=== block 1 ===
<file path="config.mk">
export PLATFORM = sky130hd
export DESIGN_NAME = mux_rr_arbiter_flat
export DESIGN_NICKNAME = d
export VERILOG_FILES = /design/src/rtl/mux_rr_arbiter_if.sv /design/src/rtl/mux_rr_arbiter.sv /design/src/flat_wrapper.sv
export SDC_FILE = /design/constraint.sdc
export NUM_CORES = 1
export LEC_CHECK = 0
export CORE_UTILIZATION = 41
export DETAILED_ROUTE_END_ITERATION = 6
export PLACE_DENSITY = 0.94
export SLEW_MARGIN = 40
export SYNTH_ARGS = -nofsm -noshare
export SYNTH_HDL_FRONTEND = slang
export SYNTH_SLANG_ARGS = --single-unit
export TNS_END_PERCENT = 10
</file>
<file path="constraint.sdc">
create_clock -name clk -period 4.02 [get_ports clk]
set_input_delay 0.804 -clock clk [delete_from_list [all_inputs] [get_ports clk]]
set_output_delay 0.804 -clock clk [all_outputs]
set_load 0.02 [all_outputs]
</file>
<file path="src/rtl/mux_rr_arbiter_if.sv">
// One valid/ready packet channel: a beat moves when valid and ready are both
// high at a rising clock edge. last marks the final beat of a packet. The
// source holds valid, data and last stable until the beat is accepted.
interface mux_rr_arbiter_if #(
  parameter int WIDTH = 8
);
  logic             valid;
  logic             ready;
  logic             last;
  logic [WIDTH-1:0] data;

  // Source side drives the beat and observes ready.
  modport master (output valid, last, data, input ready);
  // Sink side observes the beat and drives ready.
  modport slave  (input valid, last, data, output ready);
endinterface

</file>
<file path="src/rtl/mux_rr_arbiter.sv">
// Two-requester round-robin arbiter in front of one 2-to-1 select path.
// The grant is locked for a whole packet. Data is passed through
// combinationally (zero-cycle latency). Packets longer than MAX_BEATS are
// cut at MAX_BEATS beats, and the sticky err flag is raised.
module mux_rr_arbiter #(
  parameter int WIDTH     = 8,
  parameter int MAX_BEATS = 16,
  localparam int CW       = $clog2(MAX_BEATS + 1)
) (
  input  logic          clk,
  input  logic          rst,
  mux_rr_arbiter_if.slave  a,
  mux_rr_arbiter_if.slave  b,
  mux_rr_arbiter_if.master out,
  output logic          sel,
  output logic          busy,
  output logic [CW-1:0] beat_cnt,
  output logic          err
);

  typedef enum logic [1:0] {
    IDLE    = 2'd0,
    GRANT_A = 2'd1,
    GRANT_B = 2'd2
  } state_t;

  localparam logic [CW-1:0] LAST_CNT = CW'(MAX_BEATS - 1);

  state_t          state_q, state_d;
  logic            sel_q, sel_d;
  logic            prio_q, prio_d;
  logic [CW-1:0]   cnt_q, cnt_d;
  logic            err_q, err_d;
  logic            at_max;
  logic [WIDTH-1:0] mux_data;

  // The next accept fills the last slot that the current grant allows.
  assign at_max = (cnt_q == LAST_CNT);

  // The registered select drives the shared 2-to-1 data path.
  assign mux_data = sel_q ? b.data : a.data;
  assign out.data = mux_data;

  assign sel      = sel_q;
  assign busy     = (state_q != IDLE);
  assign beat_cnt = cnt_q;
  assign err      = err_q;

  // Next-state, arbitration and handshake steering.
  // When a packet ends and the other requester is waiting, the grant passes to
  // it at once. A forced cut (source last still low) keeps the same requester:
  // it provably has more beats, and they start a fresh packet. A natural end
  // with nobody waiting returns to IDLE.
  always_comb begin
    state_d   = state_q;
    sel_d     = sel_q;
    prio_d    = prio_q;
    cnt_d     = cnt_q;
    err_d     = err_q;
    out.valid = 1'b0;
    out.last  = 1'b0;
    a.ready   = 1'b0;
    b.ready   = 1'b0;
    case (state_q)
      IDLE: begin
        if (a.valid && (!b.valid || !prio_q)) begin
          state_d = GRANT_A;
          sel_d   = 1'b0;
        end else if (b.valid) begin
          state_d = GRANT_B;
          sel_d   = 1'b1;
        end
      end
      GRANT_A: begin
        out.valid = a.valid;
        out.last  = a.last | at_max;
        a.ready   = out.ready;
        if (a.valid && out.ready) begin
          cnt_d = cnt_q + CW'(1);
          if (a.last || at_max) begin
            cnt_d  = '0;
            prio_d = 1'b1;
            if (!a.last) err_d = 1'b1;
            if (b.valid) begin
              state_d = GRANT_B;
              sel_d   = 1'b1;
            end else if (a.last) begin
              state_d = IDLE;
            end
          end
        end
      end
      GRANT_B: begin
        out.valid = b.valid;
        out.last  = b.last | at_max;
        b.ready   = out.ready;
        if (b.valid && out.ready) begin
          cnt_d = cnt_q + CW'(1);
          if (b.last || at_max) begin
            cnt_d  = '0;
            prio_d = 1'b0;
            if (!b.last) err_d = 1'b1;
            if (a.valid) begin
              state_d = GRANT_A;
              sel_d   = 1'b0;
            end else if (b.last) begin
              state_d = IDLE;
            end
          end
        end
      end
      default: begin
        state_d = IDLE;
      end
    endcase
  end

  // State registers. Reset takes priority over every transition.
  always_ff @(posedge clk) begin
    if (rst) begin
      state_q <= IDLE;
      sel_q   <= 1'b0;
      prio_q  <= 1'b0;
      cnt_q   <= '0;
      err_q   <= 1'b0;
    end else begin
      state_q <= state_d;
      sel_q   <= sel_d;
      prio_q  <= prio_d;
      cnt_q   <= cnt_d;
      err_q   <= err_d;
    end
  end

endmodule

</file>
<file path="src/flat_wrapper.sv">
// flat-port wrapper written by rule: the top's interface ports become plain ports
module mux_rr_arbiter_flat 
#(
  parameter int WIDTH     = 8,
  parameter int MAX_BEATS = 16,
  localparam int CW       = $clog2(MAX_BEATS + 1)
)
  (clk, rst, sel, busy, beat_cnt, err, a_valid, a_last, a_data, a_ready, b_valid, b_last, b_data, b_ready, out_valid, out_last, out_data, out_ready);
  mux_rr_arbiter_if #(.WIDTH(WIDTH)) a_i ();
  mux_rr_arbiter_if #(.WIDTH(WIDTH)) b_i ();
  mux_rr_arbiter_if #(.WIDTH(WIDTH)) out_i ();
  input  logic clk;
  input  logic rst;
  output logic sel;
  output logic busy;
  output logic [CW-1:0] beat_cnt;
  output logic err;
  input wire logic [$bits(a_i.valid)-1:0] a_valid;
  input wire logic [$bits(a_i.last)-1:0] a_last;
  input wire logic [$bits(a_i.data)-1:0] a_data;
  output wire logic [$bits(a_i.ready)-1:0] a_ready;
  input wire logic [$bits(b_i.valid)-1:0] b_valid;
  input wire logic [$bits(b_i.last)-1:0] b_last;
  input wire logic [$bits(b_i.data)-1:0] b_data;
  output wire logic [$bits(b_i.ready)-1:0] b_ready;
  output wire logic [$bits(out_i.valid)-1:0] out_valid;
  output wire logic [$bits(out_i.last)-1:0] out_last;
  output wire logic [$bits(out_i.data)-1:0] out_data;
  input wire logic [$bits(out_i.ready)-1:0] out_ready;
  assign a_i.valid = a_valid;
  assign a_i.last = a_last;
  assign a_i.data = a_data;
  assign a_ready = a_i.ready;
  assign b_i.valid = b_valid;
  assign b_i.last = b_last;
  assign b_i.data = b_data;
  assign b_ready = b_i.ready;
  assign out_valid = out_i.valid;
  assign out_last = out_i.last;
  assign out_data = out_i.data;
  assign out_i.ready = out_ready;
  mux_rr_arbiter #(.WIDTH(WIDTH), .MAX_BEATS(MAX_BEATS)) u_core (.clk(clk), .rst(rst), .a(a_i), .b(b_i), .out(out_i), .sel(sel), .busy(busy), .beat_cnt(beat_cnt), .err(err));
endmodule
</file>
=== block 2 ===
## config.mk

```make
export PLATFORM = sky130hd
export DESIGN_NAME = led_breathe
export DESIGN_NICKNAME = d
export VERILOG_FILES = /design/src/rtl/led_breathe_pkg.sv /design/src/rtl/led_breathe_rise_edge_det.sv /design/src/rtl/led_breathe.sv
export SDC_FILE = /design/constraint.sdc
export NUM_CORES = 1
export LEC_CHECK = 0
export CAP_MARGIN = 10
export CORE_MARGIN = 2
export CORE_UTILIZATION = 35
export DETAILED_ROUTE_END_ITERATION = 8
export GPL_ROUTABILITY_DRIVEN = 0
export PLACE_DENSITY_LB_ADDON = 0.15
export SKIP_CTS_REPAIR_TIMING = 1
export SYNTH_ARGS = -nofsm -noshare
export SYNTH_HDL_FRONTEND = slang
export SYNTH_SLANG_ARGS = --single-unit
```

## constraint.sdc

```tcl
create_clock -name clk_16mhz_i -period 6 [get_ports clk_16mhz_i]
set_clock_uncertainty 0.2 [all_clocks]
set_input_delay 0.9 -clock clk_16mhz_i [delete_from_list [all_inputs] [get_ports clk_16mhz_i]]
set_output_delay 0.9 -clock clk_16mhz_i [all_outputs]
set_load 0.02 [all_outputs]
```

## src/rtl/led_breathe_pkg.sv

```systemverilog
// rtl/led_breathe_pkg.sv - shared FSM state encoding and duty-range helper for led_breathe
package led_breathe_pkg;

    typedef enum logic [1:0] {
        IDLE = 2'd0,
        RISE = 2'd1,
        FALL = 2'd2
    } state_t;

    // Largest duty value for a given PWM width (all ones).
    function automatic int duty_max(input int bits);
        return (1 << bits) - 1;
    endfunction

endpackage

```

## src/rtl/led_breathe_rise_edge_det.sv

```systemverilog
// rtl/led_breathe_rise_edge_det.sv - single-cycle rising-edge detector on a data-sampled prescaler bit
// Optional 2-flop input synchroniser enabled by LED_BREATHE_SYNC_EN.
module rise_edge_det (
    input  logic clk_i,
    input  logic rstn_i,
    input  logic sig_i,
    output logic edge_o
);

    logic w_sig;
    logic r_q;

`ifdef LED_BREATHE_SYNC_EN
    logic [1:0] r_sync;

    always_ff @(posedge clk_i or negedge rstn_i) begin
        if (!rstn_i) begin
            r_sync <= 2'b00;
        end else begin
            r_sync <= {r_sync[0], sig_i};
        end
    end

    assign w_sig = r_sync[1];
`else
    assign w_sig = sig_i;
`endif

    always_ff @(posedge clk_i or negedge rstn_i) begin
        if (!rstn_i) begin
            r_q <= 1'b0;
        end else begin
            r_q <= w_sig;
        end
    end

    assign edge_o = w_sig & ~r_q;

endmodule

```

## src/rtl/led_breathe.sv

```systemverilog
// rtl/led_breathe.sv - PWM breathing LED driven from a prescaler bit used as a data-rate time base
// Define LED_BREATHE_SYNC_EN to synchronise an asynchronous prescaler input (adds 2 cycles latency).
module led_breathe
    import led_breathe_pkg::*;
#(
    parameter int TICK_DIV = 1000,
    parameter int PWM_BITS = 8,
    parameter int STEP     = 1
) (
    input  logic                clk_16mhz_i,
    input  logic                rstn_i,
    input  logic                presc_clk_i,
    input  logic                enable_i,
    output logic                led_o,
    output logic                tick_o,
    output logic [PWM_BITS-1:0] duty_o,
    output logic                dir_o
);

    localparam int                  SC_W     = (TICK_DIV > 1) ? $clog2(TICK_DIV) : 1;
    localparam logic [SC_W-1:0]     SC_LAST  = SC_W'(TICK_DIV - 1);
    localparam logic [SC_W-1:0]     SC_ONE   = SC_W'(1);
    localparam logic [PWM_BITS-1:0] PWM_ONE  = PWM_BITS'(1);
    localparam logic [PWM_BITS:0]   DUTY_MAX = (PWM_BITS + 1)'(duty_max(PWM_BITS));
    localparam logic [PWM_BITS:0]   STEP_W   = (PWM_BITS + 1)'(STEP);

    state_t              r_state, w_state_nxt;
    logic [PWM_BITS-1:0] r_duty, w_duty_nxt;
    logic [PWM_BITS-1:0] r_pwm_cnt, w_pwm_nxt;
    logic [SC_W-1:0]     r_step_cnt, w_step_cnt_nxt;
    logic                r_led, w_led_nxt;
    logic                r_tick, w_tick_nxt;
    logic                w_edge;
    logic                w_step;
    logic [PWM_BITS:0]   w_sum;

    rise_edge_det u_edge (
        .clk_i  (clk_16mhz_i),
        .rstn_i (rstn_i),
        .sig_i  (presc_clk_i),
        .edge_o (w_edge)
    );

    assign w_step = w_edge && (r_step_cnt == SC_LAST);
    // Widened sum so saturation at the top never wraps.
    assign w_sum  = {1'b0, r_duty} + STEP_W;

    always_ff @(posedge clk_16mhz_i or negedge rstn_i) begin
        if (!rstn_i) begin
            r_state    <= IDLE;
            r_duty     <= '0;
            r_pwm_cnt  <= '0;
            r_step_cnt <= '0;
            r_led      <= 1'b0;
            r_tick     <= 1'b0;
        end else begin
            r_state    <= w_state_nxt;
            r_duty     <= w_duty_nxt;
            r_pwm_cnt  <= w_pwm_nxt;
            r_step_cnt <= w_step_cnt_nxt;
            r_led      <= w_led_nxt;
            r_tick     <= w_tick_nxt;
        end
    end

    always_comb begin
        w_state_nxt    = r_state;
        w_duty_nxt     = r_duty;
        w_pwm_nxt      = r_pwm_cnt;
        w_step_cnt_nxt = r_step_cnt;
        w_tick_nxt     = 1'b0;
        w_led_nxt      = (r_state != IDLE) && (r_pwm_cnt < r_duty);

        if (!enable_i) begin
            // Disable dominates any coincident step.
            w_state_nxt    = IDLE;
            w_duty_nxt     = '0;
            w_pwm_nxt      = '0;
            w_step_cnt_nxt = '0;
            w_led_nxt      = 1'b0;
        end else begin
            case (r_state)
                IDLE: begin
                    w_state_nxt    = RISE;
                    w_duty_nxt     = '0;
                    w_pwm_nxt      = '0;
                    w_step_cnt_nxt = '0;
                end
                RISE, FALL: begin
                    if (w_edge) begin
                        w_pwm_nxt = r_pwm_cnt + PWM_ONE;
                        if (w_step) begin
                            w_step_cnt_nxt = '0;
                            w_tick_nxt     = 1'b1;
                            if (r_state == RISE) begin
                                if (w_sum >= DUTY_MAX) begin
                                    w_duty_nxt  = DUTY_MAX[PWM_BITS-1:0];
                                    w_state_nxt = FALL;
                                end else begin
                                    w_duty_nxt = w_sum[PWM_BITS-1:0];
                                end
                            end else begin
                                if ({1'b0, r_duty} <= STEP_W) begin
                                    w_duty_nxt  = '0;
                                    w_state_nxt = RISE;
                                end else begin
                                    w_duty_nxt = r_duty - STEP_W[PWM_BITS-1:0];
                                end
                            end
                        end else begin
                            w_step_cnt_nxt = r_step_cnt + SC_ONE;
                        end
                    end
                end
                default: begin
                    w_state_nxt = IDLE;
                end
            endcase
        end
    end

    assign led_o  = r_led;
    assign tick_o = r_tick;
    assign duty_o = r_duty;
    assign dir_o  = (r_state == RISE);

endmodule

```

=== block 3 ===
File: src/rtl/sram_sp_ctrl.sv
// ---------------------------------------------------------------------------
// sram_sp_ctrl
//   Single-port synchronous SRAM controller with a request handshake,
//   pipelined in-order reads and a self-clearing init sweep after every reset.
//
//   Optional feature macro: SRAM_PARITY_EN
//     When defined, each word carries an extra even-parity bit. Reads report
//     a mismatch on parity_err, and par_flip lets a writer corrupt the stored
//     parity bit. When undefined, storage is DATA_W bits per word and the
//     parity_err / par_flip ports do not exist.
//
//   Parameters
//     DATA_W    data word width
//     ADDR_W    address width
//     DEPTH     implemented words (1 <= DEPTH <= 2**ADDR_W)
//     RD_LAT    read latency from accept to rvalid (1 or 2)
//     INIT_VAL  value written to every word by the init sweep
//
//   Ports
//     clk         rising-edge clock
//     rst         asynchronous active-low reset
//     en          request valid
//     we          1 = write, 0 = read (sampled with en)
//     addr        word address
//     data_in     write data
//     par_flip    (parity build) invert the stored parity bit on this write
//     ready       controller accepts requests (IDLE)
//     data_out    read data; holds the last read value between reads
//     rvalid      one-cycle pulse marking valid data_out
//     init_done   init sweep finished; high until the next reset
//     parity_err  (parity build) parity mismatch on the current read
// ---------------------------------------------------------------------------
module sram_sp_ctrl #(
    parameter int                DATA_W   = 8,
    parameter int                ADDR_W   = 4,
    parameter int                DEPTH    = 2**ADDR_W,
    parameter int                RD_LAT   = 1,
    parameter logic [DATA_W-1:0] INIT_VAL = {DATA_W{1'b0}}
) (
    input  logic              clk,
    input  logic              rst,
    input  logic              en,
    input  logic              we,
    input  logic [ADDR_W-1:0] addr,
    input  logic [DATA_W-1:0] data_in,
`ifdef SRAM_PARITY_EN
    input  logic              par_flip,
    output logic              parity_err,
`endif
    output logic              ready,
    output logic [DATA_W-1:0] data_out,
    output logic              rvalid,
    output logic              init_done
);

`ifdef SRAM_PARITY_EN
    localparam int PAR_W = 1;
`else
    localparam int PAR_W = 0;
`endif
    localparam int MEM_W = DATA_W + PAR_W;

    // One extra bit so DEPTH == 2**ADDR_W is representable for the range check.
    localparam logic [ADDR_W:0]   DEPTH_L = (ADDR_W+1)'(DEPTH);
    localparam logic [ADDR_W-1:0] LAST    = ADDR_W'(DEPTH - 1);

    typedef enum logic {S_INIT, S_IDLE} state_t;

    state_t              state;
    logic [ADDR_W-1:0]   cnt;

    logic [MEM_W-1:0]    mem [DEPTH];

    logic                in_range;
    logic                acc_wr;
    logic                acc_rd;
    logic                mem_we;
    logic [ADDR_W-1:0]   wr_idx;
    logic [MEM_W-1:0]    wr_word;
    logic [MEM_W-1:0]    rd_word;

    logic                vld_p0;
    logic [DATA_W-1:0]   dat_p0;

    function automatic logic par_even(input logic [DATA_W-1:0] d);
        return ^d;
    endfunction

    assign in_range = ({1'b0, addr} < DEPTH_L);
    assign acc_wr   = en && ready && we;
    assign acc_rd   = en && ready && !we;

    // The sweep owns the write port in INIT; out-of-range writes are dropped.
    assign mem_we   = (state == S_INIT) || (acc_wr && in_range);
    assign wr_idx   = (state == S_INIT) ? cnt : addr;

`ifdef SRAM_PARITY_EN
    assign wr_word  = (state == S_INIT) ? {par_even(INIT_VAL), INIT_VAL}
                                        : {par_even(data_in) ^ par_flip, data_in};
`else
    assign wr_word  = (state == S_INIT) ? INIT_VAL : data_in;
`endif

    // Out-of-range reads return all-zero, which also carries consistent parity.
    assign rd_word  = in_range ? mem[addr] : '0;

    always_ff @(posedge clk) begin
        if (mem_we) begin
            mem[wr_idx] <= wr_word;
        end
    end

    // Init sweep / handshake FSM
    always_ff @(posedge clk or negedge rst) begin
        if (!rst) begin
            state     <= S_INIT;
            cnt       <= '0;
            ready     <= 1'b0;
            init_done <= 1'b0;
        end else begin
            case (state)
                S_INIT: begin
                    if (cnt == LAST) begin
                        state     <= S_IDLE;
                        ready     <= 1'b1;
                        init_done <= 1'b1;
                    end else begin
                        cnt <= cnt + 1'b1;
                    end
                end
                default: begin
                    state     <= S_IDLE;
                    ready     <= 1'b1;
                    init_done <= 1'b1;
                end
            endcase
        end
    end

    // Read stage p0: array read at the accepting edge
    always_ff @(posedge clk or negedge rst) begin
        if (!rst) begin
            vld_p0 <= 1'b0;
            dat_p0 <= '0;
        end else begin
            vld_p0 <= acc_rd;
            if (acc_rd) begin
                dat_p0 <= rd_word[DATA_W-1:0];
            end
        end
    end

`ifdef SRAM_PARITY_EN
    logic perr_p0;

    always_ff @(posedge clk or negedge rst) begin
        if (!rst) begin
            perr_p0 <= 1'b0;
        end else begin
            perr_p0 <= acc_rd && (^rd_word);
        end
    end
`endif

    generate
        if (RD_LAT == 2) begin : g_lat2
            logic              vld_p1;
            logic [DATA_W-1:0] dat_p1;

            // Read stage p1: extra output register
            always_ff @(posedge clk or negedge rst) begin
                if (!rst) begin
                    vld_p1 <= 1'b0;
                    dat_p1 <= '0;
                end else begin
                    vld_p1 <= vld_p0;
                    if (vld_p0) begin
                        dat_p1 <= dat_p0;
                    end
                end
            end

            assign rvalid   = vld_p1;
            assign data_out = dat_p1;

`ifdef SRAM_PARITY_EN
            logic perr_p1;

            always_ff @(posedge clk or negedge rst) begin
                if (!rst) begin
                    perr_p1 <= 1'b0;
                end else begin
                    perr_p1 <= perr_p0;
                end
            end

            assign parity_err = perr_p1;
`endif
        end else begin : g_lat1
            assign rvalid   = vld_p0;
            assign data_out = dat_p0;
`ifdef SRAM_PARITY_EN
            assign parity_err = perr_p0;
`endif
        end
    endgenerate

endmodule

File: config.mk
export PLATFORM = sky130hd
export DESIGN_NAME = sram_sp_ctrl
export DESIGN_NICKNAME = d
export VERILOG_FILES = /design/src/rtl/sram_sp_ctrl.sv
export SDC_FILE = /design/constraint.sdc
export NUM_CORES = 1
export LEC_CHECK = 0
export CORE_MARGIN = 10
export CORE_UTILIZATION = 59
export CTS_CLUSTER_DIAMETER = 50
export CTS_CLUSTER_SIZE = 28
export DETAILED_ROUTE_END_ITERATION = 16
export MAX_ROUTING_LAYER = met4
export PLACE_DENSITY_LB_ADDON = 0.2
export RECOVER_POWER = 25
export SLEW_MARGIN = 20
export SYNTH_ARGS = -nofsm -noshare
export SYNTH_HDL_FRONTEND = slang
export SYNTH_SLANG_ARGS = --single-unit
File: constraint.sdc
create_clock -name clk -period 2.4 [get_ports clk]
set_input_delay 0.6 -clock clk [delete_from_list [all_inputs] [get_ports clk]]
set_output_delay 0.6 -clock clk [all_outputs]
set_load 0.05 [all_outputs]
=== block 4 ===
## src/rtl/axi_elastic_buffer.sv

```systemverilog
// DEPTH-entry elastic buffer for one AXI4-Lite channel with occupancy, almost-full and flush.
// Optional stall counter on stall_cnt_o is built only when AXI_EB_STALL_CNT_EN is defined.
module axi_elastic_buffer #(
    parameter int DATA_WIDTH = 32,
    parameter int DEPTH      = 4,
    parameter int AF_THRESH  = 3
) (
    input  logic                         aclk,
    input  logic                         aresetn,
    input  logic                         flush_i,
    input  logic [DATA_WIDTH-1:0]        s_data_i,
    input  logic                         s_valid_i,
    output logic                         s_ready_o,
    output logic [DATA_WIDTH-1:0]        m_data_o,
    output logic                         m_valid_o,
    input  logic                         m_ready_i,
    output logic [$clog2(DEPTH+1)-1:0]   level_o,
    output logic                         almost_full_o
`ifdef AXI_EB_STALL_CNT_EN
    ,
    output logic [31:0]                  stall_cnt_o
`endif
);

    localparam int PW = $clog2(DEPTH);
    localparam int LW = $clog2(DEPTH+1);

    logic [DATA_WIDTH-1:0] mem [DEPTH];
    logic [PW-1:0]         wr_ptr;
    logic [PW-1:0]         rd_ptr;
    logic [LW-1:0]         level_q;
    logic [LW-1:0]         next_level;
    logic                  push;
    logic                  pop;

    assign push = s_valid_i & s_ready_o;
    assign pop  = m_valid_o & m_ready_i;

    // Flags are derived from the next occupancy so they can be registered,
    // which keeps s_ready_o free of any path from m_ready_i.
    always_comb begin
        next_level = level_q;
        if (flush_i) begin
            next_level = '0;
        end else if (push && !pop) begin
            next_level = level_q + 1'b1;
        end else if (pop && !push) begin
            next_level = level_q - 1'b1;
        end
    end

    always_ff @(posedge aclk or negedge aresetn) begin
        if (!aresetn) begin
            wr_ptr        <= '0;
            rd_ptr        <= '0;
            level_q       <= '0;
            s_ready_o     <= 1'b1;
            m_valid_o     <= 1'b0;
            almost_full_o <= 1'b0;
            for (int i = 0; i < DEPTH; i++) begin
                mem[i] <= '0;
            end
        end else begin
            level_q       <= next_level;
            s_ready_o     <= (next_level != LW'(DEPTH));
            m_valid_o     <= (next_level != '0);
            almost_full_o <= (next_level >= LW'(AF_THRESH));
            if (flush_i) begin
                wr_ptr <= '0;
                rd_ptr <= '0;
            end else begin
                if (push) begin
                    mem[wr_ptr] <= s_data_i;
                    wr_ptr      <= wr_ptr + 1'b1;
                end
                if (pop) begin
                    rd_ptr <= rd_ptr + 1'b1;
                end
            end
        end
    end

    assign m_data_o = mem[rd_ptr];
    assign level_o  = level_q;

`ifdef AXI_EB_STALL_CNT_EN
    // Upstream back-pressure cycles, saturating rather than wrapping.
    always_ff @(posedge aclk or negedge aresetn) begin
        if (!aresetn) begin
            stall_cnt_o <= '0;
        end else if (flush_i) begin
            stall_cnt_o <= '0;
        end else if (s_valid_i && !s_ready_o && (stall_cnt_o != 32'hFFFF_FFFF)) begin
            stall_cnt_o <= stall_cnt_o + 32'd1;
        end
    end
`endif

endmodule

```

## config.mk

```make
export PLATFORM = sky130hd
export DESIGN_NAME = axi_elastic_buffer
export DESIGN_NICKNAME = d
export VERILOG_FILES = /design/src/rtl/axi_elastic_buffer.sv
export SDC_FILE = /design/constraint.sdc
export NUM_CORES = 1
export LEC_CHECK = 0
export CAP_MARGIN = 20
export CORE_UTILIZATION = 25
export CTS_CLUSTER_SIZE = 28
export DETAILED_ROUTE_END_ITERATION = 7
export PLACE_DENSITY = 0.49
export SLEW_MARGIN = 40
export SYNTH_ARGS = -nofsm -noshare
export SYNTH_HDL_FRONTEND = slang
export SYNTH_SLANG_ARGS = --single-unit
```

## constraint.sdc

```tcl
create_clock -name aclk -period 4.4 [get_ports aclk]
set_input_delay 1.32 -clock aclk [delete_from_list [all_inputs] [get_ports aclk]]
set_output_delay 1.32 -clock aclk [all_outputs]
set_load 0.005 [all_outputs]
```

=== block 5 ===
## src/rtl/counter_pkg.sv

```systemverilog
// Shared types and defaults for the event counter and its synchronizer.
`timescale 1ns/1ps
package counter_pkg;

  typedef enum logic {
    CNT_LEVEL = 1'b0,
    CNT_EDGE  = 1'b1
  } cnt_mode_e;

  localparam int DEFAULT_WIDTH = 8;
  localparam int MIN_SYNC_STAGES = 2;

  function automatic cnt_mode_e mode_from_param(input int edge_mode);
    return (edge_mode != 0) ? CNT_EDGE : CNT_LEVEL;
  endfunction

endpackage

```

## src/rtl/sync_chain.sv

```systemverilog
// N-flop synchronizer; every stage clears to 0 on the asynchronous reset.
`timescale 1ns/1ps
module sync_chain
  import counter_pkg::*;
#(
  parameter int N = MIN_SYNC_STAGES
) (
  input  logic clk,
  input  logic rst,
  input  logic d,
  output logic q
);

  if (N < MIN_SYNC_STAGES) begin : g_bad_depth
    $error("sync_chain: N must be at least 2");
  end

  logic [N-1:0] stages_q;
  logic [N-1:0] stages_d;

  always_comb begin
    stages_d = {stages_q[N-2:0], d};
  end

  always_ff @(posedge clk or posedge rst) begin
    if (rst) begin
      stages_q <= '0;
    end else begin
      stages_q <= stages_d;
    end
  end

  assign q = stages_q[N-1];

endmodule

```

## src/rtl/event_counter.sv

```systemverilog
// Activity counter: optional input synchronizer, level/edge qualification,
// wrapping or saturating increment into a registered count.
`timescale 1ns/1ps
module event_counter
  import counter_pkg::*;
#(
  parameter int WIDTH       = DEFAULT_WIDTH,
  parameter int SATURATE    = 0,
  parameter int EDGE_MODE   = 0,
  parameter int SYNC_STAGES = 0
) (
  input  logic             clk,
  input  logic             rst,
  input  logic             in,
  output logic [WIDTH-1:0] counter
);

  localparam cnt_mode_e MODE = mode_from_param(EDGE_MODE);

  if (WIDTH < 2) begin : g_bad_width
    $error("event_counter: WIDTH must be at least 2");
  end

  if (SYNC_STAGES == 1 || SYNC_STAGES < 0) begin : g_bad_sync
    $error("event_counter: SYNC_STAGES must be 0 or >= 2");
  end

  logic             q_in;
  logic             prev_q;
  logic             prev_d;
  logic             event_hit;
  logic             at_max;
  logic [WIDTH-1:0] counter_q;
  logic [WIDTH-1:0] counter_d;

  if (SYNC_STAGES >= MIN_SYNC_STAGES) begin : g_sync
    sync_chain #(
      .N(SYNC_STAGES)
    ) u_sync_chain (
      .clk(clk),
      .rst(rst),
      .d  (in),
      .q  (q_in)
    );
  end else begin : g_direct
    assign q_in = in;
  end

  // Edge detect compares against last cycle's qualified input, so no extra latency.
  always_comb begin
    prev_d    = q_in;
    event_hit = (MODE == CNT_EDGE) ? (q_in & ~prev_q) : q_in;
    at_max    = &counter_q;
    counter_d = counter_q;
    if (event_hit) begin
      if (!((SATURATE != 0) && at_max)) begin
        counter_d = counter_q + WIDTH'(1);
      end
    end
  end

  always_ff @(posedge clk or posedge rst) begin
    if (rst) begin
      prev_q    <= 1'b0;
      counter_q <= '0;
    end else begin
      prev_q    <= prev_d;
      counter_q <= counter_d;
    end
  end

  assign counter = counter_q;

`ifndef SYNTHESIS
  in_known_a : assert property (@(posedge clk) disable iff (rst) !$isunknown(in))
    else $error("event_counter: X/Z on in while out of reset");
`endif

endmodule

```

## config.mk

```make
export PLATFORM = sky130hd
export DESIGN_NAME = event_counter
export DESIGN_NICKNAME = d
export VERILOG_FILES = /design/src/rtl/counter_pkg.sv /design/src/rtl/sync_chain.sv /design/src/rtl/event_counter.sv
export SDC_FILE = /design/constraint.sdc
export NUM_CORES = 1
export LEC_CHECK = 0
export CELL_PAD_IN_SITES_DETAIL_PLACEMENT = 2
export CELL_PAD_IN_SITES_GLOBAL_PLACEMENT = 2
export CORE_AREA = 2 2 39 41
export CTS_CLUSTER_SIZE = 25
export DETAILED_ROUTE_END_ITERATION = 8
export DIE_AREA = 0 0 41 43
export PLACE_DENSITY_LB_ADDON = 0.1
export SLEW_MARGIN = 40
export SYNTH_ARGS = -nofsm -noshare
export SYNTH_HDL_FRONTEND = slang
export SYNTH_SLANG_ARGS = --single-unit
export TNS_END_PERCENT = 20
```

## constraint.sdc

```tcl
create_clock -name clk -period 2.6 [get_ports clk]
set_input_delay 0.26 -clock clk [delete_from_list [all_inputs] [get_ports clk]]
set_output_delay 0.26 -clock clk [all_outputs]
set_load 0.03 [all_outputs]
```

==> block_5/clock_map.png <==
Scale: 8 px per um.
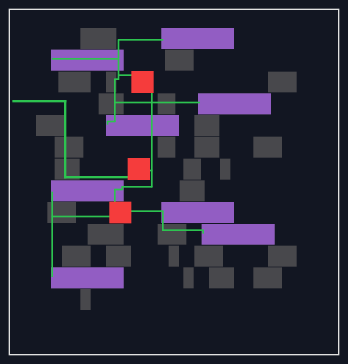
- purple: flip-flops (count 8)
- green: clock wires (length 119 um)
- red: cells driving clock nets (count 3)
- routed clock nets: 4

==> block_5/met3.png <==
Scale: 12 px per um.
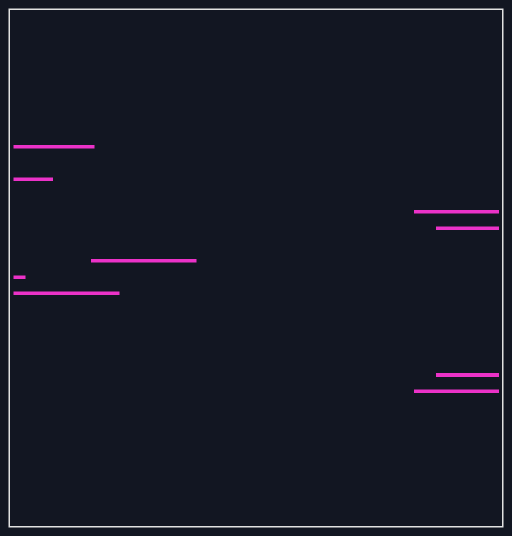
- longest straight run: 8.50 um
- main direction: horizontal
Post-Route WL: 758 um
global-route met3 utilization: 5.24%
via count: 263

==> flow_summary.html, block 5 <==
<!-- implementation run metrics -->
<table>
<tr><th>Metric</th><th>Value</th></tr>
<tr><th colspan="2">Status</th></tr>
<tr><td>Status</td><td>completed</td></tr>
<tr><th colspan="2">Global routing</th></tr>
<tr><td>GR met2 Demand/Resource</td><td>14.4%</td></tr>
<tr><th colspan="2">Final layout</th></tr>
<tr><td>Biggest Area Class</td><td>sequential cells</td></tr>
<tr><td>Sequential fraction of total cell area</td><td>41.0%</td></tr>
<tr><td>Fraction of final layout cells sized beyond drive strength 1</td><td>15.0%</td></tr>
<tr><th colspan="2">Synthesis</th></tr>
<tr><td>Biggest area contributors in the synthesized netlist</td><td>sky130_fd_sc_hd__dfrtp_1, sky130_fd_sc_hd__xnor2_1, sky130_fd_sc_hd__xor2_1, sky130_fd_sc_hd__ha_1, sky130_fd_sc_hd__nand4_1</td></tr>
<tr><td>Cell Type Count</td><td>12</td></tr>
<tr><td>Post-Syn Area</td><td>345 um^2</td></tr>
<tr><td>Synth Area in Adders</td><td>3.62%</td></tr>
<tr><td>Synth Flop Type</td><td>sky130_fd_sc_hd__dfrtp_1</td></tr>
<tr><td>Total number of yosys warnings</td><td>0</td></tr>
<tr><td>Fraction of the mapped netlist area in compound gates</td><td>0%</td></tr>
<tr><td>Dominant cell by count in the synthesized netlist</td><td>sky130_fd_sc_hd__dfrtp_1</td></tr>
<tr><td>Number of synthesized register bits</td><td>8</td></tr>
<tr><th colspan="2">Drt</th></tr>
<tr><td>Routed met1 length</td><td>293 um</td></tr>
<tr><td>Residual antenna-violating net count after detailed routing</td><td>0</td></tr>
<tr><th colspan="2">Hold path</th></tr>
<tr><td>Min-Delay Path Class</td><td>input port to asynchronous set/reset pin</td></tr>
<tr><th colspan="2">Placed design</th></tr>
<tr><td>Hpwl dp</td><td>565 um</td></tr>
<tr><th colspan="2">Worst setup path</th></tr>
<tr><td>Worst Reg2Reg Path Length in Cells</td><td>2</td></tr>
<tr><th colspan="2">Floorplanning</th></tr>
<tr><td>Tapcells inserted</td><td>16</td></tr>
<tr><td>Cell row count</td><td>14</td></tr>
</table>
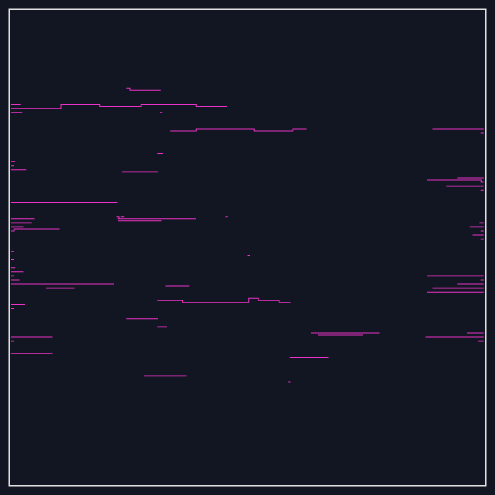
(block_4/met3.png)
Scale: 3 px per um.
- nets with wire on the layer: 49
- share of all routed wire: 4.8%
- main direction: horizontal
- wire length on this layer: 649 um

==> block_4/registers.png <==
Scale: 2 px per um. Other sequential cells in the stronger grey, the rest of the logic in the fainter grey.
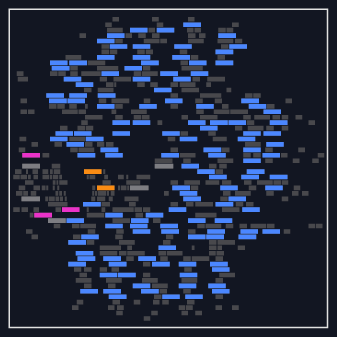
- orange: `wr_ptr` (flops 2)
- blue: `mem` (flops 128)
- magenta: `level_o` (flops 3)
area occupied by registers: 3460 um^2
sequential fraction of total cell area: 43.4%
fin util: 33.6%
power attributed to sequential cells: 2.04 mW

==> flow_summary.html, block 4 <==
<!-- implementation run metrics -->
<table>
<tr><th>Metric</th><th>Value</th></tr>
<tr><th colspan="2">Synthesis</th></tr>
<tr><td>Ranking of synthesized cells by instance count</td><td>sky130_fd_sc_hd__dfrtp_1, sky130_fd_sc_hd__mux2_2, sky130_fd_sc_hd__mux4_2</td></tr>
<tr><td>Post-synthesis cell type with the largest combined area</td><td>sky130_fd_sc_hd__dfrtp_1</td></tr>
<tr><td>Post-synthesis share of cell area spent on xor and xnor gates</td><td>1.31%</td></tr>
<tr><td>Post-synth net total</td><td>418</td></tr>
<tr><td>Mux frac, synth</td><td>35.6%</td></tr>
<tr><td>Async SR Flop Fraction</td><td>100%</td></tr>
<tr><th colspan="2">Global routing</th></tr>
<tr><td>Layer with the highest usage after global routing</td><td>met2</td></tr>
<tr><td>Vias in the first global route</td><td>3938</td></tr>
<tr><th colspan="2">Power and ir drop</th></tr>
<tr><td>LEAKAGE</td><td>3.35 nW</td></tr>
<tr><td>Cell area power density</td><td>637 nW/um^2</td></tr>
<tr><td>Switching share of total power</td><td>24.7%</td></tr>
<tr><th colspan="2">Drt</th></tr>
<tr><td>Total met3 wirelength after detailed routing</td><td>649 um</td></tr>
<tr><td>Number of DRC markers after the initial detailed-route iteration</td><td>151</td></tr>
<tr><td>Routed wire per std cell</td><td>17.1 um</td></tr>
<tr><th colspan="2">Final layout</th></tr>
<tr><td>Buffers outside the clock class</td><td>84</td></tr>
<tr><td>Layout fillers</td><td>2264</td></tr>
<tr><td>Clock buffer count in the final layout</td><td>20</td></tr>
<tr><td>FF+latch count</td><td>138</td></tr>
<tr><td>Antenna diode count</td><td>0</td></tr>
<tr><td>Area Overhead vs Synth</td><td>30.5%</td></tr>
<tr><td>Non-clock buffering overhead in the final layout</td><td>11.3%</td></tr>
<tr><th colspan="2">Floorplanning</th></tr>
<tr><td>Initial Util</td><td>25.7%</td></tr>
<tr><th colspan="2">Worst setup path</th></tr>
<tr><td>First element of the critical path</td><td>rd_ptr[0]</td></tr>
<tr><td>Worst Reg2Reg Path Length in Cells</td><td>5</td></tr>
<tr><td>Maximum cell stage delay along the critical path</td><td>0.66 ns</td></tr>
<tr><td>CP Class</td><td>flop to output pin</td></tr>
<tr><th colspan="2">Status</th></tr>
<tr><td>Status</td><td>completed</td></tr>
<tr><th colspan="2">Clock tree</th></tr>
<tr><td>Insertion delay at the late pin of the worst-skew pair</td><td>0.42 ns</td></tr>
</table>
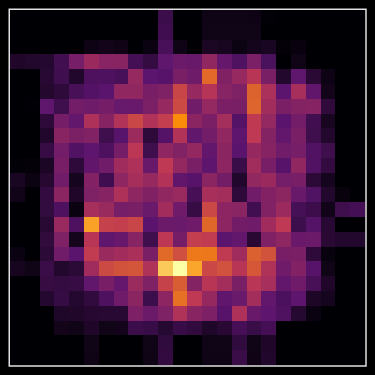
(block_3/wire_density.png)
Scale: 3 px per um. 24 x 24 tiles, from black (low) to pale yellow (high), scaled to the fullest tile. Values are wire area over tile area, all layers added.
- fullest tile: 0.63
- mean over tiles: 0.13
- nearly empty tiles: 27%
- tiles over half the peak: 7.1%
via count: 2988
Post-Route WL: 11.6 mm
total global-route track usage: 17.9%
Routed wire per std cell: 23.1 um

==> block_3/drive_strength.png <==
Scale: 4 px per um.
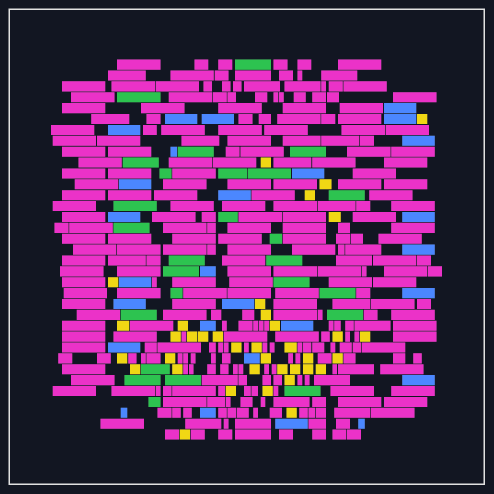
- magenta: drive 1 or less (cells 286; most used edfxtp_1)
- yellow: drive 3 to 4 (cells 37; most used buf_4)
- blue: drive 2 (cells 27; most used mux4_2)
- green: drive 6 and up (cells 26; most used clkbuf_16)
Finished Cell Area: 6910 um^2
least setup slack across all paths after layout: 0.0567 ns
Area Overhead vs Synth: 21.0%
buffers outside the clock class: 63

==> flow_summary.html, block 3 <==
<!-- implementation run metrics -->
<table>
<tr><th>Metric</th><th>Value</th></tr>
<tr><th colspan="2">Power and ir drop</th></tr>
<tr><td>Sequential fraction of design power</td><td>47.9%</td></tr>
<tr><td>LEAKAGE</td><td>2.41 nW</td></tr>
<tr><th colspan="2">Final layout</th></tr>
<tr><td>MI comb cells</td><td>134</td></tr>
<tr><td>Final #Nets</td><td>380</td></tr>
<tr><th colspan="2">Job</th></tr>
<tr><td>Max-capacitance violation count</td><td>0</td></tr>
<tr><th colspan="2">Synthesis</th></tr>
<tr><td>Post-synth net total</td><td>312</td></tr>
<tr><td>Seq share, synth</td><td>73.9%</td></tr>
<tr><td>Ranking of synthesized cells by instance count</td><td>sky130_fd_sc_hd__edfxtp_1, sky130_fd_sc_hd__nor2_1, sky130_fd_sc_hd__mux4_2</td></tr>
<tr><td>Mux frac, synth</td><td>15.8%</td></tr>
<tr><th colspan="2">Placed design</th></tr>
<tr><td>DP Area</td><td>6330 um^2</td></tr>
<tr><th colspan="2">Drt</th></tr>
<tr><td>Total met3 wirelength after detailed routing</td><td>588 um</td></tr>
<tr><td>Residual antenna-violating net count after detailed routing</td><td>0</td></tr>
<tr><th colspan="2">Status</th></tr>
<tr><td>Status</td><td>completed</td></tr>
<tr><th colspan="2">Floorplanning</th></tr>
<tr><td>Initial Util</td><td>61.2%</td></tr>
<tr><td>Core ar.</td><td>9330 um^2</td></tr>
<tr><th colspan="2">Worst setup path</th></tr>
<tr><td>Maximum cell stage delay along the critical path</td><td>0.83 ns</td></tr>
<tr><td>Crit. End Element</td><td>output pin</td></tr>
<tr><td>CP max stage cell</td><td>sky130_fd_sc_hd__clkdlybuf4s50_1</td></tr>
<tr><th colspan="2">Timing</th></tr>
<tr><td>Total negative slack</td><td>0 ns</td></tr>
</table>
==> block_2/wire_density.png <==
Scale: 4 px per um. 17 x 17 tiles, from black (low) to pale yellow (high), scaled to the fullest tile. Values are wire area over tile area, all layers added.
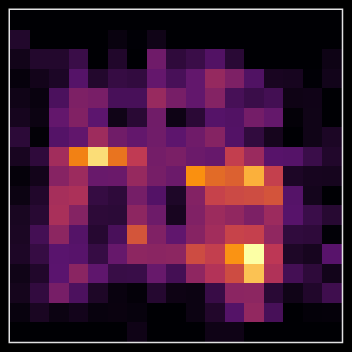
- densest ninth of the die: centre
- emptiest ninth of the die: upper right
- mean over tiles: 0.12
- nearly empty tiles: 23%
Post-Route WL: 5.14 mm
Routed wire per std cell: 15.5 um
total global-route track usage: 15.7%
via count: 1861

==> block_2/registers.png <==
Scale: 4 px per um. Other sequential cells in the stronger grey, the rest of the logic in the fainter grey.
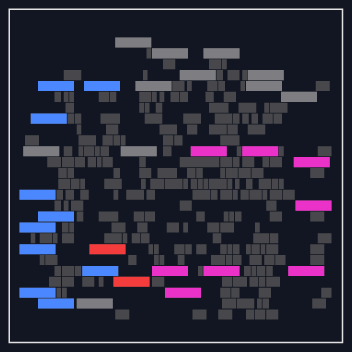
- blue: `r_step_cnt` (flops 10)
- magenta: `duty_o` (flops 8)
- red: `r_state` (flops 2)
- not coloured: 11
power attributed to sequential cells: 0.237 mW
sequential fraction of total cell area: 31.5%

==> flow_summary.html, block 2 <==
<!-- implementation run metrics -->
<table>
<tr><th>Metric</th><th>Value</th></tr>
<tr><th colspan="2">Status</th></tr>
<tr><td>Status</td><td>completed</td></tr>
<tr><th colspan="2">Hold path</th></tr>
<tr><td>Start point of the worst hold path</td><td>r_state[1]</td></tr>
<tr><td>Cells on Worst Hold Path</td><td>1</td></tr>
<tr><th colspan="2">Job</th></tr>
<tr><td>OpenROAD warnings</td><td>31</td></tr>
<tr><th colspan="2">Worst setup path</th></tr>
<tr><td>Top fanout value on the critical path</td><td>18</td></tr>
<tr><td>R2R Path Start</td><td>duty_o[0]</td></tr>
<tr><td>Crit path to</td><td>dir_o</td></tr>
<tr><th colspan="2">Final layout</th></tr>
<tr><td>Comb gate area</td><td>1300 um^2</td></tr>
<tr><td>Non-clock buffering overhead in the final layout</td><td>6.00%</td></tr>
<tr><td>Fraction of final layout cells sized beyond drive strength 1</td><td>7.81%</td></tr>
<tr><td>Antenna diode count</td><td>0</td></tr>
<tr><th colspan="2">Global routing</th></tr>
<tr><td>Number of antenna violations at the first check in global routing</td><td>0</td></tr>
<tr><td>GR met2 Demand/Resource</td><td>24.7%</td></tr>
<tr><th colspan="2">Power and ir drop</th></tr>
<tr><td>Top Consumer</td><td>combinational logic</td></tr>
<tr><th colspan="2">Synthesis</th></tr>
<tr><td>Post-Syn Area per Cell</td><td>8.97 um^2</td></tr>
<tr><th colspan="2">Placed design</th></tr>
<tr><td>Instance count after placement with tap cells included</td><td>323</td></tr>
<tr><th colspan="2">Timing</th></tr>
<tr><td>Least setup slack across all paths after layout</td><td>2.84 ns</td></tr>
</table>
==> block_1/met3.png <==
Scale: 10 px per um.
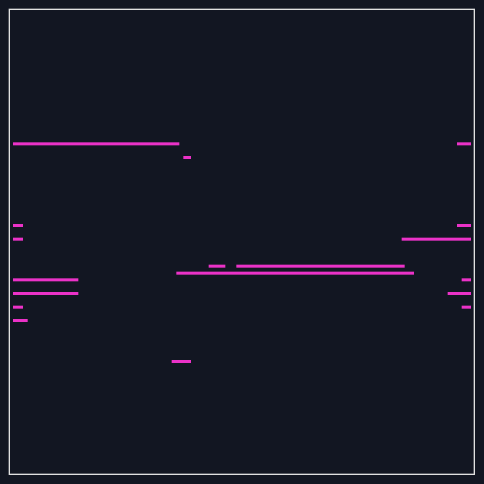
- longest straight run: 23.5 um
- main direction: horizontal
- share of all routed wire: 3.7%
- wire length on this layer: 87.4 um
- nets with wire on the layer: 17

==> flow_summary.html, block 1 <==
<!-- implementation run metrics -->
<table>
<tr><th>Metric</th><th>Value</th></tr>
<tr><th colspan="2">Status</th></tr>
<tr><td>Status</td><td>completed</td></tr>
<tr><th colspan="2">Power and ir drop</th></tr>
<tr><td>Highest ir drop seen on vdd</td><td>378 uV</td></tr>
<tr><th colspan="2">Synthesis</th></tr>
<tr><td>Cell count listed in synth_stat.txt</td><td>89</td></tr>
<tr><td>Proportion of netlist area held by the largest area contributor</td><td>24.8%</td></tr>
<tr><td>Biggest combinational cell group after synthesis</td><td>simple AND/OR/NAND/NOR gates</td></tr>
<tr><td>Yosys stat chip area</td><td>807 um^2</td></tr>
<tr><td>Synth Flop Type</td><td>sky130_fd_sc_hd__dfxtp_1</td></tr>
<tr><th colspan="2">Floorplanning</th></tr>
<tr><td>Tapcells inserted</td><td>25</td></tr>
<tr><td>Core ar.</td><td>1780 um^2</td></tr>
<tr><th colspan="2">Final layout</th></tr>
<tr><td>MI comb cells</td><td>70</td></tr>
<tr><td>Comb gate area</td><td>566 um^2</td></tr>
<tr><td>Layout fillers</td><td>141</td></tr>
<tr><th colspan="2">Worst setup path</th></tr>
<tr><td>Family with the most delay on the worst path</td><td>buffers and inverters</td></tr>
<tr><td>Crit path cell chain</td><td>clkdlybuf4s50_1, a22oi_1, nor2_1, clkdlybuf4s50_1</td></tr>
<tr><td>Maximum cell stage delay along the critical path</td><td>0.66 ns</td></tr>
<tr><td>Count of cell instances traversed by the critical path</td><td>4</td></tr>
<tr><td>Top fanout value on the critical path</td><td>6</td></tr>
<tr><th colspan="2">Clock tree</th></tr>
<tr><td>Hold buffer count at CTS</td><td>0</td></tr>
<tr><td>Deepest clock path buffer count</td><td>2</td></tr>
<tr><th colspan="2">Placed design</th></tr>
<tr><td>Routability congestion estimate from global placement</td><td>0.790</td></tr>
<tr><td>DP Area</td><td>1240 um^2</td></tr>
<tr><th colspan="2">Drt</th></tr>
<tr><td>Drt via density</td><td>5.34</td></tr>
<tr><th colspan="2">Global routing</th></tr>
<tr><td>Vias in the first global route</td><td>769</td></tr>
<tr><td>Pin count of the biggest net entering global routing</td><td>12</td></tr>
</table>

==> gallery <==
The clock network.
panel A
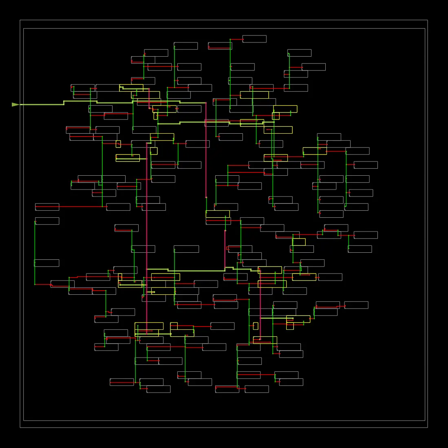
panel B
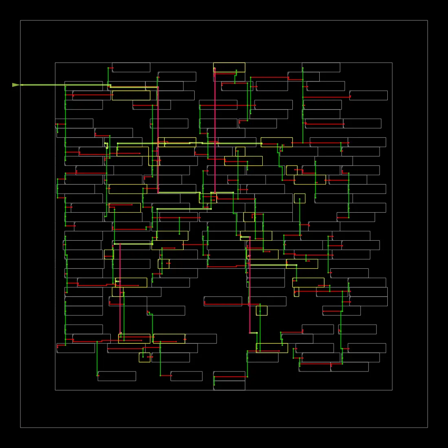
panel C
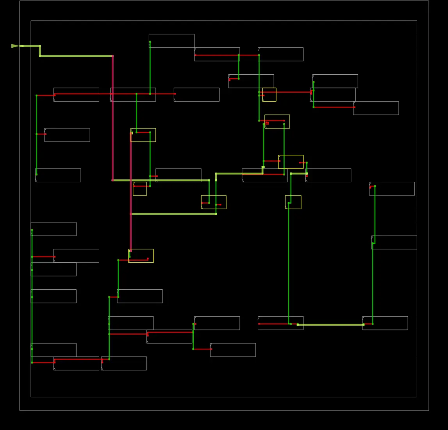
panel D
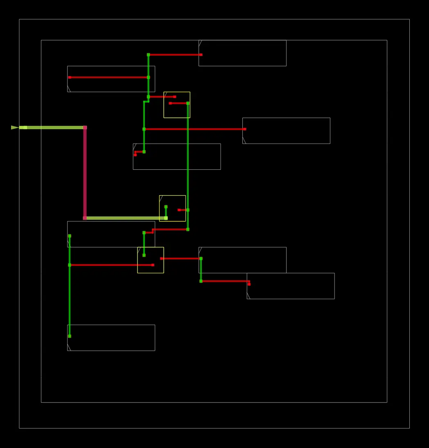
panel E
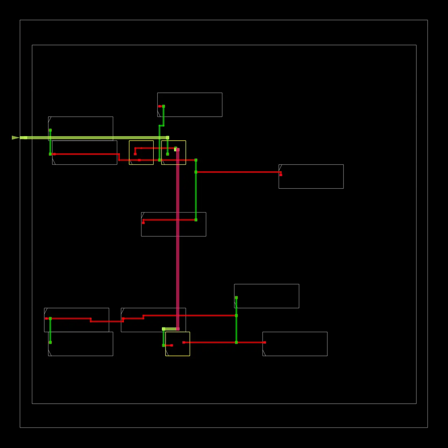
For block 5, see panel D.
For block 4, see panel A.
For block 3, see panel B.
For block 2, see panel C.
For block 1, see panel E.


=== block 6 ===
==> block_6/registers.png <==
Scale: 3 px per um. Other sequential cells in the stronger grey, the rest of the logic in the fainter grey.
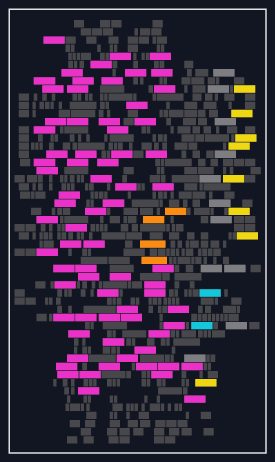

`src/rtl/fir_serial_mac.sv`:
```
// fir_serial_mac: serial multiply-accumulate FIR stage.
// A start pulse snapshots the packed tap vector, then one shared multiplier
// accumulates tap[k]*coef[k] over TOTAL_TAPS cycles. The accumulator is
// arithmetically shifted right by SHIFT and emitted with a one-cycle valid.
// Optional build macro: FIR_SATURATE_EN (clamp the scaled result to the
// OUT_BITS signed range instead of wrapping it).
module fir_serial_mac #(
    parameter int TOTAL_TAPS   = 9,
    parameter int BITS_PER_TAP = 8,
    parameter int TOTAL_BITS   = TOTAL_TAPS * BITS_PER_TAP,
    parameter int COEF_BITS    = 8,
    parameter logic [TOTAL_TAPS*COEF_BITS-1:0] COEFFS = {TOTAL_TAPS{8'sd16}},
    parameter int SHIFT        = 4,
    parameter int OUT_BITS     = 8
) (
    input  logic                       clk,
    input  logic                       rst,
    input  logic                       i_start_calc,
    input  logic [TOTAL_BITS-1:0]      i_taps,
    output logic signed [OUT_BITS-1:0] o_value,
    output logic                       o_valid,
    output logic                       o_busy,
    output logic                       o_dropped
);

    localparam int IDX_BITS  = (TOTAL_TAPS > 1) ? $clog2(TOTAL_TAPS) : 1;
    localparam int PROD_BITS = BITS_PER_TAP + COEF_BITS;
    localparam int ACC_BITS  = BITS_PER_TAP + COEF_BITS + $clog2(TOTAL_TAPS);
    localparam logic [IDX_BITS-1:0] LAST_IDX = IDX_BITS'(TOTAL_TAPS - 1);

    typedef enum logic [1:0] {
        IDLE,
        MAC,
        DONE
    } state_t;

    state_t                       state;
    logic [TOTAL_BITS-1:0]        snapshot;
    logic signed [ACC_BITS-1:0]   acc;
    logic [IDX_BITS-1:0]          idx;

    logic signed [BITS_PER_TAP-1:0] tap_arr  [TOTAL_TAPS];
    logic signed [COEF_BITS-1:0]    coef_arr [TOTAL_TAPS];
    logic signed [BITS_PER_TAP-1:0] tap_cur;
    logic signed [COEF_BITS-1:0]    coef_cur;
    logic signed [PROD_BITS-1:0]    product;
    logic signed [OUT_BITS-1:0]     out_next;

    // Unpack the captured taps and the constant coefficients into indexable arrays
    for (genvar k = 0; k < TOTAL_TAPS; k++) begin : g_unpack
        assign tap_arr[k]  = snapshot[k*BITS_PER_TAP +: BITS_PER_TAP];
        assign coef_arr[k] = COEFFS[k*COEF_BITS +: COEF_BITS];
    end

    // The single shared multiplier works on the tap/coefficient pair selected by idx
    assign tap_cur  = tap_arr[idx];
    assign coef_cur = coef_arr[idx];
    assign product  = PROD_BITS'(tap_cur) * PROD_BITS'(coef_cur);

`ifdef FIR_SATURATE_EN
    localparam logic signed [ACC_BITS-1:0] OUT_MAX = ACC_BITS'((64'sd1 <<< (OUT_BITS - 1)) - 64'sd1);
    localparam logic signed [ACC_BITS-1:0] OUT_MIN = ACC_BITS'(-(64'sd1 <<< (OUT_BITS - 1)));

    logic signed [ACC_BITS-1:0] scaled;

    // Scale the accumulator and clamp it into the signed output range
    always_comb begin
        scaled   = acc >>> SHIFT;
        out_next = scaled[OUT_BITS-1:0];
        if (scaled > OUT_MAX) begin
            out_next = OUT_MAX[OUT_BITS-1:0];
        end else if (scaled < OUT_MIN) begin
            out_next = OUT_MIN[OUT_BITS-1:0];
        end
    end
`else
    // Scale the accumulator and keep only the low bits (two's-complement wrap)
    always_comb begin
        out_next = OUT_BITS'(acc >>> SHIFT);
    end
`endif

    // Control FSM: capture on start, accumulate one product per cycle, then publish
    always_ff @(posedge clk) begin
        if (rst) begin
            state     <= IDLE;
            snapshot  <= '0;
            acc       <= '0;
            idx       <= '0;
            o_value   <= '0;
            o_valid   <= 1'b0;
            o_busy    <= 1'b0;
            o_dropped <= 1'b0;
        end else begin
            o_valid   <= 1'b0;
            o_dropped <= 1'b0;
            case (state)
                IDLE: begin
                    if (i_start_calc) begin
                        snapshot <= i_taps;
                        acc      <= '0;
                        idx      <= '0;
                        o_busy   <= 1'b1;
                        state    <= MAC;
                    end
                end
                MAC: begin
                    acc <= acc + ACC_BITS'(product);
                    idx <= idx + 1'b1;
                    if (idx == LAST_IDX) begin
                        state <= DONE;
                    end
                    if (i_start_calc) begin
                        o_dropped <= 1'b1;
                    end
                end
                DONE: begin
                    o_value <= out_next;
                    o_valid <= 1'b1;
                    o_busy  <= 1'b0;
                    state   <= IDLE;
                    if (i_start_calc) begin
                        o_dropped <= 1'b1;
                    end
                end
                default: begin
                    state <= IDLE;
                end
            endcase
        end
    end

endmodule

```
`config.mk`:
```
export PLATFORM = sky130hd
export DESIGN_NAME = fir_serial_mac
export DESIGN_NICKNAME = d
export VERILOG_FILES = /design/src/rtl/fir_serial_mac.sv
export SDC_FILE = /design/constraint.sdc
export NUM_CORES = 1
export LEC_CHECK = 0
export CAP_MARGIN = 5
export CORE_ASPECT_RATIO = 1.75
export CORE_UTILIZATION = 36
export DETAILED_ROUTE_END_ITERATION = 16
export GPL_TIMING_DRIVEN = 0
export SYNTH_ARGS = -nofsm -noshare
export SYNTH_HDL_FRONTEND = slang
export SYNTH_SLANG_ARGS = --single-unit
```
`constraint.sdc`:
```
create_clock -name clk -period 3.25 [get_ports clk]
set_input_delay 0.65 -clock clk [delete_from_list [all_inputs] [get_ports clk]]
set_output_delay 0.65 -clock clk [all_outputs]
set_load 0.1 [all_outputs]
```
=== block 7 ===
$ cat src/rtl/serial_adder_fsm.sv
// Bit-serial adder: captures a, b, cin on a rising start edge, adds LSB-first one
// bit per clk_out cycle, then registers the sum and carry for the display stage.
module serial_adder_fsm #(
  parameter int WIDTH = 4
) (
  input  logic             clk_out,
  input  logic             reset,
  input  logic             start,
  input  logic [WIDTH-1:0] a,
  input  logic [WIDTH-1:0] b,
  input  logic             cin,
  output logic [WIDTH-1:0] suma,
  output logic             cout,
  output logic             busy,
  output logic             done
);

  localparam int CW = (WIDTH > 1) ? $clog2(WIDTH) : 1;
  localparam logic [CW-1:0] LAST_BIT = CW'(WIDTH - 1);

  typedef enum logic [1:0] {
    IDLE  = 2'd0,
    SHIFT = 2'd1,
    DONE  = 2'd2
  } state_t;

  state_t           state_q;
  logic             start_q;
  logic [WIDTH-1:0] aSh_q;
  logic [WIDTH-1:0] bSh_q;
  logic [WIDTH-1:0] resSh_q;
  logic             carry_q;
  logic [CW-1:0]    cnt_q;

  logic             trig;
  logic             sumBit_d;
  logic             carry_d;

  // One full-adder slice evaluated on the current LSBs each SHIFT cycle.
  always_comb begin
    trig     = start & ~start_q;
    sumBit_d = aSh_q[0] ^ bSh_q[0] ^ carry_q;
    carry_d  = (aSh_q[0] & bSh_q[0]) | (aSh_q[0] & carry_q) | (bSh_q[0] & carry_q);
  end

  // suma/cout only change in DONE, so the display never sees a partial sum.
  always_ff @(posedge clk_out) begin
    if (reset) begin
      state_q <= IDLE;
      start_q <= 1'b0;
      aSh_q   <= '0;
      bSh_q   <= '0;
      resSh_q <= '0;
      carry_q <= 1'b0;
      cnt_q   <= '0;
      suma    <= '0;
      cout    <= 1'b0;
      busy    <= 1'b0;
      done    <= 1'b0;
    end else begin
      start_q <= start;
      case (state_q)
        IDLE: begin
          done <= 1'b0;
          if (trig) begin
            aSh_q   <= a;
            bSh_q   <= b;
            carry_q <= cin;
            cnt_q   <= '0;
            busy    <= 1'b1;
            state_q <= SHIFT;
          end else begin
            busy <= 1'b0;
          end
        end
        SHIFT: begin
          done    <= 1'b0;
          carry_q <= carry_d;
          resSh_q <= {sumBit_d, resSh_q[WIDTH-1:1]};
          aSh_q   <= aSh_q >> 1;
          bSh_q   <= bSh_q >> 1;
          cnt_q   <= cnt_q + 1'b1;
          if (cnt_q == LAST_BIT) begin
            state_q <= DONE;
          end
        end
        DONE: begin
          suma    <= resSh_q;
          cout    <= carry_q;
          done    <= 1'b1;
          busy    <= 1'b0;
          state_q <= IDLE;
        end
        default: begin
          state_q <= IDLE;
        end
      endcase
    end
  end

endmodule

$ cat config.mk
export PLATFORM = sky130hd
export DESIGN_NAME = serial_adder_fsm
export DESIGN_NICKNAME = d
export VERILOG_FILES = /design/src/rtl/serial_adder_fsm.sv
export SDC_FILE = /design/constraint.sdc
export NUM_CORES = 1
export LEC_CHECK = 0
export ABC_AREA = 1
export CORE_MARGIN = 5
export CORE_UTILIZATION = 50
export DETAILED_ROUTE_END_ITERATION = 8
export PLACE_DENSITY = 0.78
export SYNTH_ARGS = -nofsm -noshare
export SYNTH_HDL_FRONTEND = slang
export SYNTH_SLANG_ARGS = --single-unit
$ cat constraint.sdc
create_clock -name clk_out -period 2.79 [get_ports clk_out]
set_clock_uncertainty 0.1 [all_clocks]
set_input_delay 0.4185 -clock clk_out [delete_from_list [all_inputs] [get_ports clk_out]]
set_output_delay 0.4185 -clock clk_out [all_outputs]
set_load 0.01 [all_outputs]
=== block 8 ===
`config.mk`:
```
export PLATFORM = sky130hd
export DESIGN_NAME = muldiv_ctrl_flat
export DESIGN_NICKNAME = d
export VERILOG_FILES = /design/src/rtl/muldiv_pkg.sv /design/src/rtl/muldiv_ctrl_if.sv /design/src/rtl/muldiv_step.sv /design/src/rtl/muldiv_ctrl.sv /design/src/flat_wrapper.sv
export SDC_FILE = /design/constraint.sdc
export NUM_CORES = 1
export LEC_CHECK = 0
export ABC_AREA = 0
export CAP_MARGIN = 20
export CORE_MARGIN = 2
export CORE_UTILIZATION = 30
export CTS_CLUSTER_SIZE = 24
export DETAILED_ROUTE_END_ITERATION = 16
export DONT_BUFFER_PORTS = 1
export PLACE_DENSITY = 0.42
export SYNTH_ARGS = -nofsm -noshare
export SYNTH_HDL_FRONTEND = slang
export SYNTH_SLANG_ARGS = --single-unit
```
`constraint.sdc`:
```
create_clock -name clk -period 5.4 [get_ports clk]
set_clock_uncertainty 0.05 [all_clocks]
set_input_delay 0.54 -clock clk [delete_from_list [all_inputs] [get_ports clk]]
set_output_delay 0.54 -clock clk [all_outputs]
set_load 0.005 [all_outputs]
```
`src/rtl/muldiv_pkg.sv`:
```
// rtl/muldiv_pkg.sv - shared types and constants for the multiply/divide sequencer
package muldiv_pkg;

    localparam int WIDTH = 32;
    localparam int ITER  = 32;

    localparam logic OP_MULT = 1'b0;
    localparam logic OP_DIV  = 1'b1;

    typedef enum logic [2:0] {
        S_IDLE,
        S_MULT,
        S_DIV,
        S_SIGN,
        S_DONE
    } state_t;

    // Two's-complement magnitude; 0x80000000 maps to unsigned 2^31.
    function automatic logic [WIDTH-1:0] magnitude(input logic [WIDTH-1:0] x);
        return x[WIDTH-1] ? -x : x;
    endfunction

endpackage

```
`src/rtl/muldiv_ctrl_if.sv`:
```
// rtl/muldiv_ctrl_if.sv - request/result bundle between the main control FSM and muldiv_ctrl
interface muldiv_ctrl_if #(
    parameter int WIDTH = 32
);
    logic             start;
    logic             op;
    logic [WIDTH-1:0] a_in;
    logic [WIDTH-1:0] b_in;
    logic             busy;
    logic             done;
    logic             div_0;
    logic [WIDTH-1:0] hi;
    logic [WIDTH-1:0] lo;

    modport master (
        output start, op, a_in, b_in,
        input  busy, done, div_0, hi, lo
    );

    modport slave (
        input  start, op, a_in, b_in,
        output busy, done, div_0, hi, lo
    );
endinterface

```
`src/rtl/muldiv_step.sv`:
```
// rtl/muldiv_step.sv - one combinational Booth (MULT) or restoring-division (DIV) iteration
module muldiv_step
    import muldiv_pkg::*;
#(
    parameter int WIDTH = 32
) (
    input  logic             op,
    input  logic [WIDTH:0]   acc,
    input  logic [WIDTH-1:0] q,
    input  logic             qm1,
    input  logic [WIDTH-1:0] m,
    output logic [WIDTH:0]   acc_n,
    output logic [WIDTH-1:0] q_n,
    output logic             qm1_n
);

    logic [WIDTH:0] sum;
    logic [WIDTH:0] r;
    logic [WIDTH:0] d;

    // The accumulator carries one guard bit so that subtracting the most
    // negative multiplicand cannot overflow before the arithmetic shift.
    always_comb begin
        acc_n = acc;
        q_n   = q;
        qm1_n = qm1;
        sum   = acc;
        r     = '0;
        d     = '0;
        if (op == OP_MULT) begin
            case ({q[0], qm1})
                2'b01:   sum = acc + {m[WIDTH-1], m};
                2'b10:   sum = acc - {m[WIDTH-1], m};
                default: sum = acc;
            endcase
            acc_n = {sum[WIDTH], sum[WIDTH:1]};
            q_n   = {sum[0], q[WIDTH-1:1]};
            qm1_n = q[0];
        end else begin
            r = {acc[WIDTH-1:0], q[WIDTH-1]};
            d = r - {1'b0, m};
            if (!d[WIDTH]) begin
                acc_n = {1'b0, d[WIDTH-1:0]};
                q_n   = {q[WIDTH-2:0], 1'b1};
            end else begin
                acc_n = {1'b0, r[WIDTH-1:0]};
                q_n   = {q[WIDTH-2:0], 1'b0};
            end
        end
    end

endmodule

```
`src/rtl/muldiv_ctrl.sv`:
```
// rtl/muldiv_ctrl.sv - multi-cycle signed multiply/divide sequencer writing HI/LO
module muldiv_ctrl
    import muldiv_pkg::*;
#(
    parameter int WIDTH = muldiv_pkg::WIDTH
) (
    input  logic         clk,
    input  logic         reset,
    muldiv_ctrl_if.slave bus
);

    state_t           state, state_n;
    logic [4:0]       cnt;
    logic             op_q, a_neg, b_neg, qm1_q;
    logic [WIDTH:0]   acc_q;
    logic [WIDTH-1:0] q_q, m_q, hi_q, lo_q;
    logic             done_q, div0_q, busy_q;

    logic [WIDTH:0]   acc_n;
    logic [WIDTH-1:0] q_n;
    logic             qm1_n;
    logic             load, step, wr_mult, wr_div, last, div0_n;

    muldiv_step #(.WIDTH(WIDTH)) u_step (
        .op    (op_q),
        .acc   (acc_q),
        .q     (q_q),
        .qm1   (qm1_q),
        .m     (m_q),
        .acc_n (acc_n),
        .q_n   (q_n),
        .qm1_n (qm1_n)
    );

    assign last   = (cnt == 5'(ITER - 1));
    assign div0_n = load && (bus.op == OP_DIV) && (bus.b_in == '0);

    always_comb begin
        state_n = state;
        load    = 1'b0;
        step    = 1'b0;
        wr_mult = 1'b0;
        wr_div  = 1'b0;
        case (state)
            S_IDLE: begin
                if (bus.start) begin
                    load = 1'b1;
                    if (bus.op == OP_MULT)    state_n = S_MULT;
                    else if (bus.b_in == '0)  state_n = S_DONE;
                    else                      state_n = S_DIV;
                end
            end
            S_MULT: begin
                step = 1'b1;
                if (last) begin
                    wr_mult = 1'b1;
                    state_n = S_DONE;
                end
            end
            S_DIV: begin
                step = 1'b1;
                if (last) state_n = S_SIGN;
            end
            S_SIGN: begin
                wr_div  = 1'b1;
                state_n = S_DONE;
            end
            S_DONE:  state_n = S_IDLE;
            default: state_n = S_IDLE;
        endcase
    end

    // Status outputs are registered from the next state so they are glitch-free.
    always_ff @(posedge clk or negedge reset) begin
        if (!reset) begin
            state  <= S_IDLE;
            cnt    <= '0;
            op_q   <= OP_MULT;
            a_neg  <= 1'b0;
            b_neg  <= 1'b0;
            qm1_q  <= 1'b0;
            acc_q  <= '0;
            q_q    <= '0;
            m_q    <= '0;
            hi_q   <= '0;
            lo_q   <= '0;
            done_q <= 1'b0;
            div0_q <= 1'b0;
            busy_q <= 1'b0;
        end else begin
            state  <= state_n;
            busy_q <= (state_n != S_IDLE);
            done_q <= (state_n == S_DONE);
            div0_q <= div0_n;
            if (load) begin
                op_q  <= bus.op;
                a_neg <= bus.a_in[WIDTH-1];
                b_neg <= bus.b_in[WIDTH-1];
                cnt   <= '0;
                acc_q <= '0;
                qm1_q <= 1'b0;
                if (bus.op == OP_MULT) begin
                    q_q <= bus.b_in;
                    m_q <= bus.a_in;
                end else begin
                    q_q <= magnitude(bus.a_in);
                    m_q <= magnitude(bus.b_in);
                end
            end else if (step) begin
                acc_q <= acc_n;
                q_q   <= q_n;
                qm1_q <= qm1_n;
                cnt   <= cnt + 5'd1;
            end
            if (wr_mult) begin
                hi_q <= acc_n[WIDTH-1:0];
                lo_q <= q_n;
            end
            if (wr_div) begin
                lo_q <= (a_neg ^ b_neg) ? -q_q : q_q;
                hi_q <= a_neg ? -acc_q[WIDTH-1:0] : acc_q[WIDTH-1:0];
            end
        end
    end

    assign bus.busy  = busy_q;
    assign bus.done  = done_q;
    assign bus.div_0 = div0_q;
    assign bus.hi    = hi_q;
    assign bus.lo    = lo_q;

endmodule

```
`src/flat_wrapper.sv`:
```
// flat-port wrapper written by rule: the top's interface ports become plain ports
module muldiv_ctrl_flat import muldiv_pkg::*;
#(
    parameter int WIDTH = muldiv_pkg::WIDTH
)
  (clk, reset, bus_start, bus_op, bus_a_in, bus_b_in, bus_busy, bus_done, bus_div_0, bus_hi, bus_lo);
  muldiv_ctrl_if #(.WIDTH(WIDTH)) bus_i ();
  input  logic clk;
  input  logic reset;
  input wire logic [$bits(bus_i.start)-1:0] bus_start;
  input wire logic [$bits(bus_i.op)-1:0] bus_op;
  input wire logic [$bits(bus_i.a_in)-1:0] bus_a_in;
  input wire logic [$bits(bus_i.b_in)-1:0] bus_b_in;
  output wire logic [$bits(bus_i.busy)-1:0] bus_busy;
  output wire logic [$bits(bus_i.done)-1:0] bus_done;
  output wire logic [$bits(bus_i.div_0)-1:0] bus_div_0;
  output wire logic [$bits(bus_i.hi)-1:0] bus_hi;
  output wire logic [$bits(bus_i.lo)-1:0] bus_lo;
  assign bus_i.start = bus_start;
  assign bus_i.op = bus_op;
  assign bus_i.a_in = bus_a_in;
  assign bus_i.b_in = bus_b_in;
  assign bus_busy = bus_i.busy;
  assign bus_done = bus_i.done;
  assign bus_div_0 = bus_i.div_0;
  assign bus_hi = bus_i.hi;
  assign bus_lo = bus_i.lo;
  muldiv_ctrl #(.WIDTH(WIDTH)) u_core (.clk(clk), .reset(reset), .bus(bus_i));
endmodule
```
=== block 9 ===
## src/rtl/sequential_divider_if.sv

```systemverilog
// rtl/sequential_divider_if.sv - operand/result bundle for sequential_divider
interface sequential_divider_if #(
   parameter int N = 4
);
   logic         start;
   logic [N-1:0] Q;
   logic [N-1:0] M;
   logic         busy;
   logic         done;
   logic [N-1:0] Zq;
   logic [N-1:0] Zr;
   logic         dbz;

   modport master (output start, Q, M, input busy, done, Zq, Zr, dbz);
   modport slave  (input start, Q, M, output busy, done, Zq, Zr, dbz);
endinterface

```

## src/rtl/sequential_divider.sv

```systemverilog
// rtl/sequential_divider.sv - iterative restoring divider, one quotient bit per clock
// SEQ_DIV_SIGNED_EN: two's complement operands around the same unsigned core
module sequential_divider #(
   parameter int N = 4
) (
   input  logic                C,
   input  logic                rst_n,
   sequential_divider_if.slave bus
);
   localparam int CW = $clog2(N + 1);

   typedef enum logic [1:0] {S_IDLE, S_RUN, S_FIN} state_t;

   state_t         r_state;
   state_t         w_next;
   logic [N:0]     r_a;
   logic [N-1:0]   r_qr;
   logic [N-1:0]   r_mr;
   logic [CW-1:0]  r_count;
   logic           r_dbz_path;
   logic           r_busy;
   logic           r_done;
   logic [N-1:0]   r_zq;
   logic [N-1:0]   r_zr;
   logic           r_dbz;

   logic           w_last;
   logic           w_m_zero;
   logic [2*N:0]   w_shift;
   logic [N:0]     w_a_sh;
   logic [N:0]     w_t;
   logic [N-1:0]   w_q_in;
   logic [N-1:0]   w_m_in;
   logic [N-1:0]   w_zq_fin;
   logic [N-1:0]   w_zr_fin;

   assign w_last   = (r_count == CW'(N - 1));
   assign w_m_zero = (bus.M == '0);
   assign w_shift  = {r_a, r_qr} << 1;
   assign w_a_sh   = w_shift[2*N:N];
   assign w_t      = w_a_sh - {1'b0, r_mr};

`ifdef SEQ_DIV_SIGNED_EN
   logic r_sq;
   logic r_sm;

   // Core sees magnitudes; the most-negative value's magnitude still fits unsigned N bits
   assign w_q_in   = bus.Q[N-1] ? -bus.Q : bus.Q;
   assign w_m_in   = bus.M[N-1] ? -bus.M : bus.M;
   assign w_zq_fin = (r_sq ^ r_sm) ? -r_qr : r_qr;
   assign w_zr_fin = r_sq ? -r_a[N-1:0] : r_a[N-1:0];

   always_ff @(posedge C or negedge rst_n) begin
      if (!rst_n) begin
         r_sq <= 1'b0;
         r_sm <= 1'b0;
      end else if (r_state == S_IDLE && bus.start) begin
         r_sq <= bus.Q[N-1];
         r_sm <= bus.M[N-1];
      end
   end
`else
   assign w_q_in   = bus.Q;
   assign w_m_in   = bus.M;
   assign w_zq_fin = r_qr;
   assign w_zr_fin = r_a[N-1:0];
`endif

   always_ff @(posedge C or negedge rst_n) begin
      if (!rst_n) r_state <= S_IDLE;
      else        r_state <= w_next;
   end

   always_comb begin
      w_next = r_state;
      case (r_state)
         S_IDLE:  if (bus.start) w_next = w_m_zero ? S_FIN : S_RUN;
         S_RUN:   if (w_last) w_next = S_FIN;
         S_FIN:   w_next = S_IDLE;
         default: w_next = S_IDLE;
      endcase
   end

   always_ff @(posedge C or negedge rst_n) begin
      if (!rst_n) begin
         r_a        <= '0;
         r_qr       <= '0;
         r_mr       <= '0;
         r_count    <= '0;
         r_dbz_path <= 1'b0;
         r_busy     <= 1'b0;
         r_done     <= 1'b0;
         r_zq       <= '0;
         r_zr       <= '0;
         r_dbz      <= 1'b0;
      end else begin
         r_done <= 1'b0;
         case (r_state)
            S_IDLE: begin
               if (bus.start) begin
                  // Divide-by-zero keeps the raw dividend so it can be returned as remainder
                  r_qr       <= w_m_zero ? bus.Q : w_q_in;
                  r_mr       <= w_m_in;
                  r_a        <= '0;
                  r_count    <= '0;
                  r_dbz_path <= w_m_zero;
                  r_busy     <= !w_m_zero;
               end
            end
            S_RUN: begin
               r_a     <= w_t[N] ? w_a_sh : w_t;
               r_qr    <= w_shift[N-1:0] | {{(N-1){1'b0}}, ~w_t[N]};
               r_count <= r_count + 1'b1;
            end
            S_FIN: begin
               r_done <= 1'b1;
               r_busy <= 1'b0;
               if (r_dbz_path) begin
                  r_zq  <= '1;
                  r_zr  <= r_qr;
                  r_dbz <= 1'b1;
               end else begin
                  r_zq  <= w_zq_fin;
                  r_zr  <= w_zr_fin;
                  r_dbz <= 1'b0;
               end
            end
            default: ;
         endcase
      end
   end

   assign bus.busy = r_busy;
   assign bus.done = r_done;
   assign bus.Zq   = r_zq;
   assign bus.Zr   = r_zr;
   assign bus.dbz  = r_dbz;
endmodule

```

## src/flat_wrapper.sv

```systemverilog
// flat-port wrapper written by rule: the top's interface ports become plain ports
module sequential_divider_flat 
#(
   parameter int N = 4
)
  (C, rst_n, bus_start, bus_Q, bus_M, bus_busy, bus_done, bus_Zq, bus_Zr, bus_dbz);
  sequential_divider_if #(.N(N)) bus_i ();
  input  logic C;
  input  logic rst_n;
  input wire logic [$bits(bus_i.start)-1:0] bus_start;
  input wire logic [$bits(bus_i.Q)-1:0] bus_Q;
  input wire logic [$bits(bus_i.M)-1:0] bus_M;
  output wire logic [$bits(bus_i.busy)-1:0] bus_busy;
  output wire logic [$bits(bus_i.done)-1:0] bus_done;
  output wire logic [$bits(bus_i.Zq)-1:0] bus_Zq;
  output wire logic [$bits(bus_i.Zr)-1:0] bus_Zr;
  output wire logic [$bits(bus_i.dbz)-1:0] bus_dbz;
  assign bus_i.start = bus_start;
  assign bus_i.Q = bus_Q;
  assign bus_i.M = bus_M;
  assign bus_busy = bus_i.busy;
  assign bus_done = bus_i.done;
  assign bus_Zq = bus_i.Zq;
  assign bus_Zr = bus_i.Zr;
  assign bus_dbz = bus_i.dbz;
  sequential_divider #(.N(N)) u_core (.C(C), .rst_n(rst_n), .bus(bus_i));
endmodule
```

## config.mk

```make
export PLATFORM = sky130hd
export DESIGN_NAME = sequential_divider_flat
export DESIGN_NICKNAME = d
export VERILOG_FILES = /design/src/rtl/sequential_divider_if.sv /design/src/rtl/sequential_divider.sv /design/src/flat_wrapper.sv
export SDC_FILE = /design/constraint.sdc
export NUM_CORES = 1
export LEC_CHECK = 0
export ABC_AREA = 1
export CAP_MARGIN = 20
export CORE_ASPECT_RATIO = 1.2
export CORE_UTILIZATION = 44
export DETAILED_ROUTE_END_ITERATION = 10
export MAX_ROUTING_LAYER = met4
export PLACE_DENSITY = 0.7
export SLEW_MARGIN = 0
export SYNTH_ARGS = -nofsm -noshare
export SYNTH_HDL_FRONTEND = slang
export SYNTH_SLANG_ARGS = --single-unit
export TNS_END_PERCENT = 100
```

## constraint.sdc

```tcl
create_clock -name C -period 1.9 [get_ports C]
set_input_delay 0.285 -clock C [delete_from_list [all_inputs] [get_ports C]]
set_output_delay 0.285 -clock C [all_outputs]
set_load 0.05 [all_outputs]
```

==> block_6/drive_strength.png <==
Scale: 4 px per um.
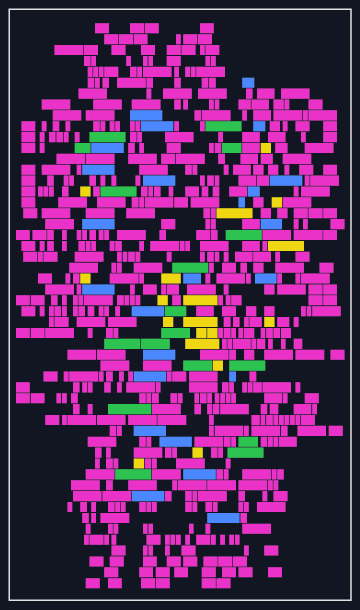
- magenta: drive 1 or less (cells 558; most used nand2_1)
- green: drive 6 and up (cells 17; most used clkbuf_16)
- blue: drive 2 (cells 24; most used mux4_2)
- yellow: drive 3 to 4 (cells 18; most used buf_4)

==> block_6/wire_density.png <==
Scale: 3 px per um. 17 x 29 tiles, from black (low) to pale yellow (high), scaled to the fullest tile. Values are wire area over tile area, all layers added.
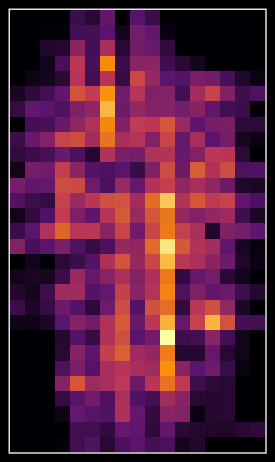
- fullest tile: 0.55
- densest ninth of the die: centre
- mean over tiles: 0.14
- tiles over half the peak: 13%
via count: 3778
Routed wire per std cell: 15.3 um
Post-Route WL: 11.5 mm

Notes on block_6/registers.png above:
- yellow: `o_value` (flops 8)
- magenta: `snapshot` (flops 72)
- orange: `idx` (flops 4; where centre)
- cyan: `state` (flops 2)

==> flow_summary.html, block 6 <==
<!-- implementation run metrics -->
<table>
<tr><th>Metric</th><th>Value</th></tr>
<tr><th colspan="2">Final layout</th></tr>
<tr><td>Clock buffer count in the final layout</td><td>12</td></tr>
<tr><td>Sequential fraction of total cell area</td><td>33.2%</td></tr>
<tr><td>Max FFs per register</td><td>72</td></tr>
<tr><td>Fraction of final layout cells sized beyond drive strength 1</td><td>9.56%</td></tr>
<tr><td>Non-clock buffering overhead in the final layout</td><td>19.3%</td></tr>
<tr><td>Layout fillers</td><td>1099</td></tr>
<tr><th colspan="2">Synthesis</th></tr>
<tr><td>Dominant cell by count in the synthesized netlist</td><td>sky130_fd_sc_hd__nand2_1</td></tr>
<tr><td>Cell Type Count</td><td>29</td></tr>
<tr><td>Total number of yosys warnings</td><td>0</td></tr>
<tr><td>Proportion of netlist area held by the largest area contributor</td><td>44.7%</td></tr>
<tr><td>Synth Area in Adders</td><td>7.08%</td></tr>
<tr><td>Yosys stat chip area</td><td>4350 um^2</td></tr>
<tr><th colspan="2">Placed design</th></tr>
<tr><td>Port bufs</td><td>84</td></tr>
<tr><td>Dpl ws</td><td>-0.471 ns</td></tr>
<tr><th colspan="2">Clock tree</th></tr>
<tr><td>Hold buffer count at CTS</td><td>0</td></tr>
<tr><td>Deepest clock path buffer count</td><td>2</td></tr>
<tr><td>Root buffer cell</td><td>sky130_fd_sc_hd__clkbuf_16</td></tr>
<tr><td>Insertion delay at the late pin of the worst-skew pair</td><td>0.34 ns</td></tr>
<tr><td>Number of clock sinks</td><td>97</td></tr>
<tr><th colspan="2">Global routing</th></tr>
<tr><td>Number of antenna violations at the first check in global routing</td><td>0</td></tr>
<tr><th colspan="2">Timing</th></tr>
<tr><td>Max transition margin</td><td>35.2%</td></tr>
<tr><td>Worst-margin pin slew</td><td>0.969 ns</td></tr>
<tr><th colspan="2">Drt</th></tr>
<tr><td>Met2 wire len</td><td>6.28 mm</td></tr>
<tr><th colspan="2">Job</th></tr>
<tr><td>Max-capacitance violation count</td><td>0</td></tr>
<tr><th colspan="2">Worst setup path</th></tr>
<tr><td>Count of cell instances traversed by the critical path</td><td>13</td></tr>
<tr><td>Category of the worst setup path launch point</td><td>flop</td></tr>
<tr><td>CP required</td><td>3.53 ns</td></tr>
<tr><th colspan="2">Status</th></tr>
<tr><td>Status</td><td>completed</td></tr>
</table>
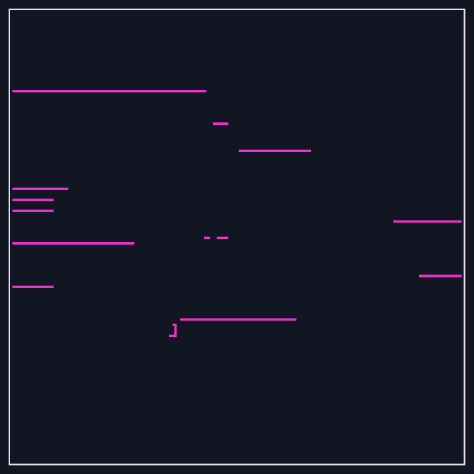
(block_7/met3.png)
Scale: 8 px per um.
- main direction: horizontal
- nets with wire on the layer: 12
- share of all routed wire: 4.8%
- wire length on this layer: 102 um
Post-Route WL: 2.12 mm
via count: 943
global-route met3 utilization: 2.99%

==> block_7/drive_strength.png <==
Scale: 8 px per um.
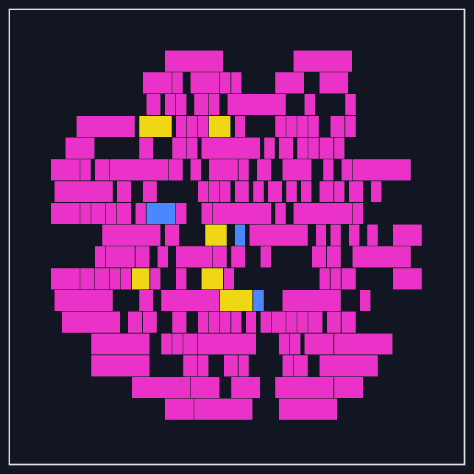
- magenta: drive 1 or less (cells 156; most used nor2_1)
- blue: drive 2 (cells 3; most used inv_2)
- yellow: drive 3 to 4 (cells 6; most used clkbuf_4)

==> flow_summary.html, block 7 <==
<!-- implementation run metrics -->
<table>
<tr><th>Metric</th><th>Value</th></tr>
<tr><th colspan="2">Synthesis</th></tr>
<tr><td>Post-Syn Area</td><td>1090 um^2</td></tr>
<tr><td>Number of synthesized register bits</td><td>25</td></tr>
<tr><td>Fraction of the mapped netlist area in compound gates</td><td>8.26%</td></tr>
<tr><td>Biggest combinational cell group after synthesis</td><td>simple AND/OR/NAND/NOR gates</td></tr>
<tr><td>Post-synth net total</td><td>163</td></tr>
<tr><td>Post-synthesis share of cell area spent on xor and xnor gates</td><td>0%</td></tr>
<tr><th colspan="2">Status</th></tr>
<tr><td>Status</td><td>completed</td></tr>
<tr><th colspan="2">Worst setup path</th></tr>
<tr><td>Family with the most delay on the worst path</td><td>buffers and inverters</td></tr>
<tr><td>Worst Reg2Reg Path Length in Cells</td><td>5</td></tr>
<tr><td>CP required</td><td>2.27 ns</td></tr>
<tr><td>Top fanout value on the critical path</td><td>2</td></tr>
<tr><th colspan="2">Final layout</th></tr>
<tr><td>Area occupied by registers</td><td>500 um^2</td></tr>
<tr><td>Non-clock buffering overhead in the final layout</td><td>14.0%</td></tr>
<tr><td>Final #Nets</td><td>180</td></tr>
<tr><td>Fraction of area in multi-input gates</td><td>37.6%</td></tr>
<tr><td>Fin util</td><td>59.7%</td></tr>
<tr><td>Most frequent cells in the layout</td><td>sky130_fd_sc_hd__nor2_1, sky130_fd_sc_hd__nand2_1, sky130_fd_sc_hd__dfxtp_1, sky130_fd_sc_hd__nand3_1, sky130_fd_sc_hd__clkdlybuf4s50_1</td></tr>
<tr><td>Share of final layout cell area taken by clock buffers and inverters</td><td>2.05%</td></tr>
<tr><th colspan="2">Clock tree</th></tr>
<tr><td>Clock-pin slew of the registers on the worst-case setup and hold paths</td><td>0.12 ns</td></tr>
<tr><td>Number of buffers created by CTS</td><td>3</td></tr>
<tr><th colspan="2">Job</th></tr>
<tr><td>OpenROAD warnings</td><td>26</td></tr>
<tr><th colspan="2">Placed design</th></tr>
<tr><td>Hpwl dp</td><td>1.52 mm</td></tr>
<tr><th colspan="2">Drt</th></tr>
<tr><td>Routed met1 length</td><td>945 um</td></tr>
<tr><td>Number of DRC markers after the initial detailed-route iteration</td><td>23</td></tr>
<tr><th colspan="2">Timing</th></tr>
<tr><td>Count of endpoints failing hold in the final timing report</td><td>0</td></tr>
<tr><td>Total negative slack</td><td>0 ns</td></tr>
</table>
==> block_8/met3.png <==
Scale: 2 px per um.
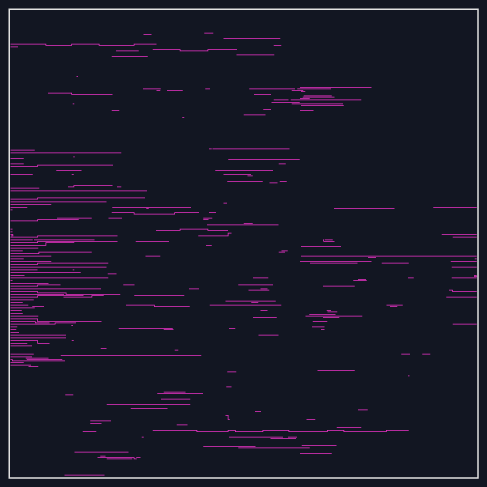
- longest straight run: 87.6 um
- share of all routed wire: 5.8%
- nets with wire on the layer: 183
- main direction: horizontal
via count: 15100
Post-Route WL: 64.9 mm
global-route met3 utilization: 5.27%

==> block_8/wire_density.png <==
Scale: 1.5 px per um. 23 x 23 tiles, from black (low) to pale yellow (high), scaled to the fullest tile. Values are wire area over tile area, all layers added.
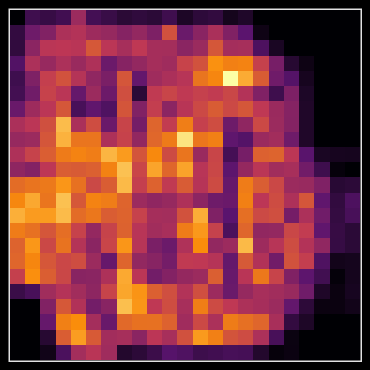
- densest ninth of the die: middle left
- mean over tiles: 0.19
- fullest tile: 0.47
- nearly empty tiles: 11%
- tiles over half the peak: 36%
- emptiest ninth of the die: upper right

==> flow_summary.html, block 8 <==
<!-- implementation run metrics -->
<table>
<tr><th>Metric</th><th>Value</th></tr>
<tr><th colspan="2">Clock tree</th></tr>
<tr><td>Post-CTS Setup Repair Bufs</td><td>0</td></tr>
<tr><td>Hold buffer count at CTS</td><td>1</td></tr>
<tr><th colspan="2">Status</th></tr>
<tr><td>Status</td><td>completed</td></tr>
<tr><th colspan="2">Worst setup path</th></tr>
<tr><td>Worst Reg2Reg Path Length in Cells</td><td>18</td></tr>
<tr><td>CP required</td><td>5.71 ns</td></tr>
<tr><th colspan="2">Timing</th></tr>
<tr><td>Least setup slack across all paths after layout</td><td>0.518 ns</td></tr>
<tr><td>Number of max-slew violations in the final report</td><td>0</td></tr>
<tr><td>Max transition margin</td><td>26.8%</td></tr>
<tr><td>Worst-margin pin slew</td><td>1.10 ns</td></tr>
<tr><th colspan="2">Synthesis</th></tr>
<tr><td>Seq share, synth</td><td>27.8%</td></tr>
<tr><td>Synth Flop Type</td><td>sky130_fd_sc_hd__dfrtp_1</td></tr>
<tr><td>Mux frac, synth</td><td>4.11%</td></tr>
<tr><td>Synth Area in Adders</td><td>5.95%</td></tr>
<tr><td>Fraction of the mapped netlist area in compound gates</td><td>28.2%</td></tr>
<tr><td>Post-synthesis cell type with the largest combined area</td><td>sky130_fd_sc_hd__dfrtp_1</td></tr>
<tr><td>Total number of yosys warnings</td><td>0</td></tr>
<tr><th colspan="2">Final layout</th></tr>
<tr><td>Antenna diode count</td><td>1</td></tr>
<tr><td>Finished Cell Area</td><td>17100 um^2</td></tr>
<tr><td>Share of final layout cell area taken by clock buffers and inverters</td><td>3.65%</td></tr>
<tr><td>Fraction of final layout cells sized beyond drive strength 1</td><td>5.56%</td></tr>
<tr><td>Buffers outside the clock class</td><td>30</td></tr>
<tr><th colspan="2">Floorplanning</th></tr>
<tr><td>Core ar.</td><td>52300 um^2</td></tr>
<tr><th colspan="2">Global routing</th></tr>
<tr><td>Met1 global-route usage</td><td>31.5%</td></tr>
</table>
==> block_9/drive_strength.png <==
Scale: 8 px per um.
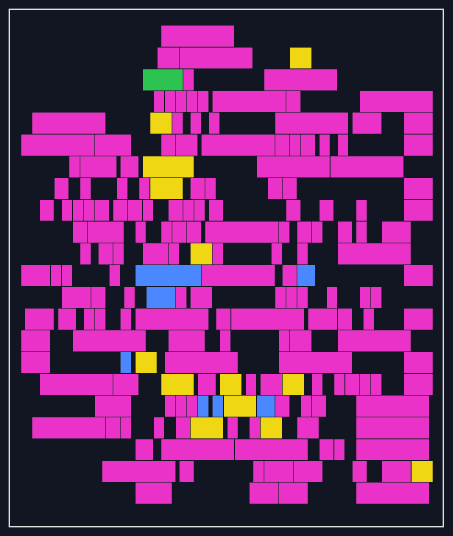
- blue: drive 2 (cells 7; most used inv_2)
- yellow: drive 3 to 4 (cells 13; most used clkbuf_4)
- green: drive 6 and up (cells 1; most used clkbuf_8)
- magenta: drive 1 or less (cells 169; most used nand2_1)
Area Overhead vs Synth: 22.8%
least setup slack across all paths after layout: 0.116 ns

==> block_9/wire_density.png <==
Scale: 6 px per um. 11 x 13 tiles, from black (low) to pale yellow (high), scaled to the fullest tile. Values are wire area over tile area, all layers added.
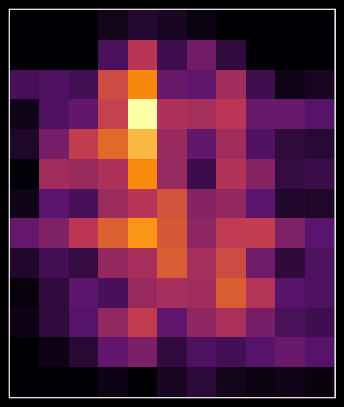
- tiles over half the peak: 13%
- mean over tiles: 0.14
- densest ninth of the die: centre
- fullest tile: 0.53
- emptiest ninth of the die: lower left
Post-Route WL: 3.00 mm
total global-route track usage: 21.9%
Routed wire per std cell: 13.3 um
via count: 1182

==> flow_summary.html, block 9 <==
<!-- implementation run metrics -->
<table>
<tr><th>Metric</th><th>Value</th></tr>
<tr><th colspan="2">Drt</th></tr>
<tr><td>Detailed-router iteration count before antenna repair</td><td>4</td></tr>
<tr><td>Total met3 wirelength after detailed routing</td><td>126 um</td></tr>
<tr><td>Drt via density</td><td>5.23</td></tr>
<tr><th colspan="2">Clock tree</th></tr>
<tr><td>Number of clock sinks</td><td>29</td></tr>
<tr><td>Post-cts sizing count</td><td>0</td></tr>
<tr><th colspan="2">Final layout</th></tr>
<tr><td>Biggest Area Class</td><td>sequential cells</td></tr>
<tr><td>Non-clock buffering overhead in the final layout</td><td>13.2%</td></tr>
<tr><td>Fin util</td><td>57.0%</td></tr>
<tr><td>Fraction of area in multi-input gates</td><td>35.3%</td></tr>
<tr><td>Final #Nets</td><td>208</td></tr>
<tr><th colspan="2">Timing</th></tr>
<tr><td>Total negative slack</td><td>0 ns</td></tr>
<tr><td>Unrepaired setup endpoints after global routing</td><td>false</td></tr>
<tr><td>Portion of the clock cycle consumed by the worst path in the final layout</td><td>93.9%</td></tr>
<tr><td>Worst Hold Margin</td><td>0.323 ns</td></tr>
<tr><th colspan="2">Worst setup path</th></tr>
<tr><td>CP required</td><td>1.62 ns</td></tr>
<tr><td>Arrival time of the worst setup path</td><td>1.50 ns</td></tr>
<tr><td>Slack of the worst reg-to-reg path</td><td>0.17 ns</td></tr>
<tr><td>Crit path cell chain</td><td>clkdlybuf4s50_1</td></tr>
<tr><td>Top fanout value on the critical path</td><td>2</td></tr>
<tr><th colspan="2">Synthesis</th></tr>
<tr><td>Seq share, synth</td><td>50.7%</td></tr>
<tr><td>Biggest area contributors in the synthesized netlist</td><td>sky130_fd_sc_hd__dfrtp_1, sky130_fd_sc_hd__nand2_1, sky130_fd_sc_hd__ha_1, sky130_fd_sc_hd__inv_1, sky130_fd_sc_hd__o21ai_0</td></tr>
<tr><td>Post-synthesis share of cell area spent on xor and xnor gates</td><td>0.612%</td></tr>
<tr><th colspan="2">Placed design</th></tr>
<tr><td>Hpwl dp</td><td>2.23 mm</td></tr>
<tr><th colspan="2">Global routing</th></tr>
<tr><td>Vias in the first global route</td><td>1219</td></tr>
<tr><td>Number of antenna violations at the first check in global routing</td><td>0</td></tr>
<tr><th colspan="2">Status</th></tr>
<tr><td>Status</td><td>completed</td></tr>
</table>

## Gallery

The clock network.
Plate I
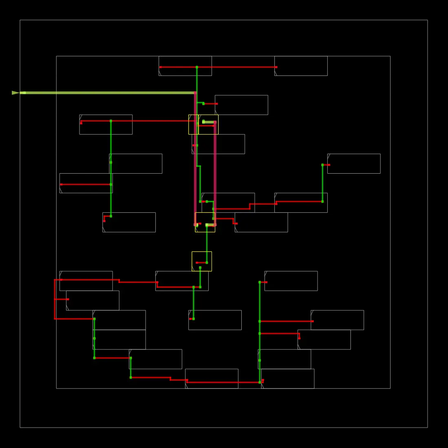
Plate II
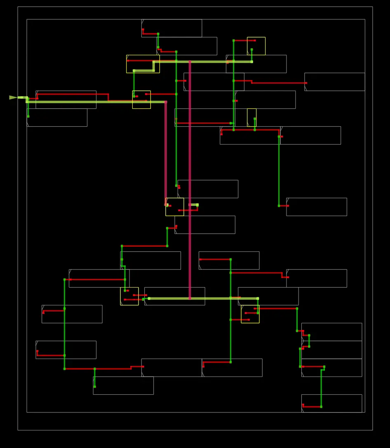
Plate III
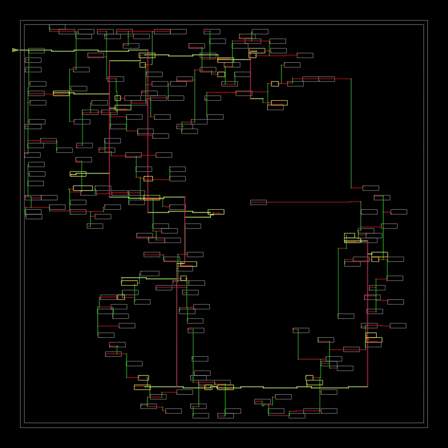
Plate IV
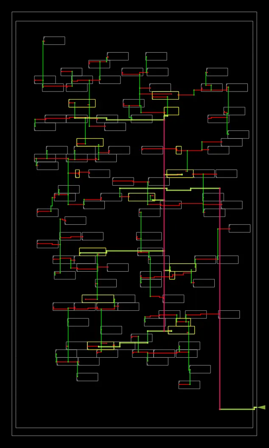
The one with the most sequential cells is Plate III.
The one with the fewest clock buffers is Plate I.
Block 8 is Plate III.
Block 9 is Plate II.
Block 6 is Plate IV.
Block 7 is Plate I.


=== block 10 ===
==> block_10/final_clocks.png <==
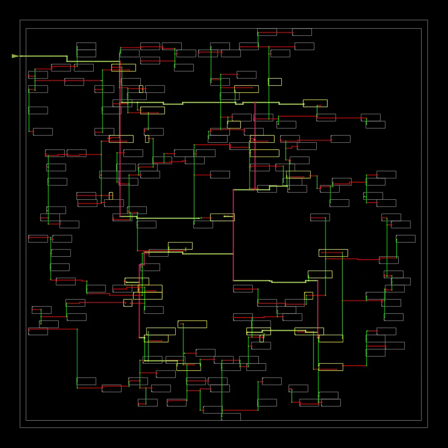

--- src/rtl/smg_pkg.sv ---
// Shared seven-segment definitions: active-high gfedcba glyphs and a width helper.
// Output polarity is applied by the consumer, never here.
package smg_pkg;

  localparam logic [6:0] SEG_ZERO = 7'h3F;
  localparam logic [6:0] SEG_OFF  = 7'h00;

  function automatic logic [6:0] hex_glyph(input logic [3:0] nib);
    logic [6:0] seg;
    case (nib)
      4'h0:    seg = 7'h3F;
      4'h1:    seg = 7'h06;
      4'h2:    seg = 7'h5B;
      4'h3:    seg = 7'h4F;
      4'h4:    seg = 7'h66;
      4'h5:    seg = 7'h6D;
      4'h6:    seg = 7'h7D;
      4'h7:    seg = 7'h07;
      4'h8:    seg = 7'h7F;
      4'h9:    seg = 7'h6F;
      4'hA:    seg = 7'h77;
      4'hB:    seg = 7'h7C;
      4'hC:    seg = 7'h39;
      4'hD:    seg = 7'h5E;
      4'hE:    seg = 7'h79;
      default: seg = 7'h71;
    endcase
    return seg;
  endfunction

  // ceil(log2(n)), never below 1 so single-entry counters still get a bit.
  function automatic int clog2(input int n);
    int r;
    r = 0;
    for (int v = n - 1; v > 0; v = v >> 1) r++;
    if (r == 0) r = 1;
    return r;
  endfunction

endpackage

--- src/rtl/smg_decoder.sv ---
// 4-bit hex to active-high 7-segment (gfedcba) decoder, purely combinational.
module smg_decoder
  import smg_pkg::*;
(
  input  logic [3:0] i_nib,
  output logic [6:0] o_seg
);

  assign o_seg = hex_glyph(i_nib);

endmodule

--- src/rtl/smg_scan_ctrl.sv ---
// Seven-segment controller: nibble store, leading-zero blanking, static and
// time-multiplexed scan outputs, and an update-indicator flash timer.
module smg_scan_ctrl
  import smg_pkg::*;
#(
  parameter int DIGITS      = 8,
  parameter int SCAN_DIV    = 50000,
  parameter int FLASH_CYC   = 25000000,
  parameter int NIB_ORDER   = 1,
  parameter int SEG_ACT_LOW = 1,
  parameter int DIG_ACT_LOW = 1
) (
  input  logic                  clk,
  input  logic                  rst_n,
  input  logic [4*DIGITS-1:0]   data_in,
  input  logic                  data_vld,
  input  logic                  hold,
  input  logic                  blank_lz,
  input  logic                  scan_mode,
  output logic [7*DIGITS-1:0]   seg_static,
  output logic [6:0]            seg_scan,
  output logic [DIGITS-1:0]     dig_sel,
  output logic                  new_data
);

  localparam int IDX_W = clog2(DIGITS);
  localparam int PRE_W = clog2(SCAN_DIV);
  localparam int FL_W  = clog2(FLASH_CYC + 1);
  localparam logic [6:0]        SEG_INV = (SEG_ACT_LOW != 0) ? 7'h7F : 7'h00;
  localparam logic [DIGITS-1:0] DIG_INV = (DIG_ACT_LOW != 0) ? {DIGITS{1'b1}} : {DIGITS{1'b0}};

  logic                     w_acc;
  logic [DIGITS-1:0][3:0]   w_nib_in;
  logic [DIGITS-1:0][3:0]   r_nib_p0;
  logic [DIGITS-1:0][6:0]   w_glyph;
  logic [DIGITS-1:0]        w_blank;
  logic                     w_lead_zero;
  logic [DIGITS-1:0][6:0]   r_seg_static_p1;
  logic [6:0]               w_scan_glyph;
  logic [6:0]               r_seg_scan_p1;
  logic [DIGITS-1:0]        r_dig_sel_p1;
  logic                     r_scan_d;
  logic [PRE_W-1:0]         r_pre;
  logic [PRE_W-1:0]         w_pre_nxt;
  logic [IDX_W-1:0]         r_idx;
  logic [IDX_W-1:0]         w_idx_nxt;
  logic [FL_W-1:0]          r_flash;

  assign w_acc = data_vld & ~hold;

  // IR order pairs digits by byte, most significant byte on the lowest digit pair.
  for (genvar d = 0; d < DIGITS; d++) begin : g_dig
    if (NIB_ORDER != 0) begin : g_ir
      localparam int BASE = 8 * (DIGITS / 2 - 1 - d / 2) + 4 * (d % 2);
      assign w_nib_in[d] = data_in[BASE +: 4];
    end else begin : g_lin
      assign w_nib_in[d] = data_in[4 * d +: 4];
    end
    smg_decoder u_dec (
      .i_nib (r_nib_p0[d]),
      .o_seg (w_glyph[d])
    );
  end

  // ---- stage p0: nibble store ----
  always_ff @(posedge clk) begin
    if (!rst_n) begin
      r_nib_p0 <= '0;
    end else if (w_acc) begin
      r_nib_p0 <= w_nib_in;
    end
  end

  always_comb begin
    w_blank     = '0;
    w_lead_zero = 1'b1;
    for (int d = DIGITS - 1; d > 0; d--) begin
      w_lead_zero = w_lead_zero & (r_nib_p0[d] == 4'h0);
      w_blank[d]  = blank_lz & w_lead_zero;
    end
  end

  // Prescaler and index; a scan_mode change in either direction restarts both.
  always_comb begin
    w_pre_nxt = r_pre + 1'b1;
    w_idx_nxt = r_idx;
    if (scan_mode != r_scan_d) begin
      w_pre_nxt = '0;
      w_idx_nxt = '0;
    end else if (r_pre == PRE_W'(SCAN_DIV - 1)) begin
      w_pre_nxt = '0;
      w_idx_nxt = (r_idx == IDX_W'(DIGITS - 1)) ? '0 : r_idx + 1'b1;
    end
  end

  smg_decoder u_dec_scan (
    .i_nib (r_nib_p0[w_idx_nxt]),
    .o_seg (w_scan_glyph)
  );

  // ---- stage p1: registered display outputs ----
  always_ff @(posedge clk) begin
    if (!rst_n) begin
      r_seg_static_p1 <= {DIGITS{SEG_ZERO ^ SEG_INV}};
    end else begin
      for (int d = 0; d < DIGITS; d++) begin
        r_seg_static_p1[d] <= (w_blank[d] ? SEG_OFF : w_glyph[d]) ^ SEG_INV;
      end
    end
  end

  always_ff @(posedge clk) begin
    if (!rst_n) begin
      r_pre         <= '0;
      r_idx         <= '0;
      r_scan_d      <= 1'b0;
      r_dig_sel_p1  <= DIGITS'(1) ^ DIG_INV;
      r_seg_scan_p1 <= SEG_ZERO ^ SEG_INV;
    end else begin
      r_pre    <= w_pre_nxt;
      r_idx    <= w_idx_nxt;
      r_scan_d <= scan_mode;
      if (scan_mode) begin
        r_dig_sel_p1  <= (DIGITS'(1) << w_idx_nxt) ^ DIG_INV;
        r_seg_scan_p1 <= (w_blank[w_idx_nxt] ? SEG_OFF : w_scan_glyph) ^ SEG_INV;
      end else begin
        r_dig_sel_p1  <= ~DIG_INV;
        r_seg_scan_p1 <= SEG_OFF ^ SEG_INV;
      end
    end
  end

  always_ff @(posedge clk) begin
    if (!rst_n) begin
      r_flash <= '0;
    end else if (w_acc) begin
      r_flash <= FL_W'(FLASH_CYC);
    end else if (r_flash != '0) begin
      r_flash <= r_flash - 1'b1;
    end
  end

  assign seg_static = r_seg_static_p1;
  assign seg_scan   = r_seg_scan_p1;
  assign dig_sel    = r_dig_sel_p1;
  assign new_data   = (r_flash != '0);

endmodule

--- config.mk ---
export PLATFORM = sky130hd
export DESIGN_NAME = smg_scan_ctrl
export DESIGN_NICKNAME = d
export VERILOG_FILES = /design/src/rtl/smg_pkg.sv /design/src/rtl/smg_decoder.sv /design/src/rtl/smg_scan_ctrl.sv
export SDC_FILE = /design/constraint.sdc
export NUM_CORES = 1
export LEC_CHECK = 0
export CELL_PAD_IN_SITES_DETAIL_PLACEMENT = 1
export CELL_PAD_IN_SITES_GLOBAL_PLACEMENT = 2
export CORE_MARGIN = 2
export CORE_UTILIZATION = 37
export DETAILED_ROUTE_END_ITERATION = 16
export PLACE_DENSITY = 0.93
export SLEW_MARGIN = 20
export SYNTH_ARGS = -nofsm -noshare
export SYNTH_HDL_FRONTEND = slang
export SYNTH_HIERARCHICAL = 1
export SYNTH_SLANG_ARGS = --single-unit
--- constraint.sdc ---
create_clock -name clk -period 10.4 [get_ports clk]
set_clock_uncertainty 0.05 [all_clocks]
set_input_delay 2.08 -clock clk [delete_from_list [all_inputs] [get_ports clk]]
set_output_delay 2.08 -clock clk [all_outputs]
set_load 0.05 [all_outputs]
=== block 11 ===
[config.mk]
export PLATFORM = sky130hd
export DESIGN_NAME = cmd_cfg_unit
export DESIGN_NICKNAME = d
export VERILOG_FILES = /design/src/rtl/cmd_cfg_unit.sv
export SDC_FILE = /design/constraint.sdc
export NUM_CORES = 1
export LEC_CHECK = 0
export CAP_MARGIN = 20
export CELL_PAD_IN_SITES_DETAIL_PLACEMENT = 1
export CELL_PAD_IN_SITES_GLOBAL_PLACEMENT = 1
export CORE_ASPECT_RATIO = 1.5
export CORE_UTILIZATION = 30
export DETAILED_ROUTE_END_ITERATION = 16
export PLACE_DENSITY = 0.78
export REMOVE_ABC_BUFFERS = 1
export SKIP_LAST_GASP = 1
export SLEW_MARGIN = 10
export SYNTH_ARGS = -nofsm -noshare
export SYNTH_HDL_FRONTEND = slang
export SYNTH_SLANG_ARGS = --single-unit
[constraint.sdc]
create_clock -name clk -period 2.6 [get_ports clk]
set_clock_uncertainty 0.05 [all_clocks]
set_input_delay 0.52 -clock clk [delete_from_list [all_inputs] [get_ports clk]]
set_output_delay 0.52 -clock clk [all_outputs]
set_load 0.1 [all_outputs]
[src/rtl/cmd_cfg_unit.sv]
// Command decoder/config block: executes one opcode+operand from the UART receiver, updates
// setpoints and sequences battery conversion and motor spin-up/inertial calibration.
module cmd_cfg_unit #(
  parameter bit FAST_SIM = 1'b1
) (
  input  logic        clk,
  input  logic        clr_cmd_rdy,
  input  logic        cmd_rdy,
  input  logic [7:0]  cmd,
  input  logic [15:0] data,
  output logic        cmd_ack,
  output logic [7:0]  resp,
  output logic        send_resp,
  output logic [15:0] d_ptch,
  output logic [15:0] d_roll,
  output logic [15:0] d_yaw,
  output logic [8:0]  thrst,
  input  logic [7:0]  batt,
  output logic        strt_cnv,
  input  logic        cnv_cmplt,
  output logic        strt_cal,
  output logic        inertial_cal,
  input  logic        cal_done,
  output logic        motors_off
);

  localparam int unsigned TimerW = FAST_SIM ? 9 : 26;
  localparam logic [7:0] RespAck  = 8'hA5;
  localparam logic [7:0] RespNack = 8'hFF;

  typedef enum logic [1:0] {StIdle, StBattWait, StSpinup, StCalWait} state_e;

  state_e              state_q, state_d;
  logic [TimerW-1:0]   timer_q, timer_d;
  logic [15:0]         d_ptch_q, d_ptch_d, d_roll_q, d_roll_d, d_yaw_q, d_yaw_d;
  logic [8:0]          thrst_q, thrst_d;
  logic [7:0]          resp_q, resp_d;
  logic                cmd_ack_q, cmd_ack_d, send_resp_q, send_resp_d;
  logic                strt_cnv_q, strt_cnv_d, strt_cal_q, strt_cal_d;
  logic                inertial_cal_q, inertial_cal_d, motors_off_q, motors_off_d;
  logic                done;
  logic [7:0]          done_resp;

  always_comb begin
    state_d        = state_q;
    timer_d        = timer_q;
    d_ptch_d       = d_ptch_q;
    d_roll_d       = d_roll_q;
    d_yaw_d        = d_yaw_q;
    thrst_d        = thrst_q;
    resp_d         = resp_q;
    motors_off_d   = motors_off_q;
    inertial_cal_d = inertial_cal_q;
    strt_cnv_d     = 1'b0;
    strt_cal_d     = 1'b0;
    cmd_ack_d      = 1'b0;
    send_resp_d    = 1'b0;
    done           = 1'b0;
    done_resp      = RespAck;

    case (state_q)
      StIdle: begin
        // The ack cycle itself never accepts, so a lingering cmd_rdy is not re-executed.
        if (cmd_rdy && !cmd_ack_q) begin
          case (cmd)
            8'h01: begin
              strt_cnv_d = 1'b1;
              state_d    = StBattWait;
            end
            8'h02: begin d_ptch_d = data;      done = 1'b1; end
            8'h03: begin d_roll_d = data;      done = 1'b1; end
            8'h04: begin d_yaw_d  = data;      done = 1'b1; end
            8'h05: begin thrst_d  = data[8:0]; done = 1'b1; end
            8'h06: begin
              motors_off_d = 1'b0;
              timer_d      = '0;
              state_d      = StSpinup;
            end
            8'h07: begin
              d_ptch_d = '0;
              d_roll_d = '0;
              d_yaw_d  = '0;
              thrst_d  = '0;
              done     = 1'b1;
            end
            8'h08: begin motors_off_d = 1'b1; done = 1'b1; end
            default: begin
              done      = 1'b1;
              done_resp = RespNack;
            end
          endcase
        end
      end
      StBattWait: begin
        // A stale cnv_cmplt seen alongside strt_cnv belongs to the previous conversion.
        if (!strt_cnv_q && cnv_cmplt) begin
          done      = 1'b1;
          done_resp = batt;
          state_d   = StIdle;
        end
      end
      StSpinup: begin
        if (timer_q == {TimerW{1'b1}}) begin
          strt_cal_d     = 1'b1;
          inertial_cal_d = 1'b1;
          state_d        = StCalWait;
        end else begin
          timer_d = timer_q + 1'b1;
        end
      end
      StCalWait: begin
        if (!strt_cal_q && cal_done) begin
          inertial_cal_d = 1'b0;
          done           = 1'b1;
          state_d        = StIdle;
        end
      end
      default: state_d = StIdle;
    endcase

    if (done) begin
      resp_d      = done_resp;
      send_resp_d = 1'b1;
      cmd_ack_d   = 1'b1;
    end
  end

  always_ff @(posedge clk or posedge clr_cmd_rdy) begin
    if (clr_cmd_rdy) begin
      state_q        <= StIdle;
      timer_q        <= '0;
      d_ptch_q       <= '0;
      d_roll_q       <= '0;
      d_yaw_q        <= '0;
      thrst_q        <= '0;
      resp_q         <= 8'h00;
      cmd_ack_q      <= 1'b0;
      send_resp_q    <= 1'b0;
      strt_cnv_q     <= 1'b0;
      strt_cal_q     <= 1'b0;
      inertial_cal_q <= 1'b0;
      motors_off_q   <= 1'b1;
    end else begin
      state_q        <= state_d;
      timer_q        <= timer_d;
      d_ptch_q       <= d_ptch_d;
      d_roll_q       <= d_roll_d;
      d_yaw_q        <= d_yaw_d;
      thrst_q        <= thrst_d;
      resp_q         <= resp_d;
      cmd_ack_q      <= cmd_ack_d;
      send_resp_q    <= send_resp_d;
      strt_cnv_q     <= strt_cnv_d;
      strt_cal_q     <= strt_cal_d;
      inertial_cal_q <= inertial_cal_d;
      motors_off_q   <= motors_off_d;
    end
  end

  assign cmd_ack      = cmd_ack_q;
  assign resp         = resp_q;
  assign send_resp    = send_resp_q;
  assign d_ptch       = d_ptch_q;
  assign d_roll       = d_roll_q;
  assign d_yaw        = d_yaw_q;
  assign thrst        = thrst_q;
  assign strt_cnv     = strt_cnv_q;
  assign strt_cal     = strt_cal_q;
  assign inertial_cal = inertial_cal_q;
  assign motors_off   = motors_off_q;

endmodule

=== block 12 ===
### src/rtl/prio_scan_encoder.sv
// rtl/prio_scan_encoder.sv - captures a request vector and streams its set-bit indices in priority order (optional PENC_ONEHOT_EN)
module prio_scan_encoder #(
    parameter int WIDTH     = 8,
    parameter int MSB_FIRST = 1
) (
    input  logic                     clk,
    input  logic                     rst_n,
    input  logic                     in_valid,
    output logic                     in_ready,
    input  logic [WIDTH-1:0]         in_req,
    output logic                     out_valid,
    input  logic                     out_ready,
    output logic [$clog2(WIDTH)-1:0] out_idx,
    output logic                     out_last,
    output logic                     out_none
`ifdef PENC_ONEHOT_EN
    ,
    output logic [WIDTH-1:0]         out_onehot
`endif
);

    localparam int IDX_W = $clog2(WIDTH);
    localparam logic [WIDTH-1:0] ONE = WIDTH'(1);

    typedef enum logic {
        S_IDLE,
        S_SCAN
    } state_t;

    state_t           state;
    state_t           state_nxt;
    logic [WIDTH-1:0] pending;
    logic [WIDTH-1:0] pending_nxt;
    logic             zero_flag;
    logic             zero_nxt;
    logic [IDX_W-1:0] cur_idx;
    logic             cur_last;

    // Later matches overwrite earlier ones, so scan order decides which end wins.
    function automatic logic [IDX_W-1:0] prio_idx(input logic [WIDTH-1:0] v);
        logic [IDX_W-1:0] r;
        r = '0;
        if (MSB_FIRST != 0) begin
            for (int i = 0; i < WIDTH; i++) begin
                if (v[i]) r = IDX_W'(i);
            end
        end else begin
            for (int i = WIDTH - 1; i >= 0; i--) begin
                if (v[i]) r = IDX_W'(i);
            end
        end
        return r;
    endfunction

    assign cur_idx  = prio_idx(pending);
    assign cur_last = ((pending & (pending - ONE)) == '0);

    always_ff @(posedge clk or negedge rst_n) begin
        if (!rst_n) begin
            state     <= S_IDLE;
            pending   <= '0;
            zero_flag <= 1'b0;
        end else begin
            state     <= state_nxt;
            pending   <= pending_nxt;
            zero_flag <= zero_nxt;
        end
    end

    always_comb begin
        state_nxt   = state;
        pending_nxt = pending;
        zero_nxt    = zero_flag;
        case (state)
            S_IDLE: begin
                if (in_valid) begin
                    pending_nxt = in_req;
                    zero_nxt    = (in_req == '0);
                    state_nxt   = S_SCAN;
                end
            end
            S_SCAN: begin
                if (out_ready) begin
                    pending_nxt = pending & ~(ONE << cur_idx);
                    if (cur_last) begin
                        zero_nxt  = 1'b0;
                        state_nxt = S_IDLE;
                    end
                end
            end
            default: state_nxt = S_IDLE;
        endcase
    end

    // All outputs are functions of registered state only; IDLE forces them to their rest values.
    always_comb begin
        in_ready  = (state == S_IDLE);
        out_valid = (state == S_SCAN);
        out_idx   = out_valid ? cur_idx : '0;
        out_last  = out_valid && cur_last;
        out_none  = out_valid && zero_flag;
    end

`ifdef PENC_ONEHOT_EN
    assign out_onehot = (out_valid && !zero_flag) ? (ONE << cur_idx) : '0;
`endif

endmodule
### config.mk
export PLATFORM = sky130hd
export DESIGN_NAME = prio_scan_encoder
export DESIGN_NICKNAME = d
export VERILOG_FILES = /design/src/rtl/prio_scan_encoder.sv
export SDC_FILE = /design/constraint.sdc
export NUM_CORES = 1
export LEC_CHECK = 0
export CORE_MARGIN = 5
export CORE_UTILIZATION = 40
export DETAILED_ROUTE_END_ITERATION = 10
export PLACE_DENSITY = 0.72
export SETUP_SLACK_MARGIN = 0.05
export SLEW_MARGIN = 20
export SYNTH_ARGS = -nofsm -noshare
export SYNTH_HDL_FRONTEND = slang
export SYNTH_SLANG_ARGS = --single-unit
export TNS_END_PERCENT = 20
### constraint.sdc
create_clock -name clk -period 1.7 [get_ports clk]
set_clock_uncertainty 0.1 [all_clocks]
set_input_delay 0.34 -clock clk [delete_from_list [all_inputs] [get_ports clk]]
set_output_delay 0.34 -clock clk [all_outputs]
set_load 0.01 [all_outputs]
==> block_11/final_clocks.png <==
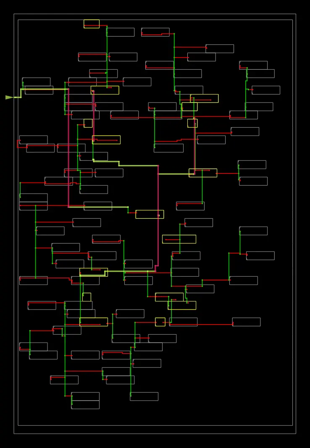
insertion delay at the late pin of the worst-skew pair: 0.34 ns
FF+latch count: 81
Clock Power: 1.34 mW

==> block_11/registers.png <==
Scale: 3 px per um. Other sequential cells in the stronger grey, the rest of the logic in the fainter grey.
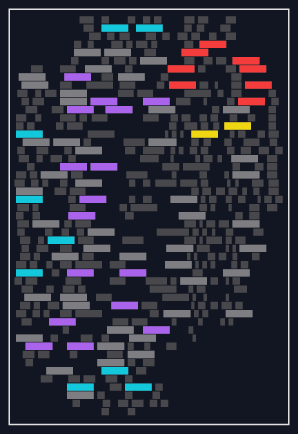
- purple: `d_yaw` (flops 16)
- yellow: `state_q` (flops 2)
- cyan: `thrst` (flops 9)
- red: `resp` (flops 8; where upper right)
- not coloured: 46

==> flow_summary.html, block 11 <==
<!-- implementation run metrics -->
<table>
<tr><th>Metric</th><th>Value</th></tr>
<tr><th colspan="2">Drt</th></tr>
<tr><td>Post-Route WL</td><td>9.63 mm</td></tr>
<tr><td>Routed wire per std cell</td><td>17.2 um</td></tr>
<tr><td>Met2 wire len</td><td>5.15 mm</td></tr>
<tr><th colspan="2">Final layout</th></tr>
<tr><td>Sequential fraction of total cell area</td><td>38.6%</td></tr>
<tr><td>Antenna diode count</td><td>0</td></tr>
<tr><td>Most frequent cells in the layout</td><td>sky130_fd_sc_hd__buf_4, sky130_fd_sc_hd__dfrtp_1, sky130_fd_sc_hd__mux2_2, sky130_fd_sc_hd__clkdlybuf4s50_1, sky130_fd_sc_hd__mux2_4</td></tr>
<tr><td>MI comb cells</td><td>169</td></tr>
<tr><td>Buffers outside the clock class</td><td>135</td></tr>
<tr><th colspan="2">Worst setup path</th></tr>
<tr><td>Maximum cell stage delay along the critical path</td><td>0.54 ns</td></tr>
<tr><td>Arrival time of the worst setup path</td><td>2.58 ns</td></tr>
<tr><th colspan="2">Power and ir drop</th></tr>
<tr><td>Power consumed by combinational cells</td><td>2.12 mW</td></tr>
<tr><td>Total design power</td><td>5.09 mW</td></tr>
<tr><td>Net load switching power</td><td>2.24 mW</td></tr>
<tr><th colspan="2">Placed design</th></tr>
<tr><td>Port bufs</td><td>107</td></tr>
<tr><td>Hpwl dp</td><td>7.13 mm</td></tr>
<tr><td>DP Area</td><td>4940 um^2</td></tr>
<tr><th colspan="2">Clock tree</th></tr>
<tr><td>Hold buffer count at CTS</td><td>0</td></tr>
<tr><td>Number of clock sinks</td><td>81</td></tr>
<tr><td>Post-CTS Setup Repair Bufs</td><td>0</td></tr>
<tr><td>Clock tree from TritonCTS</td><td>built</td></tr>
<tr><td>Clock-pin slew of the registers on the worst-case setup and hold paths</td><td>0.06 ns</td></tr>
<tr><th colspan="2">Synthesis</th></tr>
<tr><td>Post-synthesis cell type with the largest combined area</td><td>sky130_fd_sc_hd__dfrtp_1</td></tr>
<tr><td>Number of synthesized register bits</td><td>81</td></tr>
<tr><td>Total number of yosys warnings</td><td>0</td></tr>
<tr><td>Synth Area in Adders</td><td>0.677%</td></tr>
<tr><td>Seq share, synth</td><td>54.9%</td></tr>
<tr><td>Ranking of synthesized cells by instance count</td><td>sky130_fd_sc_hd__dfrtp_1, sky130_fd_sc_hd__mux2_2, sky130_fd_sc_hd__mux2_4</td></tr>
<tr><th colspan="2">Timing</th></tr>
<tr><td>Total negative slack</td><td>0 ns</td></tr>
<tr><th colspan="2">Status</th></tr>
<tr><td>Status</td><td>completed</td></tr>
<tr><th colspan="2">Floorplanning</th></tr>
<tr><td>Core ar.</td><td>12000 um^2</td></tr>
<tr><th colspan="2">Job</th></tr>
<tr><td>Max-capacitance violation count</td><td>0</td></tr>
<tr><th colspan="2">Global routing</th></tr>
<tr><td>Number of antenna violations at the first check in global routing</td><td>0</td></tr>
</table>
==> block_12/drive_strength.png <==
Scale: 10 px per um.
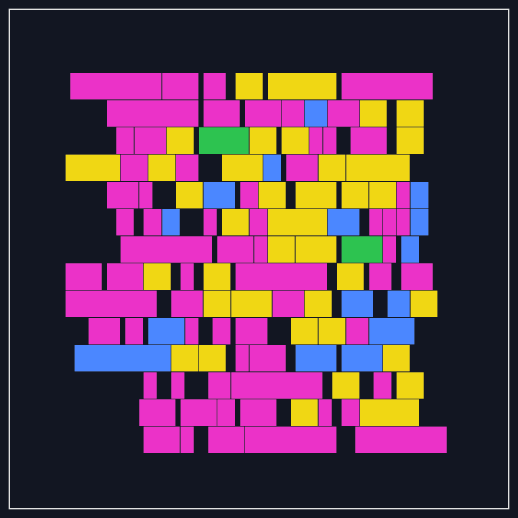
- green: drive 6 and up (cells 2)
- magenta: drive 1 or less (cells 65; most used clkdlybuf4s50_1)
- blue: drive 2 (cells 15; most used buf_2)
- yellow: drive 3 to 4 (cells 38; most used buf_4)
Area Overhead vs Synth: 76.9%
Finished Cell Area: 1120 um^2
buffers outside the clock class: 45

==> flow_summary.html, block 12 <==
<!-- implementation run metrics -->
<table>
<tr><th>Metric</th><th>Value</th></tr>
<tr><th colspan="2">Status</th></tr>
<tr><td>Status</td><td>complete, but fails checks</td></tr>
<tr><td>Violations in the final reports</td><td>negative setup slack</td></tr>
<tr><th colspan="2">Drt</th></tr>
<tr><td>Drt via density</td><td>5.50</td></tr>
<tr><td>Top Layer Used</td><td>met4</td></tr>
<tr><td>Met2 wire len</td><td>1.04 mm</td></tr>
<tr><th colspan="2">Worst setup path</th></tr>
<tr><td>Reg-to-Reg End</td><td>zero_flag</td></tr>
<tr><td>Top fanout value on the critical path</td><td>3</td></tr>
<tr><td>Category of the worst setup path launch point</td><td>flop</td></tr>
<tr><td>Buffers and inverters on the worst path</td><td>1</td></tr>
<tr><td>Maximum cell stage delay along the critical path</td><td>0.54 ns</td></tr>
<tr><td>First element of the critical path</td><td>pending[2]</td></tr>
<tr><th colspan="2">Clock tree</th></tr>
<tr><td>Deepest clock path buffer count</td><td>2</td></tr>
<tr><td>Hold buffer count at CTS</td><td>0</td></tr>
<tr><td>Number of buffers created by CTS</td><td>3</td></tr>
<tr><td>Insertion delay at the late pin of the worst-skew pair</td><td>0.27 ns</td></tr>
<tr><th colspan="2">Synthesis</th></tr>
<tr><td>Post-synthesis share of cell area spent on xor and xnor gates</td><td>0%</td></tr>
<tr><td>Synth Flop Type</td><td>sky130_fd_sc_hd__dfrtp_1</td></tr>
<tr><td>Dominant cell by count in the synthesized netlist</td><td>sky130_fd_sc_hd__dfrtp_1</td></tr>
<tr><td>Cell count listed in synth_stat.txt</td><td>74</td></tr>
<tr><td>Yosys stat chip area</td><td>633 um^2</td></tr>
<tr><td>Post-Syn Area per Cell</td><td>8.56 um^2</td></tr>
<tr><th colspan="2">Timing</th></tr>
<tr><td>Least setup slack across all paths after layout</td><td>-0.393 ns</td></tr>
<tr><td>Worst-margin pin slew</td><td>0.515 ns</td></tr>
<tr><td>Worst Hold Margin</td><td>0.308 ns</td></tr>
<tr><td>Final setup viols</td><td>9</td></tr>
<tr><th colspan="2">Global routing</th></tr>
<tr><td>GR met2 Demand/Resource</td><td>30.1%</td></tr>
<tr><td>Wire length of the first global-routing pass</td><td>3.44 mm</td></tr>
<tr><th colspan="2">Power and ir drop</th></tr>
<tr><td>Clock Power</td><td>0.224 mW</td></tr>
<tr><td>Clock network fraction of design power</td><td>10.0%</td></tr>
<tr><td>Net load switching power</td><td>0.908 mW</td></tr>
<tr><th colspan="2">Final layout</th></tr>
<tr><td>Non-clock buffering overhead in the final layout</td><td>32.1%</td></tr>
<tr><td>Max FFs per register</td><td>8</td></tr>
</table>
==> block_10/wire_density.png <==
Scale: 2 px per um. 31 x 31 tiles, from black (low) to pale yellow (high), scaled to the fullest tile. Values are wire area over tile area, all layers added.
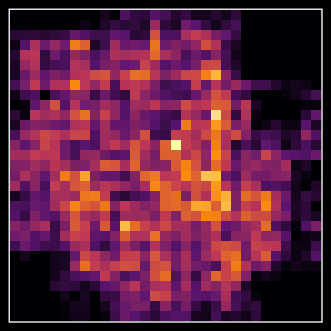
- fullest tile: 0.49
- densest ninth of the die: centre
- mean over tiles: 0.14
total global-route track usage: 18.8%
via count: 6816
Post-Route WL: 22.2 mm
Routed wire per std cell: 17.1 um

==> block_10/met3.png <==
Scale: 3 px per um.
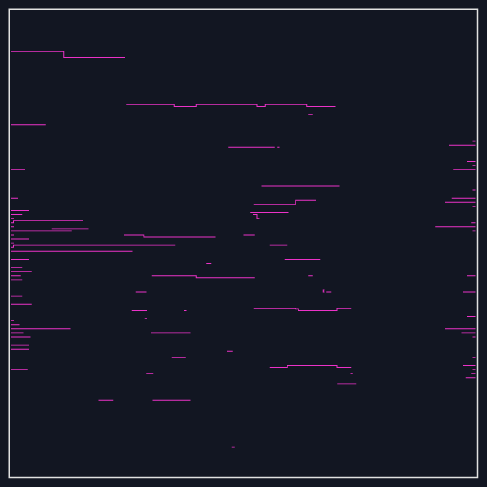
- nets with wire on the layer: 69
- wire length on this layer: 755 um
- longest straight run: 53.8 um
global-route met3 utilization: 4.11%

About block_10/final_clocks.png:
number of clock sinks: 148
number of buffers created by CTS: 17
clock buffer count in the final layout: 23

==> flow_summary.html, block 10 <==
<!-- implementation run metrics -->
<table>
<tr><th>Metric</th><th>Value</th></tr>
<tr><th colspan="2">Clock tree</th></tr>
<tr><td>Hold buffer count at CTS</td><td>0</td></tr>
<tr><td>Root buffer cell</td><td>sky130_fd_sc_hd__clkbuf_16</td></tr>
<tr><td>Insertion delay at the late pin of the worst-skew pair</td><td>0.43 ns</td></tr>
<tr><th colspan="2">Worst setup path</th></tr>
<tr><td>CP Class</td><td>input port to flop</td></tr>
<tr><td>CP max stage cell</td><td>sky130_fd_sc_hd__clkdlybuf4s50_1</td></tr>
<tr><td>Crit path to</td><td>seg_scan[5]</td></tr>
<tr><td>Count of cell instances traversed by the critical path</td><td>13</td></tr>
<tr><th colspan="2">Synthesis</th></tr>
<tr><td>Biggest area contributors in the synthesized netlist</td><td>sky130_fd_sc_hd__dfxtp_1, sky130_fd_sc_hd__ha_1, sky130_fd_sc_hd__a21boi_0, sky130_fd_sc_hd__nand2_1, sky130_fd_sc_hd__mux2_2</td></tr>
<tr><td>Ranking of synthesized cells by instance count</td><td>sky130_fd_sc_hd__dfxtp_1, sky130_fd_sc_hd__nand2_1, sky130_fd_sc_hd__a21boi_0</td></tr>
<tr><td>Post-Syn Area</td><td>8500 um^2</td></tr>
<tr><td>Cell Type Count</td><td>67</td></tr>
<tr><td>Biggest combinational cell group after synthesis</td><td>simple AND/OR/NAND/NOR gates</td></tr>
<tr><td>Dominant cell by count in the synthesized netlist</td><td>sky130_fd_sc_hd__dfxtp_1</td></tr>
<tr><th colspan="2">Timing</th></tr>
<tr><td>Portion of the clock cycle consumed by the worst path in the final layout</td><td>59.6%</td></tr>
<tr><td>Maximum clock frequency</td><td>161 MHz</td></tr>
<tr><th colspan="2">Hold path</th></tr>
<tr><td>Min-Delay Path Class</td><td>flop to flop</td></tr>
<tr><th colspan="2">Power and ir drop</th></tr>
<tr><td>Net load switching power</td><td>0.502 mW</td></tr>
<tr><td>Clock Power</td><td>0.712 mW</td></tr>
<tr><td>LEAKAGE</td><td>3.77 nW</td></tr>
<tr><th colspan="2">Floorplanning</th></tr>
<tr><td>Die boundary width</td><td>156 um</td></tr>
<tr><td>Chip area</td><td>24200 um^2</td></tr>
<tr><th colspan="2">Global routing</th></tr>
<tr><td>Met1 global-route usage</td><td>24.0%</td></tr>
<tr><td>Layer with the highest usage after global routing</td><td>met2</td></tr>
<tr><td>Number of antenna violations at the first check in global routing</td><td>0</td></tr>
<tr><th colspan="2">Placed design</th></tr>
<tr><td>Hpwl dp</td><td>15.4 mm</td></tr>
<tr><th colspan="2">Final layout</th></tr>
<tr><td>Biggest Area Class</td><td>combinational gates</td></tr>
<tr><td>Area occupied by registers</td><td>2960 um^2</td></tr>
<tr><th colspan="2">Drt</th></tr>
<tr><td>Top Layer Used</td><td>met4</td></tr>
<tr><th colspan="2">Status</th></tr>
<tr><td>Status</td><td>completed</td></tr>
</table>


==> screenshots <==
Wiring heat map.
shot_01.png
Scale: 8 px per um. 9 x 9 tiles, from black (low) to pale yellow (high), scaled to the fullest tile. Values are wire area over tile area, all layers added.
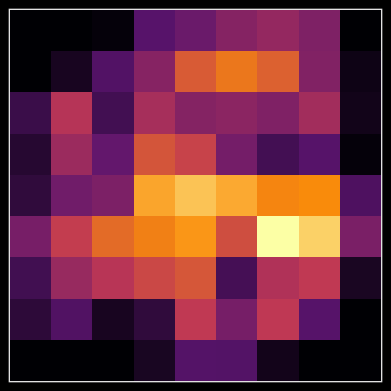
shot_02.png
Scale: 3 px per um. 19 x 28 tiles, from black (low) to pale yellow (high), scaled to the fullest tile. Values are wire area over tile area, all layers added.
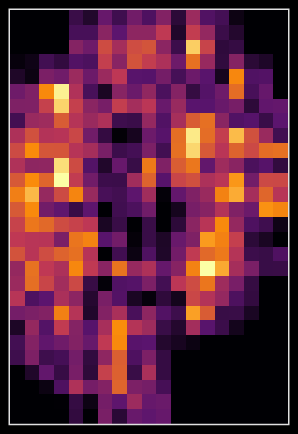
shot_03.png
Scale: 6 px per um. 11 x 11 tiles, from black (low) to pale yellow (high), scaled to the fullest tile. Values are wire area over tile area, all layers added.
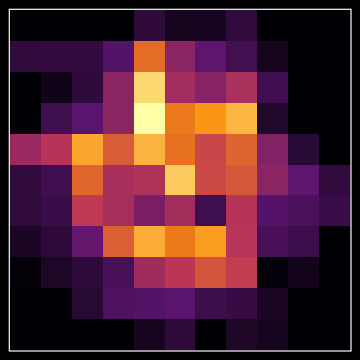
shot_04.png
Scale: 8 px per um. 8 x 9 tiles, from black (low) to pale yellow (high), scaled to the fullest tile. Values are wire area over tile area, all layers added.
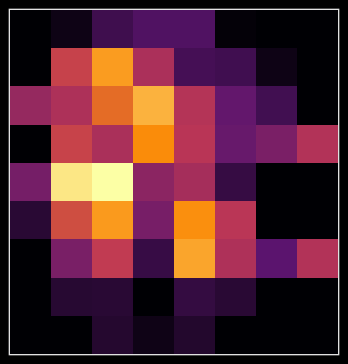
shot_05.png
Scale: 8 px per um. 10 x 10 tiles, from black (low) to pale yellow (high), scaled to the fullest tile. Values are wire area over tile area, all layers added.
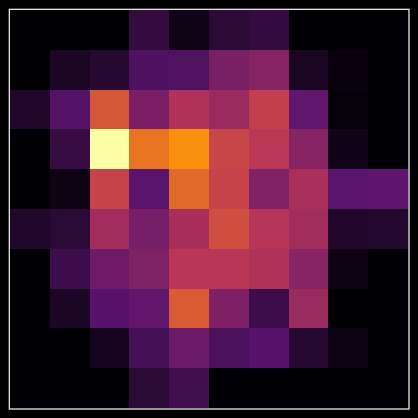
shot_06.png
Scale: 2 px per um. 32 x 32 tiles, from black (low) to pale yellow (high), scaled to the fullest tile. Values are wire area over tile area, all layers added.
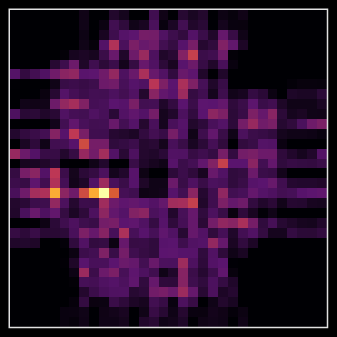
Of these, smallest die: shot_04.png
Of these, largest die: shot_06.png
For block 5, see shot_04.png.
For block 7, see shot_03.png.
For block 4, see shot_06.png.
For block 12, see shot_05.png.
For block 11, see shot_02.png.
For block 1, see shot_01.png.


## Gallery

Sizing map.
picture 1
Scale: 3 px per um.
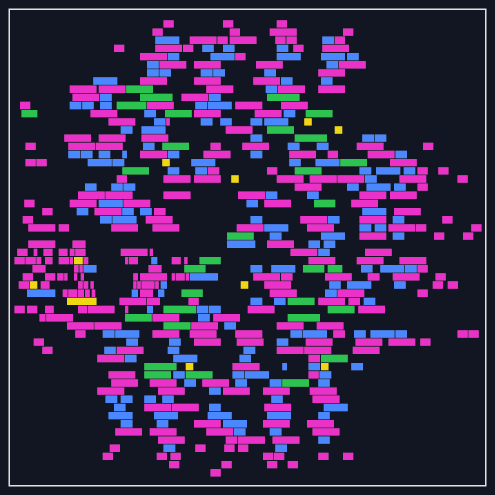
picture 2
Scale: 2 px per um.
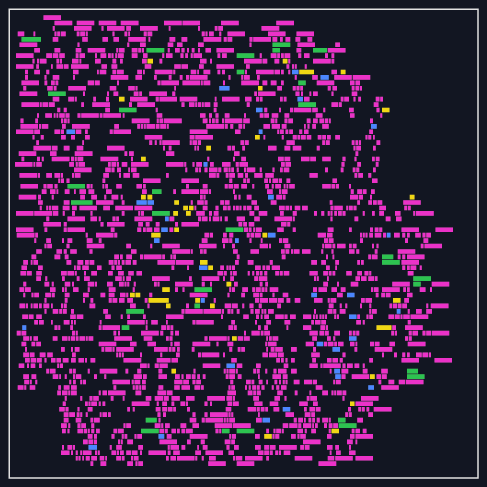
picture 3
Scale: 3 px per um.
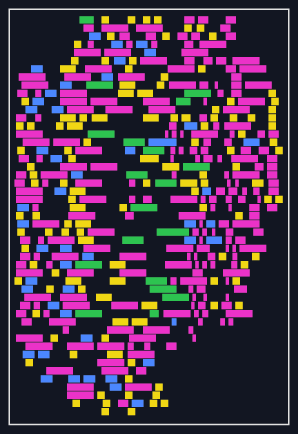
picture 4
Scale: 12 px per um.
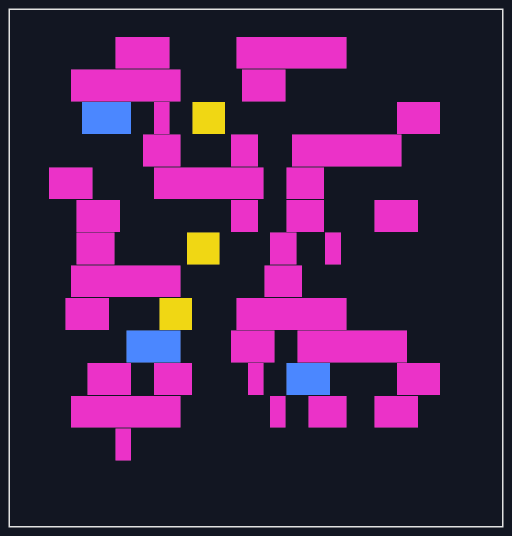
picture 5
Scale: 3 px per um.
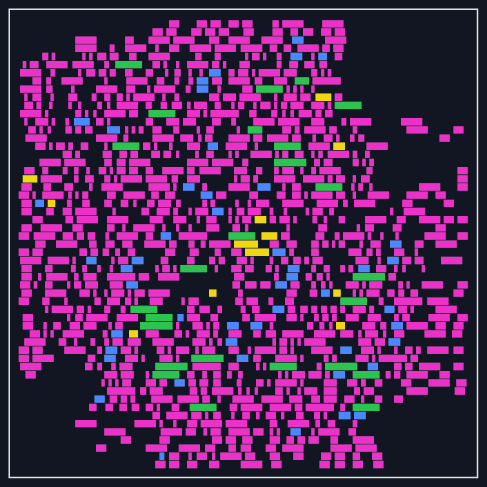
picture 6
Scale: 10 px per um.
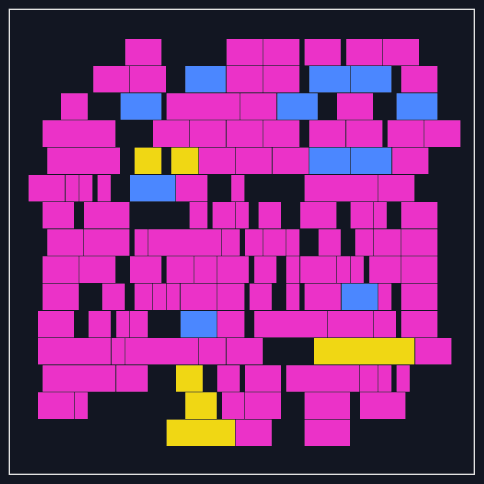
- largest die: picture 2
- fewest cells: picture 4
Picture 2 is block 8.
Picture 5 is block 10.
Picture 1 is block 4.
Picture 4 is block 5.
Picture 3 is block 11.
Picture 6 is block 1.

Key to picture 6:
- blue: drive 2 (cells 11; most used mux2_2)
- magenta: drive 1 or less (cells 115; most used clkdlybuf4s50_1)
- yellow: drive 3 to 4 (cells 6; most used clkbuf_4)

Power and IR drop assume default switching activity.
